# ---- block 1 ----
==> block_1/congestion_map.png <==
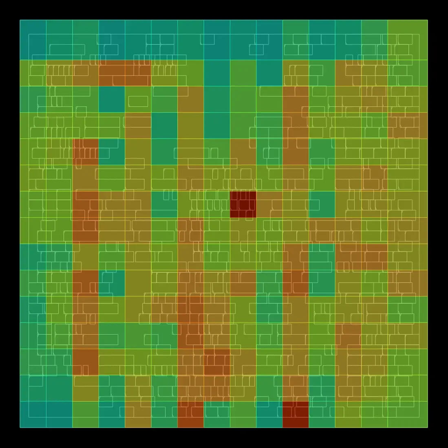
`config.mk`:
```
export PLATFORM = sky130hd
export DESIGN_NAME = alu_share_arbiter_flat
export DESIGN_NICKNAME = d
export VERILOG_FILES = /design/src/rtl/alu_share_arbiter_if.sv /design/src/rtl/alu_share_arbiter.sv /design/src/flat_wrapper.sv
export SDC_FILE = /design/constraint.sdc
export NUM_CORES = 1
export LEC_CHECK = 0
export CORE_MARGIN = 2
export CORE_UTILIZATION = 30
export DETAILED_ROUTE_END_ITERATION = 6
export PLACE_DENSITY_LB_ADDON = 0.2
export SLEW_MARGIN = 25
export SYNTH_ARGS = -nofsm -noshare
export SYNTH_HDL_FRONTEND = slang
export SYNTH_SLANG_ARGS = --single-unit
```
`constraint.sdc`:
```
create_clock -name clk -period 2 [get_ports clk]
set_clock_uncertainty 0.05 [all_clocks]
set_input_delay 0.4 -clock clk [delete_from_list [all_inputs] [get_ports clk]]
set_output_delay 0.4 -clock clk [all_outputs]
set_load 0.01 [all_outputs]
```
`src/rtl/alu_share_arbiter_if.sv`:
```
// Bundle of per-core request lanes, grant/completion returns and the shared ALU port.
// The master view belongs to the cores plus the ALU; the slave view belongs to the arbiter.
interface alu_share_arbiter_if #(
   parameter int WIDTH   = 12,
   parameter int N_CORES = 4
);
   logic [N_CORES-1:0]       req;
   logic [3*N_CORES-1:0]     req_op;
   logic [WIDTH*N_CORES-1:0] req_a;
   logic [WIDTH*N_CORES-1:0] req_b;
   logic [N_CORES-1:0]       gnt;
   logic [N_CORES-1:0]       done;
   logic [WIDTH-1:0]         result;
   logic                     busy;
   logic [2:0]               alu_op;
   logic [WIDTH-1:0]         alu_a;
   logic [WIDTH-1:0]         alu_b;
   logic [WIDTH-1:0]         alu_result;

   modport master (
      output req, req_op, req_a, req_b, alu_result,
      input  gnt, done, result, busy, alu_op, alu_a, alu_b
   );

   modport slave (
      input  req, req_op, req_a, req_b, alu_result,
      output gnt, done, result, busy, alu_op, alu_a, alu_b
   );
endinterface

```
`src/rtl/alu_share_arbiter.sv`:
```
// Round-robin arbiter time-sharing one combinational ALU among N_CORES requesters.
// Operands are latched at grant and held until the registered result is returned.
module alu_share_arbiter #(
   parameter int WIDTH      = 12,
   parameter int N_CORES    = 4,
   parameter int MUL_CYCLES = 3
) (
   input  logic               clk,
   input  logic               rst_n,
   alu_share_arbiter_if.slave bus
);
   localparam int               IDX_W    = (N_CORES > 1) ? $clog2(N_CORES) : 1;
   localparam logic [IDX_W:0]   NC_W     = (IDX_W+1)'(N_CORES);
   localparam logic [IDX_W-1:0] LAST_IDX = IDX_W'(N_CORES - 1);
   localparam logic [2:0]       OP_MUL   = 3'd4;
   localparam logic [2:0]       OP_IDLE  = 3'd6;
   localparam logic [3:0]       MUL_LOAD = 4'(MUL_CYCLES - 1);

   typedef enum logic [1:0] {
      IDLE = 2'd0,
      EXEC = 2'd1,
      RESP = 2'd2
   } state_t;

   state_t           state_r, state_s;
   logic [IDX_W-1:0] rr_ptr_r, rr_ptr_s;
   logic [IDX_W-1:0] owner_r, owner_s;
   logic [3:0]       cnt_r, cnt_s;
   logic [N_CORES-1:0] gnt_r, gnt_s;
   logic [N_CORES-1:0] done_r, done_s;
   logic [WIDTH-1:0] result_r, result_s;
   logic [2:0]       alu_op_r, alu_op_s;
   logic [WIDTH-1:0] alu_a_r, alu_a_s;
   logic [WIDTH-1:0] alu_b_r, alu_b_s;
   logic             busy_r, busy_s;

   logic [2:0]       op_arr_s [N_CORES];
   logic [WIDTH-1:0] a_arr_s  [N_CORES];
   logic [WIDTH-1:0] b_arr_s  [N_CORES];
   logic [IDX_W-1:0] win_idx_s;
   logic             win_found_s;
   logic [IDX_W:0]   cand_s;
   logic             hit_s;

   for (genvar i = 0; i < N_CORES; i++) begin : g_unpack
      assign op_arr_s[i] = bus.req_op[3*i +: 3];
      assign a_arr_s[i]  = bus.req_a[WIDTH*i +: WIDTH];
      assign b_arr_s[i]  = bus.req_b[WIDTH*i +: WIDTH];
   end

   // Round-robin search: first requesting core at or after rr_ptr, wrapping.
   always_comb begin
      win_found_s = 1'b0;
      win_idx_s   = '0;
      cand_s      = '0;
      hit_s       = 1'b0;
      for (int off = 0; off < N_CORES; off++) begin
         cand_s      = {1'b0, rr_ptr_r} + (IDX_W+1)'(off);
         cand_s      = (cand_s >= NC_W) ? (cand_s - NC_W) : cand_s;
         hit_s       = ~win_found_s & bus.req[cand_s[IDX_W-1:0]];
         win_idx_s   = hit_s ? cand_s[IDX_W-1:0] : win_idx_s;
         win_found_s = win_found_s | hit_s;
      end
   end

   // Next-state and next-output computation for the IDLE/EXEC/RESP sequence.
   always_comb begin
      state_s  = state_r;
      rr_ptr_s = rr_ptr_r;
      owner_s  = owner_r;
      cnt_s    = cnt_r;
      gnt_s    = gnt_r;
      done_s   = done_r;
      result_s = result_r;
      alu_op_s = alu_op_r;
      alu_a_s  = alu_a_r;
      alu_b_s  = alu_b_r;
      case (state_r)
         IDLE: begin
            done_s = '0;
            if (win_found_s) begin
               owner_s  = win_idx_s;
               alu_op_s = op_arr_s[win_idx_s];
               alu_a_s  = a_arr_s[win_idx_s];
               alu_b_s  = b_arr_s[win_idx_s];
               gnt_s    = N_CORES'(1) << win_idx_s;
               cnt_s    = (op_arr_s[win_idx_s] == OP_MUL) ? MUL_LOAD : 4'd0;
               state_s  = EXEC;
            end else begin
               alu_op_s = OP_IDLE;
               gnt_s    = '0;
            end
         end
         EXEC: begin
            if (cnt_r != 4'd0) begin
               cnt_s = cnt_r - 4'd1;
            end else begin
               result_s = bus.alu_result;
               done_s   = gnt_r;
               state_s  = RESP;
            end
         end
         RESP: begin
            gnt_s    = '0;
            done_s   = '0;
            alu_op_s = OP_IDLE;
            rr_ptr_s = (owner_r == LAST_IDX) ? '0 : (owner_r + IDX_W'(1));
            state_s  = IDLE;
         end
         default: begin
            gnt_s    = '0;
            done_s   = '0;
            alu_op_s = OP_IDLE;
            cnt_s    = 4'd0;
            state_s  = IDLE;
         end
      endcase
      busy_s = (state_s != IDLE);
   end

   // Register bank; asynchronous reset aborts any operation without a done pulse.
   always_ff @(posedge clk or negedge rst_n) begin
      if (!rst_n) begin
         state_r  <= IDLE;
         rr_ptr_r <= '0;
         owner_r  <= '0;
         cnt_r    <= 4'd0;
         gnt_r    <= '0;
         done_r   <= '0;
         result_r <= '0;
         alu_op_r <= OP_IDLE;
         alu_a_r  <= '0;
         alu_b_r  <= '0;
         busy_r   <= 1'b0;
      end else begin
         state_r  <= state_s;
         rr_ptr_r <= rr_ptr_s;
         owner_r  <= owner_s;
         cnt_r    <= cnt_s;
         gnt_r    <= gnt_s;
         done_r   <= done_s;
         result_r <= result_s;
         alu_op_r <= alu_op_s;
         alu_a_r  <= alu_a_s;
         alu_b_r  <= alu_b_s;
         busy_r   <= busy_s;
      end
   end

   assign bus.gnt    = gnt_r;
   assign bus.done   = done_r;
   assign bus.result = result_r;
   assign bus.busy   = busy_r;
   assign bus.alu_op = alu_op_r;
   assign bus.alu_a  = alu_a_r;
   assign bus.alu_b  = alu_b_r;
endmodule
```
`src/flat_wrapper.sv`:
```
// flat-port wrapper written by rule: the top's interface ports become plain ports
module alu_share_arbiter_flat 
#(
   parameter int WIDTH      = 12,
   parameter int N_CORES    = 4,
   parameter int MUL_CYCLES = 3
)
  (clk, rst_n, bus_req, bus_req_op, bus_req_a, bus_req_b, bus_alu_result, bus_gnt, bus_done, bus_result, bus_busy, bus_alu_op, bus_alu_a, bus_alu_b);
  alu_share_arbiter_if #(.WIDTH(WIDTH), .N_CORES(N_CORES)) bus_i ();
  input  logic clk;
  input  logic rst_n;
  input wire logic [$bits(bus_i.req)-1:0] bus_req;
  input wire logic [$bits(bus_i.req_op)-1:0] bus_req_op;
  input wire logic [$bits(bus_i.req_a)-1:0] bus_req_a;
  input wire logic [$bits(bus_i.req_b)-1:0] bus_req_b;
  input wire logic [$bits(bus_i.alu_result)-1:0] bus_alu_result;
  output wire logic [$bits(bus_i.gnt)-1:0] bus_gnt;
  output wire logic [$bits(bus_i.done)-1:0] bus_done;
  output wire logic [$bits(bus_i.result)-1:0] bus_result;
  output wire logic [$bits(bus_i.busy)-1:0] bus_busy;
  output wire logic [$bits(bus_i.alu_op)-1:0] bus_alu_op;
  output wire logic [$bits(bus_i.alu_a)-1:0] bus_alu_a;
  output wire logic [$bits(bus_i.alu_b)-1:0] bus_alu_b;
  assign bus_i.req = bus_req;
  assign bus_i.req_op = bus_req_op;
  assign bus_i.req_a = bus_req_a;
  assign bus_i.req_b = bus_req_b;
  assign bus_i.alu_result = bus_alu_result;
  assign bus_gnt = bus_i.gnt;
  assign bus_done = bus_i.done;
  assign bus_result = bus_i.result;
  assign bus_busy = bus_i.busy;
  assign bus_alu_op = bus_i.alu_op;
  assign bus_alu_a = bus_i.alu_a;
  assign bus_alu_b = bus_i.alu_b;
  alu_share_arbiter #(.WIDTH(WIDTH), .N_CORES(N_CORES), .MUL_CYCLES(MUL_CYCLES)) u_core (.clk(clk), .rst_n(rst_n), .bus(bus_i));
endmodule
```
==> reports/metrics.csv <==
stage,metric,value,unit
critical_path,critical path's slowest cell,a2111o_2,
run_status,outcome,"complete, but fails checks",
run_status,failing checks,setup timing,
final_timing,post-route setup slack,-0.1095,ns
hold_path,min-delay worst type,in -> async,
yosys,ao+oa area frac,14.52,%
final_timing,Setup-failing EPs final,27,
layout,Fillers,891,
place,# port buffers,173,
clock_tree,post-CTS setup buffer count,10,
place,post-DP HPWL,7.638,mm
yosys,"EDFF count, synth",0,
power,Clk. pwr,0.00112,W
layout,logic share of the area,29.90,%
layout,CLK BUF,11,
clock_tree,CTS root buf,clkbuf_8,
yosys,"Adder Share, Synth",1.177,%
clock_tree,post_cts resized,22,
critical_path,critical path class,in -> reg,
yosys,most common cell in the synthesized netlist,nand2_1,
## Picture notes: block_1/congestion_map.png
met3 Track Usage GR: 5.228%
GR peak layer: met2
GRT Total Usage: 18.02%
DR WL/cell: 15.68 um
met1 usage: 22.53%

## path summary, 6_finish.rpt
check                                 startpoint               endpoint  slack [ns]  cells after the start
max reg2reg                   u_core.rr_ptr_r[1]    u_core.bus.alu_b[9]       -0.11                      7
min                                        rst_n     u_core.bus.done[0]       0.006                      1
max in group asynchronous                  rst_n     u_core.rr_ptr_r[0]        1.30                      2
min in group clk           u_core.bus.result[10]  u_core.bus.result[10]        0.43                      2
min reg2reg                u_core.bus.result[10]  u_core.bus.result[10]        0.43                      2
max                                   bus_req[3]   u_core.bus.alu_b[10]       -0.11                      9
## cells in the final DEF, fill, tap and decap left out, types with 4 or more instances in the layout
cell             synthesis  final
clkdlybuf4s50_1          0    168
nand2_1                 72     71
dfrtp_1                 56     55
buf_4                    0     44
mux2i_1                 46     42
o21ai_1                 24     23
mux2_2                  18     13
clkbuf_8                 0     11
nor2_1                  10      9
a221o_1                  8      8
o21ai_0                  7      7
buf_6                    1      7
a22o_1                   6      6
mux2_4                   0      5
buf_12                   2      5
nor3_1                   5      4
a21o_1                   4      4

# ---- block 2 ----
$ cat config.mk
export PLATFORM = sky130hd
export DESIGN_NAME = fetch_ctrl
export DESIGN_NICKNAME = d
export VERILOG_FILES = /design/src/rtl/fetch_pkg.sv /design/src/rtl/fetch_stage_reg.sv /design/src/rtl/fetch_ctrl.sv
export SDC_FILE = /design/constraint.sdc
export NUM_CORES = 1
export LEC_CHECK = 0
export CAP_MARGIN = 10
export CORE_MARGIN = 2
export CORE_UTILIZATION = 44
export DETAILED_ROUTE_END_ITERATION = 16
export GPL_TIMING_DRIVEN = 0
export PLACE_DENSITY = 0.8
export RECOVER_POWER = 100
export SLEW_MARGIN = 30
export SYNTH_ARGS = -nofsm -noshare
export SYNTH_HDL_FRONTEND = slang
export SYNTH_SLANG_ARGS = --single-unit
export TNS_END_PERCENT = 30
$ cat constraint.sdc
create_clock -name clock -period 2 [get_ports clock]
set_input_delay 0.2 -clock clock [delete_from_list [all_inputs] [get_ports clock]]
set_output_delay 0.2 -clock clock [all_outputs]
set_load 0.1 [all_outputs]
$ cat src/rtl/fetch_pkg.sv
// ---------------------------------------------------------------------------
// fetch_pkg
// Shared types and constants for the fetch controller.
//   fetch_state_e    : controller FSM states (BOOT, RUN, HALT)
//   RESET_PC_DEFAULT : default PC loaded on reset, also the first fetch address
//   PC_INC           : PC advance per completed fetch (one 32-bit instruction)
// ---------------------------------------------------------------------------
package fetch_pkg;

    typedef enum logic [1:0] {
        BOOT = 2'd0,
        RUN  = 2'd1,
        HALT = 2'd2
    } fetch_state_e;

    localparam logic [31:0] RESET_PC_DEFAULT = 32'h0100_0000;
    localparam logic [31:0] PC_INC           = 32'd4;

endpackage

$ cat src/rtl/fetch_stage_reg.sv
// ---------------------------------------------------------------------------
// fetch_stage_reg
// One pipeline stage register holding a PC and its valid bit.
// Control priority: reset > clear > load > hold.
//   clear drops the valid bit only; the PC value is kept so the stage still
//   shows the last address it carried.
// Ports:
//   clock, reset : clock and synchronous active-high reset
//   i_load       : capture i_pc / i_valid
//   i_clear      : drop o_valid, keep o_pc
//   i_pc, i_valid: incoming PC and valid from the previous stage
//   o_pc, o_valid: registered stage contents
// ---------------------------------------------------------------------------
module fetch_stage_reg #(
    parameter logic [31:0] RESET_PC = 32'h0100_0000
) (
    input  logic        clock,
    input  logic        reset,
    input  logic        i_load,
    input  logic        i_clear,
    input  logic [31:0] i_pc,
    input  logic        i_valid,
    output logic [31:0] o_pc,
    output logic        o_valid
);

    logic [31:0] r_pc;
    logic        r_valid;

    always_ff @(posedge clock) begin
        if (reset) begin
            r_pc    <= RESET_PC;
            r_valid <= 1'b0;
        end else if (i_clear) begin
            r_valid <= 1'b0;
        end else if (i_load) begin
            r_pc    <= i_pc;
            r_valid <= i_valid;
        end
    end

    assign o_pc    = r_pc;
    assign o_valid = r_valid;

endmodule

$ cat src/rtl/fetch_ctrl.sv
// ---------------------------------------------------------------------------
// fetch_ctrl
// Program counter sequencer and F/D/E PC pipeline for the RISC-V core.
//
// Optional feature macro: FETCH_CTRL_MISALIGN_TRAP_EN
//   defined   : a redirect whose target is not word aligned sends the FSM to
//               HALT; trap is high while halted, only reset leaves HALT.
//   undefined : no alignment check, trap tied low, HALT unreachable.
//
// Instruction memory handshake: imem_req is the request-valid and imem_ready
// the ready. A fetch of imem_addr completes in any cycle where imem_req and
// imem_ready are both high and no redirect or stall is present. While waiting,
// imem_addr is held stable unless a redirect arrives, in which case the
// outstanding request is abandoned and the new address is presented the next
// cycle.
//
// Ports:
//   clock, reset      : clock, synchronous active-high reset
//   redirect_valid    : execute redirects the PC this cycle
//   redirect_target   : redirect address
//   stall             : downstream hazard, freeze F/D/E
//   imem_ready        : memory returns data for imem_addr this cycle
//   imem_req          : fetch request valid
//   imem_addr         : fetch address (= pc_F)
//   pc_F, pc_D, pc_E  : per-stage PC
//   valid_D, valid_E  : stage holds a real instruction
//   flush             : combinational, high when a redirect is accepted
//   trap              : misaligned redirect halted the fetch unit
//   state_dbg         : current FSM state for observation
// ---------------------------------------------------------------------------
module fetch_ctrl
    import fetch_pkg::*;
#(
    parameter logic [31:0] RESET_PC = RESET_PC_DEFAULT
) (
    input  logic         clock,
    input  logic         reset,
    input  logic         redirect_valid,
    input  logic [31:0]  redirect_target,
    input  logic         stall,
    input  logic         imem_ready,
    output logic         imem_req,
    output logic [31:0]  imem_addr,
    output logic [31:0]  pc_F,
    output logic [31:0]  pc_D,
    output logic [31:0]  pc_E,
    output logic         valid_D,
    output logic         valid_E,
    output logic         flush,
    output logic         trap,
    output fetch_state_e state_dbg
);

    fetch_state_e r_state;
    fetch_state_e w_state_next;
    logic [31:0]  r_pc_f;
    logic [31:0]  w_pc_f_next;

    logic         w_d_load;
    logic         w_d_clear;
    logic         w_e_load;
    logic         w_e_clear;
    logic         w_flush;
    logic         w_imem_req;

    logic [31:0]  w_pc_d;
    logic [31:0]  w_pc_e;
    logic         w_valid_d;
    logic         w_valid_e;

    // State and fetch PC registers
    always_ff @(posedge clock) begin
        if (reset) begin
            r_state <= BOOT;
            r_pc_f  <= RESET_PC;
        end else begin
            r_state <= w_state_next;
            r_pc_f  <= w_pc_f_next;
        end
    end

    // Next state and per-cycle event priority: redirect > stall > fetch > wait
    always_comb begin
        w_state_next = r_state;
        w_pc_f_next  = r_pc_f;
        w_d_load     = 1'b0;
        w_d_clear    = 1'b0;
        w_e_load     = 1'b0;
        w_e_clear    = 1'b0;
        w_flush      = 1'b0;
        w_imem_req   = 1'b0;

        case (r_state)
            BOOT: begin
                w_state_next = RUN;
            end

            RUN: begin
                w_imem_req = 1'b1;
                if (redirect_valid) begin
                    // Redirect overrides stall and imem_ready; D/E keep their
                    // PCs but lose their valid bits.
                    w_flush     = 1'b1;
                    w_pc_f_next = redirect_target;
                    w_d_clear   = 1'b1;
                    w_e_clear   = 1'b1;
`ifdef FETCH_CTRL_MISALIGN_TRAP_EN
                    if (redirect_target[1:0] != 2'b00) begin
                        w_state_next = HALT;
                    end
`endif
                end else if (stall) begin
                    // Everything holds; the request stays asserted.
                    w_pc_f_next = r_pc_f;
                end else if (imem_ready) begin
                    w_pc_f_next = r_pc_f + PC_INC;
                    w_d_load    = 1'b1;
                    w_e_load    = 1'b1;
                end else begin
                    // Memory wait: a bubble enters D, E still advances.
                    w_d_clear = 1'b1;
                    w_e_load  = 1'b1;
                end
            end

            HALT: begin
                w_state_next = HALT;
            end

            default: begin
                w_state_next = BOOT;
            end
        endcase
    end

    fetch_stage_reg #(
        .RESET_PC (RESET_PC)
    ) u_stage_d (
        .clock   (clock),
        .reset   (reset),
        .i_load  (w_d_load),
        .i_clear (w_d_clear),
        .i_pc    (r_pc_f),
        .i_valid (1'b1),
        .o_pc    (w_pc_d),
        .o_valid (w_valid_d)
    );

    fetch_stage_reg #(
        .RESET_PC (RESET_PC)
    ) u_stage_e (
        .clock   (clock),
        .reset   (reset),
        .i_load  (w_e_load),
        .i_clear (w_e_clear),
        .i_pc    (w_pc_d),
        .i_valid (w_valid_d),
        .o_pc    (w_pc_e),
        .o_valid (w_valid_e)
    );

    assign imem_req  = w_imem_req;
    assign imem_addr = r_pc_f;
    assign pc_F      = r_pc_f;
    assign pc_D      = w_pc_d;
    assign pc_E      = w_pc_e;
    assign valid_D   = w_valid_d;
    assign valid_E   = w_valid_e;
    assign flush     = w_flush;
    assign state_dbg = r_state;

`ifdef FETCH_CTRL_MISALIGN_TRAP_EN
    assign trap = (r_state == HALT);
`else
    assign trap = 1'b0;
`endif

endmodule

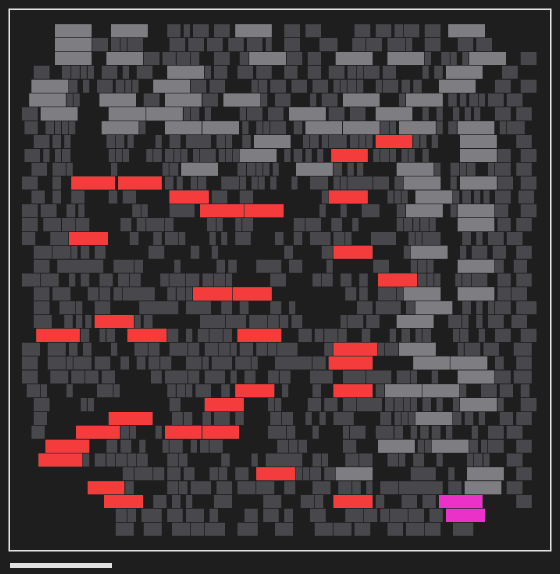
(block_2/ff_map.png)
Bar = 20 um.
[`imem_addr`] red | placed flops: 32
[`state_dbg`] magenta | placed flops: 2
flop share of the area: 30.95%
P_seq: 0.00213 W

==> reports/metrics.csv <==
stage,metric,value,unit
layout,most numerous logic cell after layout,nand2_1,
critical_path,worst reg-to-reg setup slack,0.05,ns
routing,Top Layer Used,met4,
job,Max-Cap Viols,0,
routing,met2 WL,8.127,mm
place,routability cong.,0.9088,
die,Chip Height,106.1,um
routing,met1 wire length,6.979,mm
routing,DRC,0,
clock_tree,hold buffers post-CTS,0,
routing,Vias/cell,5.518,
die,die width,106.1,um
run_status,outcome,"complete, no violations",
critical_path,critical path's slowest cell,dlygate4sd2_1,
routing,DRT Pass-1 Iters,5,
hold_path,Hold Path Depth,4,
power,Flop pwr share,46.5,%
global_routing,GRT Total Usage,29.11,%
final_timing,Clock Skews,0.01505,ns
layout,Fillers,982,
final_timing,Slew Limit Fails,0,
stage by stage:
stage	util (%)	hold WS (ns)	instance area, um2
global route	65.32	0.3896	6683
global placement	63.98	0.4430	6546
finish	65.32	0.3683	6683
floorplan	-	0.3320	4684
CTS	64.50	0.3577	6599
detailed placement	63.98	0.4475	6546
kinds of logic (layout without fill, tap and decap cells):
kind of cell             Yosys count  count (layout)  synth area share (%)
buffers and inverters             81             273                 9.604
other                              1               1               0.08178
AND-OR/OR-AND                    151             151                 19.24
AND/OR/NAND/NOR                  256             256                 25.97
adder cells (fa/ha/maj)            1               1                0.2728
multiplexers                       5               5                 1.173
flip-flops                       100             100                 43.66
synthesized netlist by cell type, types with 3 or more instances:
cell / n
or3_1: 7
mux2_2: 3
nor2_1: 25
buf_2: 7
nor3_1: 9
inv_1: 4
nand3_1: 17
clkbuf_1: 34
a22o_1: 3
and3_1: 8
a22oi_1: 5
buf_4: 34
nor4_1: 4
a211oi_1: 5
o21ai_0: 18
nand4_1: 13
nand2_1: 151
and2_1: 5
dfxtp_1: 100
a21oi_1: 86
a31oi_1: 9
a21o_1: 3

# ---- block 3 ----
==> block_3/congestion_map.png <==
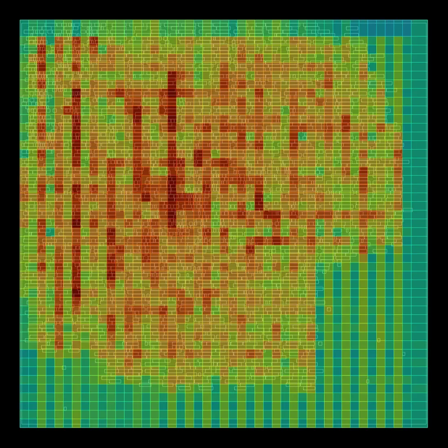
===== config.mk =====
export PLATFORM = sky130hd
export DESIGN_NAME = transport_rcv
export DESIGN_NICKNAME = d
export VERILOG_FILES = /design/src/rtl/transport_rcv_pkg.sv /design/src/rtl/transport_rcv_sample_fifo.sv /design/src/rtl/transport_rcv.sv
export SDC_FILE = /design/constraint.sdc
export NUM_CORES = 1
export LEC_CHECK = 0
export CAP_MARGIN = 20
export CORE_UTILIZATION = 41
export CTS_CLUSTER_DIAMETER = 30
export DETAILED_ROUTE_END_ITERATION = 8
export HOLD_SLACK_MARGIN = 0.15
export PLACE_DENSITY = 0.59
export SKIP_LAST_GASP = 1
export SYNTH_ARGS = -nofsm -noshare
export SYNTH_HDL_FRONTEND = slang
export SYNTH_HIERARCHICAL = 1
export SYNTH_SLANG_ARGS = --single-unit

===== constraint.sdc =====
create_clock -name clk -period 3.25 [get_ports clk]
set_input_delay 0.65 -clock clk [delete_from_list [all_inputs] [get_ports clk]]
set_output_delay 0.65 -clock clk [all_outputs]
set_load 0.05 [all_outputs]

===== src/rtl/transport_rcv_pkg.sv =====
// ============================================================================
// transport_rcv_pkg : header constants, command codes and parser state encoding
// Revision 1.0
// ============================================================================
`default_nettype none

package transport_rcv_pkg;

  localparam logic [7:0] HDR_CTRL  = 8'h40;
  localparam logic [7:0] HDR_AUDIO = 8'h80;

  localparam logic [1:0] CMD_IDLE  = 2'b00;
  localparam logic [1:0] CMD_CTRL  = 2'b01;
  localparam logic [1:0] CMD_AUDIO = 2'b10;

  typedef enum logic [2:0] {
    IDLE    = 3'd0,
    CTRL_HI = 3'd1,
    CTRL_LO = 3'd2,
    PAD     = 3'd3,
    AUD_HI  = 3'd4,
    AUD_LO  = 3'd5,
    DROP    = 3'd6
  } state_t;

  // Parser state entered after accepting a header byte.
  function automatic state_t hdrState(input logic [7:0] hdr);
    case (hdr)
      HDR_CTRL:  return CTRL_HI;
      HDR_AUDIO: return AUD_HI;
      default:   return DROP;
    endcase
  endfunction

endpackage

`default_nettype wire


===== src/rtl/transport_rcv_sample_fifo.sv =====
// ============================================================================
// sample_fifo : synchronous show-ahead FIFO with occupancy count
// Revision 1.0
// ============================================================================
`default_nettype none

module sample_fifo #(
  parameter int WIDTH = 16,
  parameter int DEPTH = 64
) (
  input  logic                     clk,
  input  logic                     reset,
  input  logic                     wrEn,
  input  logic [WIDTH-1:0]         wrData,
  input  logic                     rdEn,
  output logic [WIDTH-1:0]         rdData,
  output logic                     empty,
  output logic                     full,
  output logic [$clog2(DEPTH):0]   count
);

  localparam int c_aw = $clog2(DEPTH);

  logic [WIDTH-1:0] r_mem [DEPTH];
  logic [c_aw-1:0]  r_wrPtr, r_rdPtr;
  logic [c_aw:0]    r_count;
  logic             w_rd, w_wr;

  // A read in the same cycle frees a slot, so a write into a full FIFO is kept.
  assign w_rd = rdEn && (r_count != '0);
  assign w_wr = wrEn && (!full || w_rd);

  always_ff @(posedge clk) begin
    if (reset) begin
      r_wrPtr <= '0;
      r_rdPtr <= '0;
      r_count <= '0;
    end else begin
      if (w_wr) r_wrPtr <= r_wrPtr + c_aw'(1);
      if (w_rd) r_rdPtr <= r_rdPtr + c_aw'(1);
      case ({w_wr, w_rd})
        2'b10:   r_count <= r_count + (c_aw+1)'(1);
        2'b01:   r_count <= r_count - (c_aw+1)'(1);
        default: r_count <= r_count;
      endcase
    end
  end

  always_ff @(posedge clk) begin
    if (w_wr) r_mem[r_wrPtr] <= wrData;
  end

  assign empty  = (r_count == '0);
  assign full   = (r_count == (c_aw+1)'(DEPTH));
  assign count  = r_count;
  assign rdData = empty ? '0 : r_mem[r_rdPtr];

endmodule

`default_nettype wire


===== src/rtl/transport_rcv.sv =====
// ============================================================================
// transport_rcv : parses received packets into control words and audio samples
// Revision 1.0
// ============================================================================
`default_nettype none

module transport_rcv
  import transport_rcv_pkg::*;
#(
  parameter int packetSize = 16,
  parameter int audioDepth = 64
) (
  input  logic                          clk,
  input  logic                          reset,
  input  logic [7:0]                    packetIn,
  input  logic                          byteValid,
  input  logic                          frameStart,
  output logic [1:0]                    cmdOut,
  output logic [15:0]                   ctrlData,
  output logic                          ctrlValid,
  input  logic                          audioRdEn,
  output logic [15:0]                   audioOut,
  output logic                          audioEmpty,
  output logic [$clog2(audioDepth):0]   audioCount,
  output logic                          busy,
  output logic                          pktErr,
  output logic                          overflow
);

  localparam logic [7:0] c_lastIdx = 8'(packetSize - 1);

  state_t      r_state, w_nextState;
  logic [7:0]  r_cnt, w_nextCnt;
  logic [7:0]  r_hi;
  logic [1:0]  r_cmd;
  logic [15:0] r_ctrlData;
  logic        r_ctrlValid, r_pktErr, r_overflow;
  logic        w_last, w_latchHi, w_ctrlFire, w_audWr, w_err, w_fifoFull;

  assign w_last = (r_cnt == c_lastIdx);

  always_comb begin
    w_nextState = r_state;
    w_nextCnt   = r_cnt;
    w_latchHi   = 1'b0;
    w_ctrlFire  = 1'b0;
    w_audWr     = 1'b0;
    w_err       = 1'b0;
    if (byteValid) begin
      if (frameStart) begin
        // A header always restarts parsing; any packet in flight is abandoned.
        w_nextState = hdrState(packetIn);
        w_nextCnt   = 8'd1;
        w_err       = (r_state != IDLE) || (hdrState(packetIn) == DROP);
      end else if (r_state != IDLE) begin
        w_nextCnt = w_last ? 8'd0 : r_cnt + 8'd1;
        case (r_state)
          CTRL_HI: begin
            w_latchHi   = 1'b1;
            w_nextState = w_last ? IDLE : CTRL_LO;
          end
          CTRL_LO: begin
            w_ctrlFire  = 1'b1;
            w_nextState = w_last ? IDLE : PAD;
          end
          AUD_HI: begin
            w_latchHi   = 1'b1;
            w_nextState = w_last ? IDLE : AUD_LO;
          end
          AUD_LO: begin
            w_audWr     = 1'b1;
            w_nextState = w_last ? IDLE : AUD_HI;
          end
          default: w_nextState = w_last ? IDLE : r_state;
        endcase
      end
    end
  end

  always_ff @(posedge clk) begin
    if (reset) begin
      r_state     <= IDLE;
      r_cnt       <= 8'd0;
      r_hi        <= 8'd0;
      r_cmd       <= CMD_IDLE;
      r_ctrlData  <= 16'd0;
      r_ctrlValid <= 1'b0;
      r_pktErr    <= 1'b0;
      r_overflow  <= 1'b0;
    end else begin
      r_state     <= w_nextState;
      r_cnt       <= w_nextCnt;
      r_ctrlValid <= w_ctrlFire;
      r_pktErr    <= w_err;
      if (w_latchHi) r_hi <= packetIn;
      if (w_ctrlFire) begin
        r_ctrlData <= {r_hi, packetIn};
        r_cmd      <= CMD_CTRL;
      end
      if (w_audWr) r_cmd <= CMD_AUDIO;
      if (w_audWr && w_fifoFull && !audioRdEn) r_overflow <= 1'b1;
    end
  end

  sample_fifo #(
    .WIDTH (16),
    .DEPTH (audioDepth)
  ) u_fifo (
    .clk    (clk),
    .reset  (reset),
    .wrEn   (w_audWr),
    .wrData ({r_hi, packetIn}),
    .rdEn   (audioRdEn),
    .rdData (audioOut),
    .empty  (audioEmpty),
    .full   (w_fifoFull),
    .count  (audioCount)
  );

  assign busy      = (r_state != IDLE);
  assign cmdOut    = r_cmd;
  assign ctrlData  = r_ctrlData;
  assign ctrlValid = r_ctrlValid;
  assign pktErr    = r_pktErr;
  assign overflow  = r_overflow;

endmodule

`default_nettype wire


==> reports/metrics.csv <==
stage,metric,value,unit
final_timing,crit path time final,3.913,ns
layout,CLK BUF,225,
final_timing,post-route setup slack,-0.6634,ns
die,Core Rows,117,
yosys,cell taking the most area after synthesis,edfxtp_1,
critical_path,CP Capture Type,output port,
routing,DRC,0,
run_status,outcome,"complete, but fails checks",
global_routing,initial antenna violation count,3,
global_routing,first-pass GRT wire length,164.4,mm
place,dpl ws,-0.1427,ns
layout,Buffers excl. clock,365,
run_status,failing checks,setup timing,
yosys,share of flip-flops with an asynchronous set or reset,0,%
critical_path,critical path class,reg -> out,
final_timing,post-route setup TNS,-9.513,ns
critical_path,required time of the critical path,2.60,ns
routing,met2 WL,55.30,mm
routing,met1 wire length,47.61,mm
layout,post-route cell area,55380,um2
layout,logic share of the area,18.71,%
final_timing,actual slew at the worst max-slew pin,1.134,ns
layout,Final nets,2570,
yosys,"Distinct cells, synth",79,
die,Tap Cells,1368,
final_timing,Slew Limit Fails,0,
die,fp_density,41.47,%
hold_path,Hold Path Depth,3,
power,Pleak,17.28,nW
layout,Fillers,7824,
clock_tree,maximum clock path buffer count,3,
global_routing,largest net degree at the start of global routing,67,
final_timing,Setup-failing EPs final,16,
yosys,Yosys warning count,6,
yosys,Mapped Area,42370,um2
layout,Logic cell area,10360,um2
critical_path,"most used cell, CP",buf_12,
clock_tree,hold buffers post-CTS,0,
layout,Non-Clock Buffer Area Fraction,7.996,%
die,Chip Height,323.5,um
power,Power Total,0.04397,W
die,die width,323.5,um
critical_path,critical path's slowest cell,mux4_2,
routing,DRT Pass-1 Iters,6,
die,Core Region,102200,um2
yosys,Yosys chip area,42370,um2
layout,most numerous logic cell after layout,edfxtp_1,
clock_tree,total CTS buffers,198,
layout,flop share of the area,57.91,%
place,post-DP HPWL,72.21,mm
layout,diodes inserted,2,
critical_path,worst r2r src,u_fifo/count[0],
global_routing,GRT Total Usage,22.25,%
clock_tree,clock sinks,1089,
yosys,most common cell in the synthesized netlist,edfxtp_1,
final_timing,hold slack,0.2780,ns
layout,Non-Clock Inverter Count,17,
yosys,Top-area cell share,72.57,%
critical_path,Critical Path Start Type,flip-flop,
die,IO Count,59,
critical_path,CP max FO,7,
global_routing,total gr overflow,0,
place,routability cong.,0.8831,
About block_3/congestion_map.png:
DR WL/cell: 28.31 um
met3 Track Usage GR: 5.497%
GR peak layer: met2
met2 global-route usage: 34.70%

## state kept, by name, summed over array words and instances (netlist names), named ones only
signal,cells
cmdOut,2
ctrlData,16
ctrlValid,1
overflow,1
pktErr,1
r_cnt,8
r_hi,8
r_state,3
u_fifo/count,7
u_fifo/r_mem,1024
u_fifo/r_rdPtr,6
u_fifo/r_wrPtr,6
## cell families after synthesis
group           after synthesis  share of synthesized area, %
flops                      1089                         75.64
mux                         334                         15.14
simple gates                316                         3.393
compound gates              199                         3.245
buf+inv                     128                         1.905
xor+xnor                     19                        0.3927
fa+ha+maj                     9                        0.2835
## power by group
part           switching, W  leakage (nW)  internal [W]
combinational       0.00440          4.81       0.00365
clock               0.00700          3.26        0.0134
sequential         0.000138          9.21        0.0154
## critical path: cells and delay by family, from the launching register on
kind / cells / cell delay (ns)
AND-OR/OR-AND: 1 / 0.13
AND/OR/NAND/NOR: 1 / 0.15
buffers and inverters: 5 / 0.71
multiplexers: 2 / 1.08
flip-flops: 1 / 0.39
## what timing repair did
| action | 4_1_cts | 5_1_grt |
|---|---|---|
| pin swaps | 8 | 32 |
| gates cloned | 4 | 5 |
| setup buffers | 25 | 21 |
| gates resized | 86 | 102 |
| endpoints found under the setup margin | 16 | 17 |

# ---- block 4 ----
==> block_4/closeup.png <==
Bar = 10 um. Window x 0 to 25, y 0 to 25 um. Cells in gray, sequential cells in the stronger gray; small squares are vias.
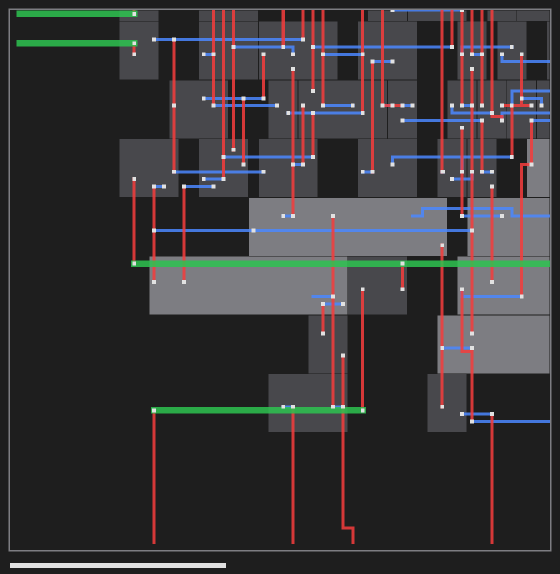
==> block_4/port_trees.png <==
Bar = 10 um.
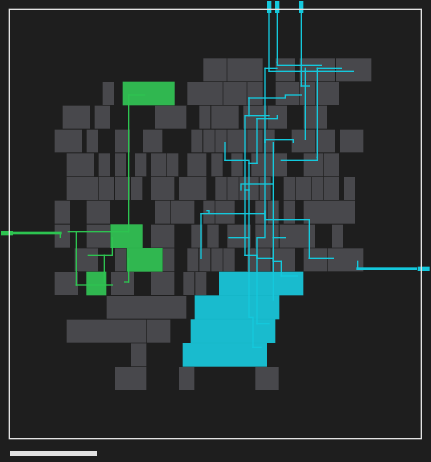
`config.mk`:
```
export PLATFORM = sky130hd
export DESIGN_NAME = jk_sync_counter
export DESIGN_NICKNAME = d
export VERILOG_FILES = /design/src/rtl/jk_sync_counter.sv
export SDC_FILE = /design/constraint.sdc
export NUM_CORES = 1
export LEC_CHECK = 0
export ABC_AREA = 1
export CAP_MARGIN = 30
export CORE_AREA = 5 5 42 44
export CTS_BUF_LIST = sky130_fd_sc_hd__clkbuf_4
export DETAILED_ROUTE_END_ITERATION = 10
export DIE_AREA = 0 0 47 49
export HOLD_SLACK_MARGIN = 0.02
export RECOVER_POWER = 100
export SETUP_SLACK_MARGIN = 0.15
export SYNTH_ARGS = -nofsm -noshare
export SYNTH_HDL_FRONTEND = slang
export SYNTH_SLANG_ARGS = --single-unit
```
`constraint.sdc`:
```
create_clock -name clk -period 1.2 [get_ports clk]
set_input_delay 0.36 -clock clk [delete_from_list [all_inputs] [get_ports clk]]
set_output_delay 0.36 -clock clk [all_outputs]
set_load 0.02 [all_outputs]
```
`src/rtl/jk_sync_counter.sv`:
```
// jk_sync_counter: modulo-MODULUS synchronous up/down counter built from
// per-bit JK toggle stages. Bit i toggles when all lower bits are 1 (counting
// up) or all lower bits are 0 (counting down). Modulus wrap, synchronous
// clear and parallel load override the JK toggle path.
//
// Optional build macro: JK_COUNTER_GRAY_OUT_EN
//   defined   -> adds a registered gray-coded copy of the count on port gray
//   undefined -> gray port and its logic are absent
module jk_sync_counter #(
   parameter int WIDTH   = 4,
   parameter int MODULUS = 10
) (
   input  logic             clk,
   input  logic             rst,
   input  logic             en,
   input  logic             up,
   input  logic             clr,
   input  logic             load,
   input  logic [WIDTH-1:0] load_val,
   output logic [WIDTH-1:0] count,
   output logic             tc,
   output logic             carry,
   output logic             load_err
`ifdef JK_COUNTER_GRAY_OUT_EN
   ,
   output logic [WIDTH-1:0] gray
`endif
);

   // Parameter legality is checked once at elaboration.
   generate
      if (WIDTH < 2 || WIDTH > 16) begin : g_bad_width
         $error("jk_sync_counter: WIDTH=%0d outside 2..16", WIDTH);
      end
      if (MODULUS < 2 || MODULUS > (1 << WIDTH)) begin : g_bad_modulus
         $error("jk_sync_counter: MODULUS=%0d outside 2..2**WIDTH", MODULUS);
      end
   endgenerate

   localparam logic [WIDTH-1:0] MAX_CNT = WIDTH'(MODULUS - 1);
   // One extra bit so MODULUS == 2**WIDTH is representable in the compare.
   localparam logic [WIDTH:0]   MOD_EXT = (WIDTH + 1)'(MODULUS);

   logic [WIDTH-1:0] jk_j;
   logic [WIDTH-1:0] jk_k;
   logic [WIDTH-1:0] jk_next;
   logic [WIDTH-1:0] next_count;
   logic             at_max;
   logic             at_zero;
   logic             wrap;
   logic             load_bad;
   logic             carry_next;
   logic             load_err_next;

   assign at_max  = (count == MAX_CNT);
   assign at_zero = (count == '0);

   // Terminal count is valid regardless of en.
   assign tc = (up && at_max) || (!up && at_zero);

   // Per-bit JK drive: j = k = AND of lower bits (up) or of their inverses (down).
   always_comb begin
      jk_j    = '0;
      jk_j[0] = 1'b1;
      for (int i = 1; i < WIDTH; i++) begin
         jk_j[i] = jk_j[i-1] & (up ? count[i-1] : ~count[i-1]);
      end
      jk_k    = jk_j;
      jk_next = (jk_j & ~count) | (~jk_k & count);
   end

   assign wrap     = en && tc;
   assign load_bad = ({1'b0, load_val} >= MOD_EXT);

   // Next-state selection with priority clr > load > en > hold.
   always_comb begin
      next_count    = count;
      carry_next    = 1'b0;
      load_err_next = 1'b0;
      if (clr) begin
         next_count = '0;
      end else if (load) begin
         if (load_bad) begin
            next_count    = '0;
            load_err_next = 1'b1;
         end else begin
            next_count = load_val;
         end
      end else if (en) begin
         if (wrap) begin
            next_count = up ? '0 : MAX_CNT;
            carry_next = 1'b1;
         end else begin
            next_count = jk_next;
         end
      end
   end

   // Count and status pulse registers.
   always_ff @(posedge clk or negedge rst) begin
      if (!rst) begin
         count    <= '0;
         carry    <= 1'b0;
         load_err <= 1'b0;
      end else begin
         count    <= next_count;
         carry    <= carry_next;
         load_err <= load_err_next;
      end
   end

`ifdef JK_COUNTER_GRAY_OUT_EN
   // Gray copy is taken from next_count so it lands on the same edge as count.
   always_ff @(posedge clk or negedge rst) begin
      if (!rst) begin
         gray <= '0;
      end else begin
         gray <= next_count ^ (next_count >> 1);
      end
   end
`endif

endmodule

```
==> reports/metrics.csv <==
stage,metric,value,unit
run_status,outcome,"complete, but fails checks",
run_status,failing checks,setup timing,
clock_tree,clock sinks,6,
die,die width,47,um
layout,biggest regs,"count x4, carry x1, load_err x1",
final_timing,final hold violation count,0,
yosys,Top-area cell share,34.58,%
global_routing,number of global-route vias before repair,572,
yosys,most common cell in the synthesized netlist,nand2_1,
clock_tree,hold buffers post-CTS,0,
yosys,share of flip-flops with an asynchronous set or reset,100.0,%
routing,Vias/cell,4.532,
yosys,simple share,49.86,%
final_timing,period utilization,122.2,%
global_routing,first-pass GRT wire length,2.297,mm
layout,Logic cell area,297.8,um2
layout,mi-comb count,54,
final_timing,Setup-failing EPs final,8,
layout,flop count,6,
clock_tree,total CTS buffers,3,
yosys,Cells after Synth,68,
job,Tool Warnings,29,
clock_tree,post-CTS setup buffer count,7,
critical_path,required time of the critical path,0.84,ns
final_timing,Max-slew headroom,82.89,%
die,Die ar.,2303,um2
final_timing,post-route setup slack,-0.2662,ns
final_timing,Clock Skews,0.01142,ns
final_timing,actual slew at the worst max-slew pin,0.2559,ns
yosys,Yosys chip area,434.2,um2
yosys,number of synthesized register bits,6,
global_routing,total gr overflow,0,
place,post-DP HPWL,1.021,mm
job,Max-Cap Viols,0,
yosys,Post-synth mux share,0,%
global_routing,GR peak layer,met2,
final_timing,Max Fclk,0.6820,GHz
clock_tree,post_cts resized,60,
layout,share of layout cells above drive strength 1,50.91,%
final_timing,Slew Limit Fails,0,
layout,Non-Clock Inverter Count,8,
global_routing,initial antenna violation count,0,
die,Chip Height,49,um
global_routing,largest net degree at the start of global routing,7,
layout,Largest Register,count,
yosys,"Distinct cells, synth",16,
die,fp_density,30.98,%
clock_tree,maximum clock path buffer count,2,
routing,DRC,0,
yosys,ao+oa area frac,4.611,%
power,total power per unit cell area,946.9,nW/um2
## Picture notes: block_4/closeup.png
[M1] blue
[M2] red
[M3] green
sequential cells in the window: 3
cells with their middle in the window: 26
most frequent: nand2_1 (8), buf_4 (5), clkbuf_2 (3)

## Picture notes: block_4/port_trees.png
[`clr`] green | bits: 1 | direction: input | edge: left | end cells: 4 | buffers: 3 | wire: 51.5 um
[`count`] cyan | bits: 4 | direction: output | edge: 3 top, 1 right | end cells: 4 | buffers: 7 | wire: 231 um
# port buffers: 16
IO Count: 17

-- worst paths after layout --
| path | to | slack [ns] | from | depth (start not counted) |
|---|---|---|---|---|
| max reg2reg | count[3] | -0.21 | count[3] | 11 |
| max | tc | -0.27 | count[3] | 5 |
| min reg2reg | count[0] | 0.64 | count[0] | 3 |
| min | count[3] | 0.41 | rst | 1 |
| max in group asynchronous | count[0] | 0.56 | rst | 1 |
| min in group clk | carry | 0.43 | en | 3 |
-- report_power, final --
group | switching (W) | total [W] | internal (W)
Clock | 0.0000787 | 0.000228 | 0.000149
Combinational | 0.000161 | 0.000326 | 0.000165
Sequential | 0.0000183 | 0.000238 | 0.000220
-- worst max-delay path, cell delays in order, from the launching register on --
cell	delay [ns]
dfrtp_2	0.40
nand2_2	0.07
nor2_2	0.13
nand2_1	0.08
nand2_2	0.07
buf_6	0.11
-- per-stage QoR --
step	util [%]	setup slack, ns	hold WS [ns]	instances
after floorplan	-	0.01121	0.06441	68
after global placement	52.23	-0.8542	0.6082	115
after detailed placement	52.23	-0.8685	0.6121	115
after CTS	60.27	-0.2406	0.3356	126
after global routing	59.64	-0.3582	0.4087	126
final	59.64	-0.2662	0.4083	126

# ---- block 5 ----
==> block_5/congestion_map.png <==
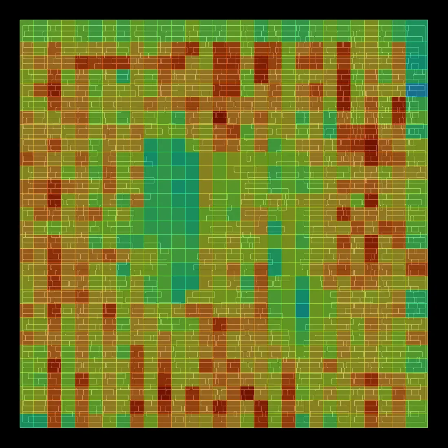
==> block_5/closeup.png <==
Bar = 10 um. Window x 39 to 64, y 39 to 64 um. Cells in gray, sequential cells in the stronger gray; small squares are vias.
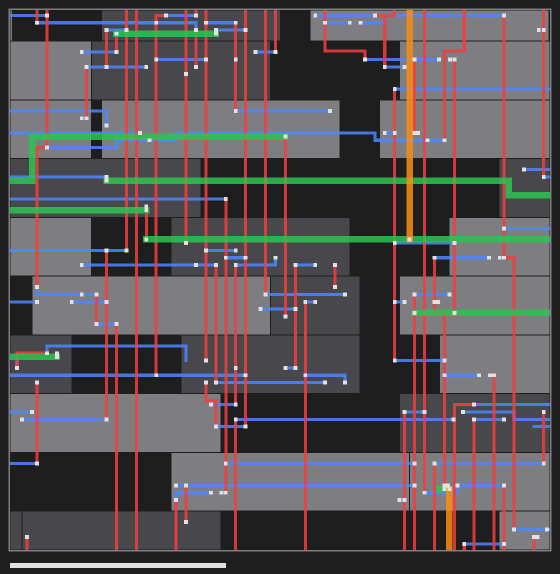
==> config.mk <==
export PLATFORM = sky130hd
export DESIGN_NAME = ifu_fetch_queue
export DESIGN_NICKNAME = d
export VERILOG_FILES = /design/src/rtl/ifu_fetch_queue.sv
export SDC_FILE = /design/constraint.sdc
export NUM_CORES = 1
export LEC_CHECK = 0
export CAP_MARGIN = 10
export CORE_UTILIZATION = 58
export DETAILED_ROUTE_END_ITERATION = 6
export DONT_BUFFER_PORTS = 1
export GPL_TIMING_DRIVEN = 0
export PLACE_DENSITY = 0.77
export REMOVE_ABC_BUFFERS = 1
export SLEW_MARGIN = 15
export SYNTH_ARGS = -nofsm -noshare
export SYNTH_HDL_FRONTEND = slang
export SYNTH_SLANG_ARGS = --single-unit
==> constraint.sdc <==
create_clock -name clk -period 4.9 [get_ports clk]
set_input_delay 1.47 -clock clk [delete_from_list [all_inputs] [get_ports clk]]
set_output_delay 1.47 -clock clk [all_outputs]
set_load 0.05 [all_outputs]
==> src/rtl/ifu_fetch_queue.sv <==
// Fetch-packet queue between the I-cache response path and the decode
// instruction buffer. Holds two-instruction packets and presents up to two
// instructions per cycle, consuming them with the same accept rule the
// instruction buffer applies so nothing is dropped.
`ifndef LA64_PC_WIDTH
`define LA64_PC_WIDTH 64
`endif
`ifndef LA64_INST_WIDTH
`define LA64_INST_WIDTH 32
`endif

module ifu_fetch_queue #(
  parameter int FQ_DEPTH = 4,
  parameter int PC_W     = `LA64_PC_WIDTH,
  parameter int INST_W   = `LA64_INST_WIDTH
) (
  input  logic                clk,
  input  logic                rst_n,
  input  logic                ic_rsp_valid,
  input  logic [PC_W-1:1]     ic_rsp_pc,
  input  logic [2*INST_W-1:0] ic_rsp_data,
  output logic                ifu_fq_ready,
  input  logic                ifu_flush,
  input  logic                deu_ib2_val,
  input  logic                deu_ib3_val,
  output logic                ifu_i0_valid,
  output logic [PC_W-1:1]     ifu_i0_pc,
  output logic [INST_W-1:0]   ifu_i0_inst,
  output logic                ifu_i1_valid,
  output logic [PC_W-1:1]     ifu_i1_pc,
  output logic [INST_W-1:0]   ifu_i1_inst
);

  localparam int AW = $clog2(FQ_DEPTH);

  // Packet storage: aligned packet address, both instruction words, and
  // the first slot not yet handed to decode.
  logic [PC_W-1:3]     pc_q   [FQ_DEPTH];
  logic [2*INST_W-1:0] data_q [FQ_DEPTH];
  logic [FQ_DEPTH-1:0] lo_q;

  // Pointers carry an extra wrap bit to tell full from empty.
  logic [AW:0]   head, tail, count, pop_n;
  logic [AW-1:0] hi, ni, ti;
  logic          full, empty, n_occ;
  logic          h_lo, n_lo;
  logic          i1_src;
  logic          acc0, acc1, enq;
  logic          pop1, pop2, set_h_lo, set_n_lo;

  function automatic logic [INST_W-1:0] slot_word(
    input logic [2*INST_W-1:0] d,
    input logic                s
  );
    return s ? d[2*INST_W-1:INST_W] : d[INST_W-1:0];
  endfunction

  assign hi    = head[AW-1:0];
  assign ni    = hi + AW'(1);
  assign ti    = tail[AW-1:0];
  assign count = tail - head;
  assign empty = (head == tail);
  assign full  = (hi == ti) && (head[AW] != tail[AW]);
  assign n_occ = (count >= (AW+1)'(2));
  assign h_lo  = lo_q[hi];
  assign n_lo  = lo_q[ni];

  assign ifu_fq_ready = ~full;
  assign enq          = ic_rsp_valid & ~full & ~ifu_flush;

  // Instruction selection: i0 is the head's first live slot; i1 is the
  // head's second slot, or the next packet's first live slot when the head
  // only has slot 1 left.
  assign i1_src       = h_lo ? n_occ : ~empty;
  assign ifu_i0_valid = ~empty & ~ifu_flush;
  assign ifu_i1_valid = i1_src & ~ifu_flush;
  assign ifu_i0_pc    = {pc_q[hi], h_lo, 1'b0};
  assign ifu_i0_inst  = slot_word(data_q[hi], h_lo);
  assign ifu_i1_pc    = h_lo ? {pc_q[ni], n_lo, 1'b0} : {pc_q[hi], 1'b1, 1'b0};
  assign ifu_i1_inst  = h_lo ? slot_word(data_q[ni], n_lo) : slot_word(data_q[hi], 1'b1);

  // Buffer accept rule, mirrored so the queue consumes exactly what decode takes.
  assign acc0 = ifu_i0_valid & ~deu_ib3_val;
  assign acc1 = ifu_i1_valid & ~deu_ib2_val;

  assign pop1     = acc0 & (h_lo | acc1);
  assign pop2     = acc0 & acc1 & h_lo & n_lo;
  assign set_h_lo = acc0 & ~acc1 & ~h_lo;
  assign set_n_lo = acc0 & acc1 & h_lo & ~n_lo;
  assign pop_n    = pop2 ? (AW+1)'(2) : (pop1 ? (AW+1)'(1) : '0);

  // Control state: pointers and per-entry start slot; reset and flush empty the queue.
  always_ff @(posedge clk) begin
    if (!rst_n || ifu_flush) begin
      head <= '0;
      tail <= '0;
      lo_q <= '0;
    end else begin
      if (enq) begin
        tail     <= tail + (AW+1)'(1);
        lo_q[ti] <= ic_rsp_pc[2];
      end
      if (set_h_lo) lo_q[hi] <= 1'b1;
      if (set_n_lo) lo_q[ni] <= 1'b1;
      head <= head + pop_n;
    end
  end

  // Packet payload capture; payload needs no reset because validity lives in the pointers.
  always_ff @(posedge clk) begin
    if (enq) begin
      pc_q[ti]   <= ic_rsp_pc[PC_W-1:3];
      data_q[ti] <= ic_rsp_data;
    end
  end

  // The instruction buffer fills in order, so it can never take i1 while refusing i0.
  a_acc1_needs_acc0: assert property (@(posedge clk) disable iff (!rst_n) !(acc1 && !acc0));

  // Fetch packets are always 4-byte aligned.
  a_pc_aligned: assert property (@(posedge clk) disable iff (!rst_n) !(ic_rsp_valid && ic_rsp_pc[1]));

endmodule

==> reports/metrics.csv <==
stage,metric,value,unit
run_status,outcome,"complete, no violations",
place,dpl ws,-1.383,ns
clock_tree,Latency at later pin,0.58,ns
layout,CLK BUF,68,
layout,share of layout cells above drive strength 1,41.82,%
yosys,Yosys warning count,0,
global_routing,total gr overflow,0,
die,fp_density,59.21,%
final_timing,Max Fclk,0.2085,GHz
global_routing,met3 Track Usage GR,9.965,%
routing,met3 WL,5.577,mm
power,Top Consumer,registers,
final_timing,final hold violation count,0,
clock_tree,CTS root buf,clkbuf_16,
clock_tree,clock sinks,510,
routing,met2 WL,26.20,mm
yosys,"XOR Share, Synth",0.2799,%
global_routing,GRT Total Usage,24.45,%
power,Flop pwr share,50.8,%
layout,Non-Clock Buffer Area Fraction,2.404,%
critical_path,Setup crit start,head[0],
critical_path,critical path class,reg -> out,
power,P_seq,0.00490,W
layout,Non-Clock Inverter Count,13,
global_routing,largest net degree at the start of global routing,89,
critical_path,Buf/Inv on CP,4,
layout,Area-dominant class,sequential cells,
routing,Top Layer Used,met4,
yosys,Yosys Instances,1113,
critical_path,"most used cell, CP",buf_16,
global_routing,met1 usage,28.83,%
final_timing,post-route setup TNS,0,ns
yosys,"Distinct cells, synth",36,
final_timing,hold slack,0.6117,ns
routing,met1 wire length,17.70,mm
power,Switching Fraction,21.74,%
layout,sequential cell area,15220,um2
routing,DR WL/cell,30.11,um
place,# port buffers,0,
layout,flop share of the area,57.02,%
layout,logic share of the area,30.99,%
clock_tree,total CTS buffers,52,
layout,mi-comb count,509,
critical_path,WP depth,8,
yosys,Yosys chip area,23690,um2
die,Tap Cells,525,
layout,flop count,510,
final_timing,actual slew at the worst max-slew pin,1.161,ns
yosys,number of synthesized register bits,510,
layout,Final nets,1260,
Notes on block_5/congestion_map.png above:
GR peak layer: met2
met2 global-route usage: 41.31%

Notes on block_5/closeup.png above:
[M1] blue
[M2] red
[M3] green
[M4] orange
cells with their middle in the window: 17
netlist names of flops here include: `pc_q` (9)
most frequent: edfxtp_1 (9), mux4_2 (5), clkbuf_16 (2)
sequential cells in the window: 9

-- worst paths after layout --
kind | to | slack, ns
worst max-delay path | ifu_i1_inst[11] | 0.10
worst min-delay path | lo_q[1] | 0.61
worst max register to register | head[2] | 1.62
worst min register to register | lo_q[1] | 0.61
-- Yosys cell counts, drive strengths merged --
master    n  share of area, %
nor2     38              0.60
mux2     94               4.5
xor3      1              0.10
a31oi     5              0.13
nand3     2             0.042
nand2     3             0.048
edfxtp  500                63
inv      13              0.22
conb      1             0.016
a21oi    33              0.70
nand4b    4              0.15
xnor2     2              0.11
ha       11              0.58
dfxtp    10              0.85
fa        2              0.17
and3b     4              0.15
nand4     4              0.11
o21ai     6              0.13
mux4    251                24
a311oi    1              0.11
o211a     1             0.074
or2       1             0.026
mux2i    39               1.6
clkbuf    7              0.11
buf      75               2.1
nand2b    2             0.053
xor2      2             0.074
o221a     1             0.048
-- logic make-up after synthesis --
kind of cell | Yosys count
and+or+nand+nor | 58
AOI/OAI and AO/OA | 47
buffers and inverters | 95
xor gates and xnor gates | 5
adders and majority gates | 13
muxes | 384
DFF | 510
other | 1
-- state kept, by name, indices dropped and copies added, names as in the netlist --
name and cells:
data_q 256, head 3, lo_q 4, pc_q 244
tail 3

# ---- block 6 ----
==> block_6/port_trees.png <==
Bar = 20 um.
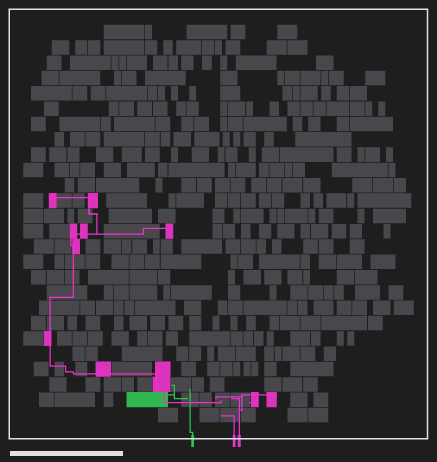
==> block_6/ff_map.png <==
Bar = 20 um.
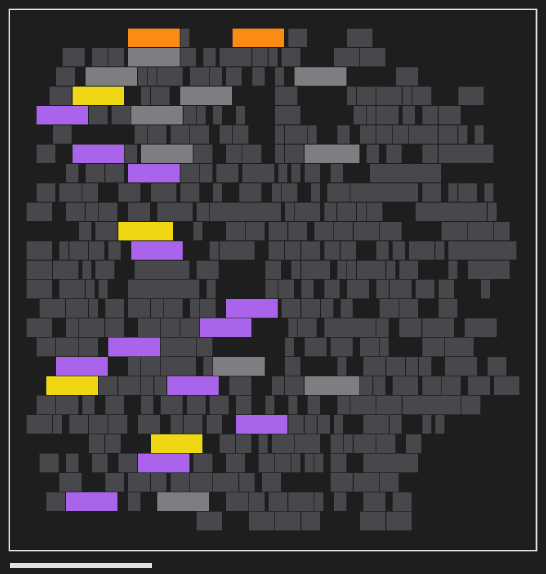
--- src/rtl/branch_resolve_ctrl.sv ---
// Branch resolution sequencer: buffers up to two reports per cycle in a tag-indexed
// pending table and issues one per cycle to the branch stack, oldest mispredict first.
module branch_resolve_ctrl #(
    parameter int N_BS           = 4,
    parameter int RECOVER_CYCLES = 2,
    localparam int TW            = (N_BS > 1) ? $clog2(N_BS) : 1,
    localparam int CW            = $clog2(RECOVER_CYCLES + 1)
) (
    input  logic                     clk,
    input  logic                     reset,
    input  logic [1:0]               bu_valid,
    input  logic [1:0][TW-1:0]       bu_bs_ptr,
    input  logic [1:0]               bu_mispred,
    input  logic [1:0][N_BS-1:0]     bu_bmask,
    output logic                     br_branch_resolved,
    output logic [TW-1:0]            br_bs_ptr,
    output logic                     br_pred_wrong,
    output logic                     ctrl_recovering,
    output logic [N_BS-1:0]          ctrl_pending,
    output logic                     ctrl_err
);

    typedef enum logic {RUN, RECOVER} state_t;

    state_t                   state_q, state_d;
    logic [CW-1:0]            count_q, count_d;
    logic [N_BS-1:0]          squash_q, squash_d;
    logic                     err_q, err_d;
    logic [N_BS-1:0]          valid_q, valid_d;
    logic [N_BS-1:0]          mispred_q, mispred_d;
    logic [N_BS-1:0][N_BS-1:0] bmask_q, bmask_d;

    logic [N_BS-1:0]          mis_pend;
    logic [N_BS-1:0]          oldest;
    logic [N_BS-1:0]          others;
    logic [N_BS-1:0]          cand;
    logic [TW-1:0]            issue_tag;
    logic                     issue_valid;
    logic                     issue_mis;
    logic [N_BS-1:0]          cap_mask;
    logic                     drop;
    logic                     busy;

    always_ff @(posedge clk) begin
        if (!reset) begin
            state_q   <= RUN;
            count_q   <= '0;
            squash_q  <= '0;
            err_q     <= 1'b0;
            valid_q   <= '0;
            mispred_q <= '0;
            bmask_q   <= '0;
        end else begin
            state_q   <= state_d;
            count_q   <= count_d;
            squash_q  <= squash_d;
            err_q     <= err_d;
            valid_q   <= valid_d;
            mispred_q <= mispred_d;
            bmask_q   <= bmask_d;
        end
    end

    // Selection: a mispredict is oldest when no other pending mispredict is in its bmask.
    always_comb begin
        mis_pend = valid_q & mispred_q;
        oldest   = '0;
        others   = '0;
        for (int i = 0; i < N_BS; i++) begin
            others    = mis_pend;
            others[i] = 1'b0;
            if (mis_pend[i] && ((bmask_q[i] & others) == '0)) begin
                oldest[i] = 1'b1;
            end
        end
        if (|oldest) begin
            cand = oldest;
        end else if (|mis_pend) begin
            cand = mis_pend;
        end else begin
            cand = valid_q;
        end
        issue_tag = '0;
        for (int i = N_BS - 1; i >= 0; i--) begin
            if (cand[i]) begin
                issue_tag = TW'(i);
            end
        end
        issue_valid = (state_q == RUN) && (|valid_q);
        issue_mis   = issue_valid && mispred_q[issue_tag];
    end

    always_comb begin
        state_d   = state_q;
        count_d   = count_q;
        squash_d  = squash_q;
        err_d     = err_q;
        valid_d   = valid_q;
        mispred_d = mispred_q;
        bmask_d   = bmask_q;
        cap_mask  = '0;
        drop      = 1'b0;
        busy      = 1'b0;

        if (issue_valid) begin
            valid_d[issue_tag] = 1'b0;
            if (issue_mis) begin
                for (int i = 0; i < N_BS; i++) begin
                    if (bmask_q[i][issue_tag]) begin
                        valid_d[i] = 1'b0;
                    end
                end
                state_d             = RECOVER;
                count_d             = CW'(RECOVER_CYCLES);
                squash_d            = '0;
                squash_d[issue_tag] = 1'b1;
            end else begin
                for (int i = 0; i < N_BS; i++) begin
                    bmask_d[i][issue_tag] = 1'b0;
                end
            end
        end else if (state_q == RECOVER) begin
            if (count_q == CW'(1)) begin
                state_d  = RUN;
                count_d  = '0;
                squash_d = '0;
            end else begin
                count_d = count_q - CW'(1);
            end
        end

        // A slot being issued this cycle counts as free, so a same-cycle re-report is captured.
        for (int k = 0; k < 2; k++) begin
            cap_mask = bu_bmask[k];
            if (issue_valid && !issue_mis) begin
                cap_mask[issue_tag] = 1'b0;
            end
            drop = ((state_q == RECOVER) && ((bu_bmask[k] & squash_q) != '0))
                || (issue_mis && bu_bmask[k][issue_tag]);
            if (k == 1 && bu_valid[0] && (bu_bs_ptr[0] == bu_bs_ptr[1])) begin
                drop = 1'b1;
            end
            busy = valid_q[bu_bs_ptr[k]] && !(issue_valid && (issue_tag == bu_bs_ptr[k]));
            if (bu_valid[k] && !drop) begin
                if (busy) begin
                    err_d = 1'b1;
                end else begin
                    valid_d[bu_bs_ptr[k]]   = 1'b1;
                    mispred_d[bu_bs_ptr[k]] = bu_mispred[k];
                    bmask_d[bu_bs_ptr[k]]   = cap_mask;
                end
            end
        end
    end

    always_comb begin
        br_branch_resolved = issue_valid;
        br_bs_ptr          = issue_valid ? issue_tag : '0;
        br_pred_wrong      = issue_mis;
        ctrl_recovering    = (state_q == RECOVER);
        ctrl_pending       = valid_q;
        ctrl_err           = err_q;
    end

endmodule
--- config.mk ---
export PLATFORM = sky130hd
export DESIGN_NAME = branch_resolve_ctrl
export DESIGN_NICKNAME = d
export VERILOG_FILES = /design/src/rtl/branch_resolve_ctrl.sv
export SDC_FILE = /design/constraint.sdc
export NUM_CORES = 1
export LEC_CHECK = 0
export CORE_AREA = 2 2 72 74
export CTS_CLUSTER_SIZE = 10
export DETAILED_ROUTE_END_ITERATION = 10
export DIE_AREA = 0 0 74 76
export PLACE_DENSITY = 0.78
export SYNTH_ARGS = -nofsm -noshare
export SYNTH_HDL_FRONTEND = slang
export SYNTH_SLANG_ARGS = --single-unit
--- constraint.sdc ---
create_clock -name clk -period 3.55 [get_ports clk]
set_clock_uncertainty 0.05 [all_clocks]
set_input_delay 0.5325 -clock clk [delete_from_list [all_inputs] [get_ports clk]]
set_output_delay 0.5325 -clock clk [all_outputs]
set_load 0.05 [all_outputs]
==> reports/metrics.csv <==
stage,metric,value,unit
clock_tree,total CTS buffers,3,
critical_path,worst reg-to-reg setup slack,0.02,ns
power,Top Consumer,combinational logic,
die,Core Region,4912,um2
yosys,Mapped Area,2713,um2
yosys,cell taking the most area after synthesis,dfxtp_1,
clock_tree,maximum clock path buffer count,2,
clock_tree,hold buffers post-CTS,0,
yosys,"EDFF count, synth",0,
run_status,outcome,"complete, no violations",
layout,flop share of the area,17.65,%
power,Pleak,1.069,nW
layout,ClkCell Share,1.722,%
routing,DRC,0,
power,clock network power share,12.5,%
yosys,"XOR Share, Synth",0.6458,%
Notes on block_6/port_trees.png above:
[`ctrl_err`] green | bits: 1 | direction: output | edge: bottom | end cells: 1 | buffers: 1 | wire: 15.3 um
[`bu_valid`] magenta | bits: 2 | direction: input | edge: bottom | end cells: 12 | buffers: 3 | wire: 137 um
IO Count: 28
# port buffers: 27

Notes on block_6/ff_map.png above:
[`bmask_q`] purple | placed flops: 12
[`count_q`] orange | placed flops: 2
[`mispred_q`] yellow | placed flops: 4
P_seq: 0.000464 W
Final Util: 65.08%

==> cell usage in the layout (no fill, tap or decap), types with 4 or more instances in the layout <==
| cell | instances |
|---|---|
| o211ai_1 | 4 |
| nor2_1 | 21 |
| dfxtp_1 | 25 |
| clkdlybuf4s50_1 | 24 |
| a22oi_1 | 5 |
| inv_1 | 16 |
| nor2b_1 | 5 |
| nand2b_1 | 4 |
| or3_1 | 4 |
| a21oi_1 | 6 |
| nand4_1 | 9 |
| a31oi_1 | 10 |
| a311oi_1 | 14 |
| buf_4 | 28 |
| nand2_1 | 23 |
| or4_1 | 16 |
| o21ai_0 | 4 |
| nand3_1 | 19 |
| mux2i_1 | 5 |
| or2_1 | 5 |
| nor3_1 | 18 |
| o31ai_1 | 18 |
| clkbuf_8 | 4 |
==> worst max-delay path by stage <==
stage	cells past startpoint	startpoint	slack, ns	end
after floorplan	11	ctrl_pending[2]	0.32	ctrl_err
after global placement	8	ctrl_pending[0]	0.22	ctrl_err
after detailed placement	8	ctrl_pending[0]	0.12	ctrl_err
after CTS	8	ctrl_pending[0]	0.10	ctrl_err
after global routing	10	ctrl_pending[3]	-0.03	mispred_q[0]
final	8	mispred_q[1]	0.02	bmask_q[1]


==> layout pictures side by side <==
Where the registers sit.
picture 1
Bar = 100 um.
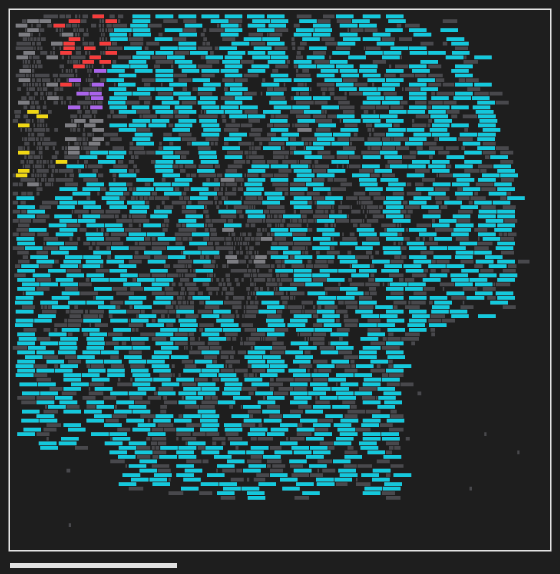
picture 2
Bar = 50 um.
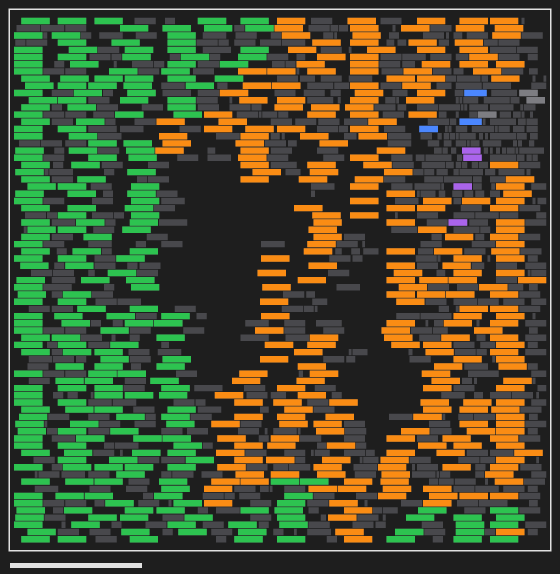
picture 3
Bar = 20 um.
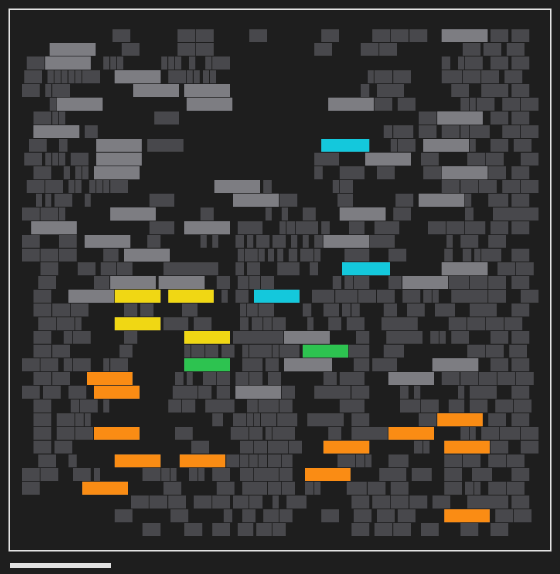
Block 1 is picture 3.
Block 5 is picture 2.
Block 3 is picture 1.


==> notes/layouts.md <==
Pictures saved along the way, in no particular order.

Routing congestion map.
(a)
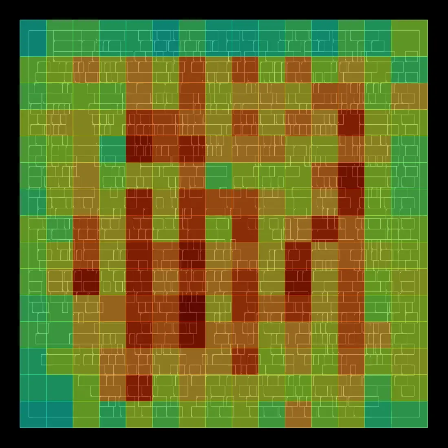
(b)
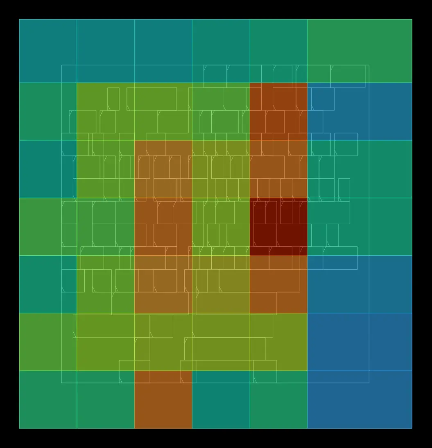
(c)
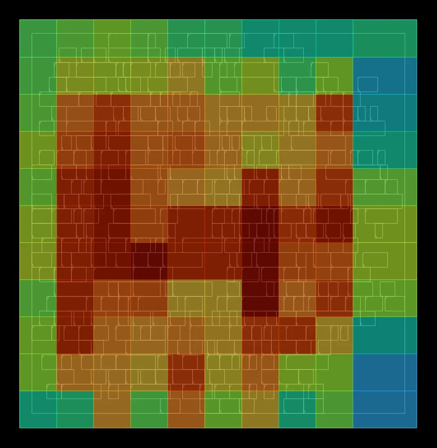
Of these, most wire per cell: (c)
Of these, highest track usage: (c)
block 4: (b)
block 2: (a)
block 6: (c)

Power and IR drop assume default switching activity.
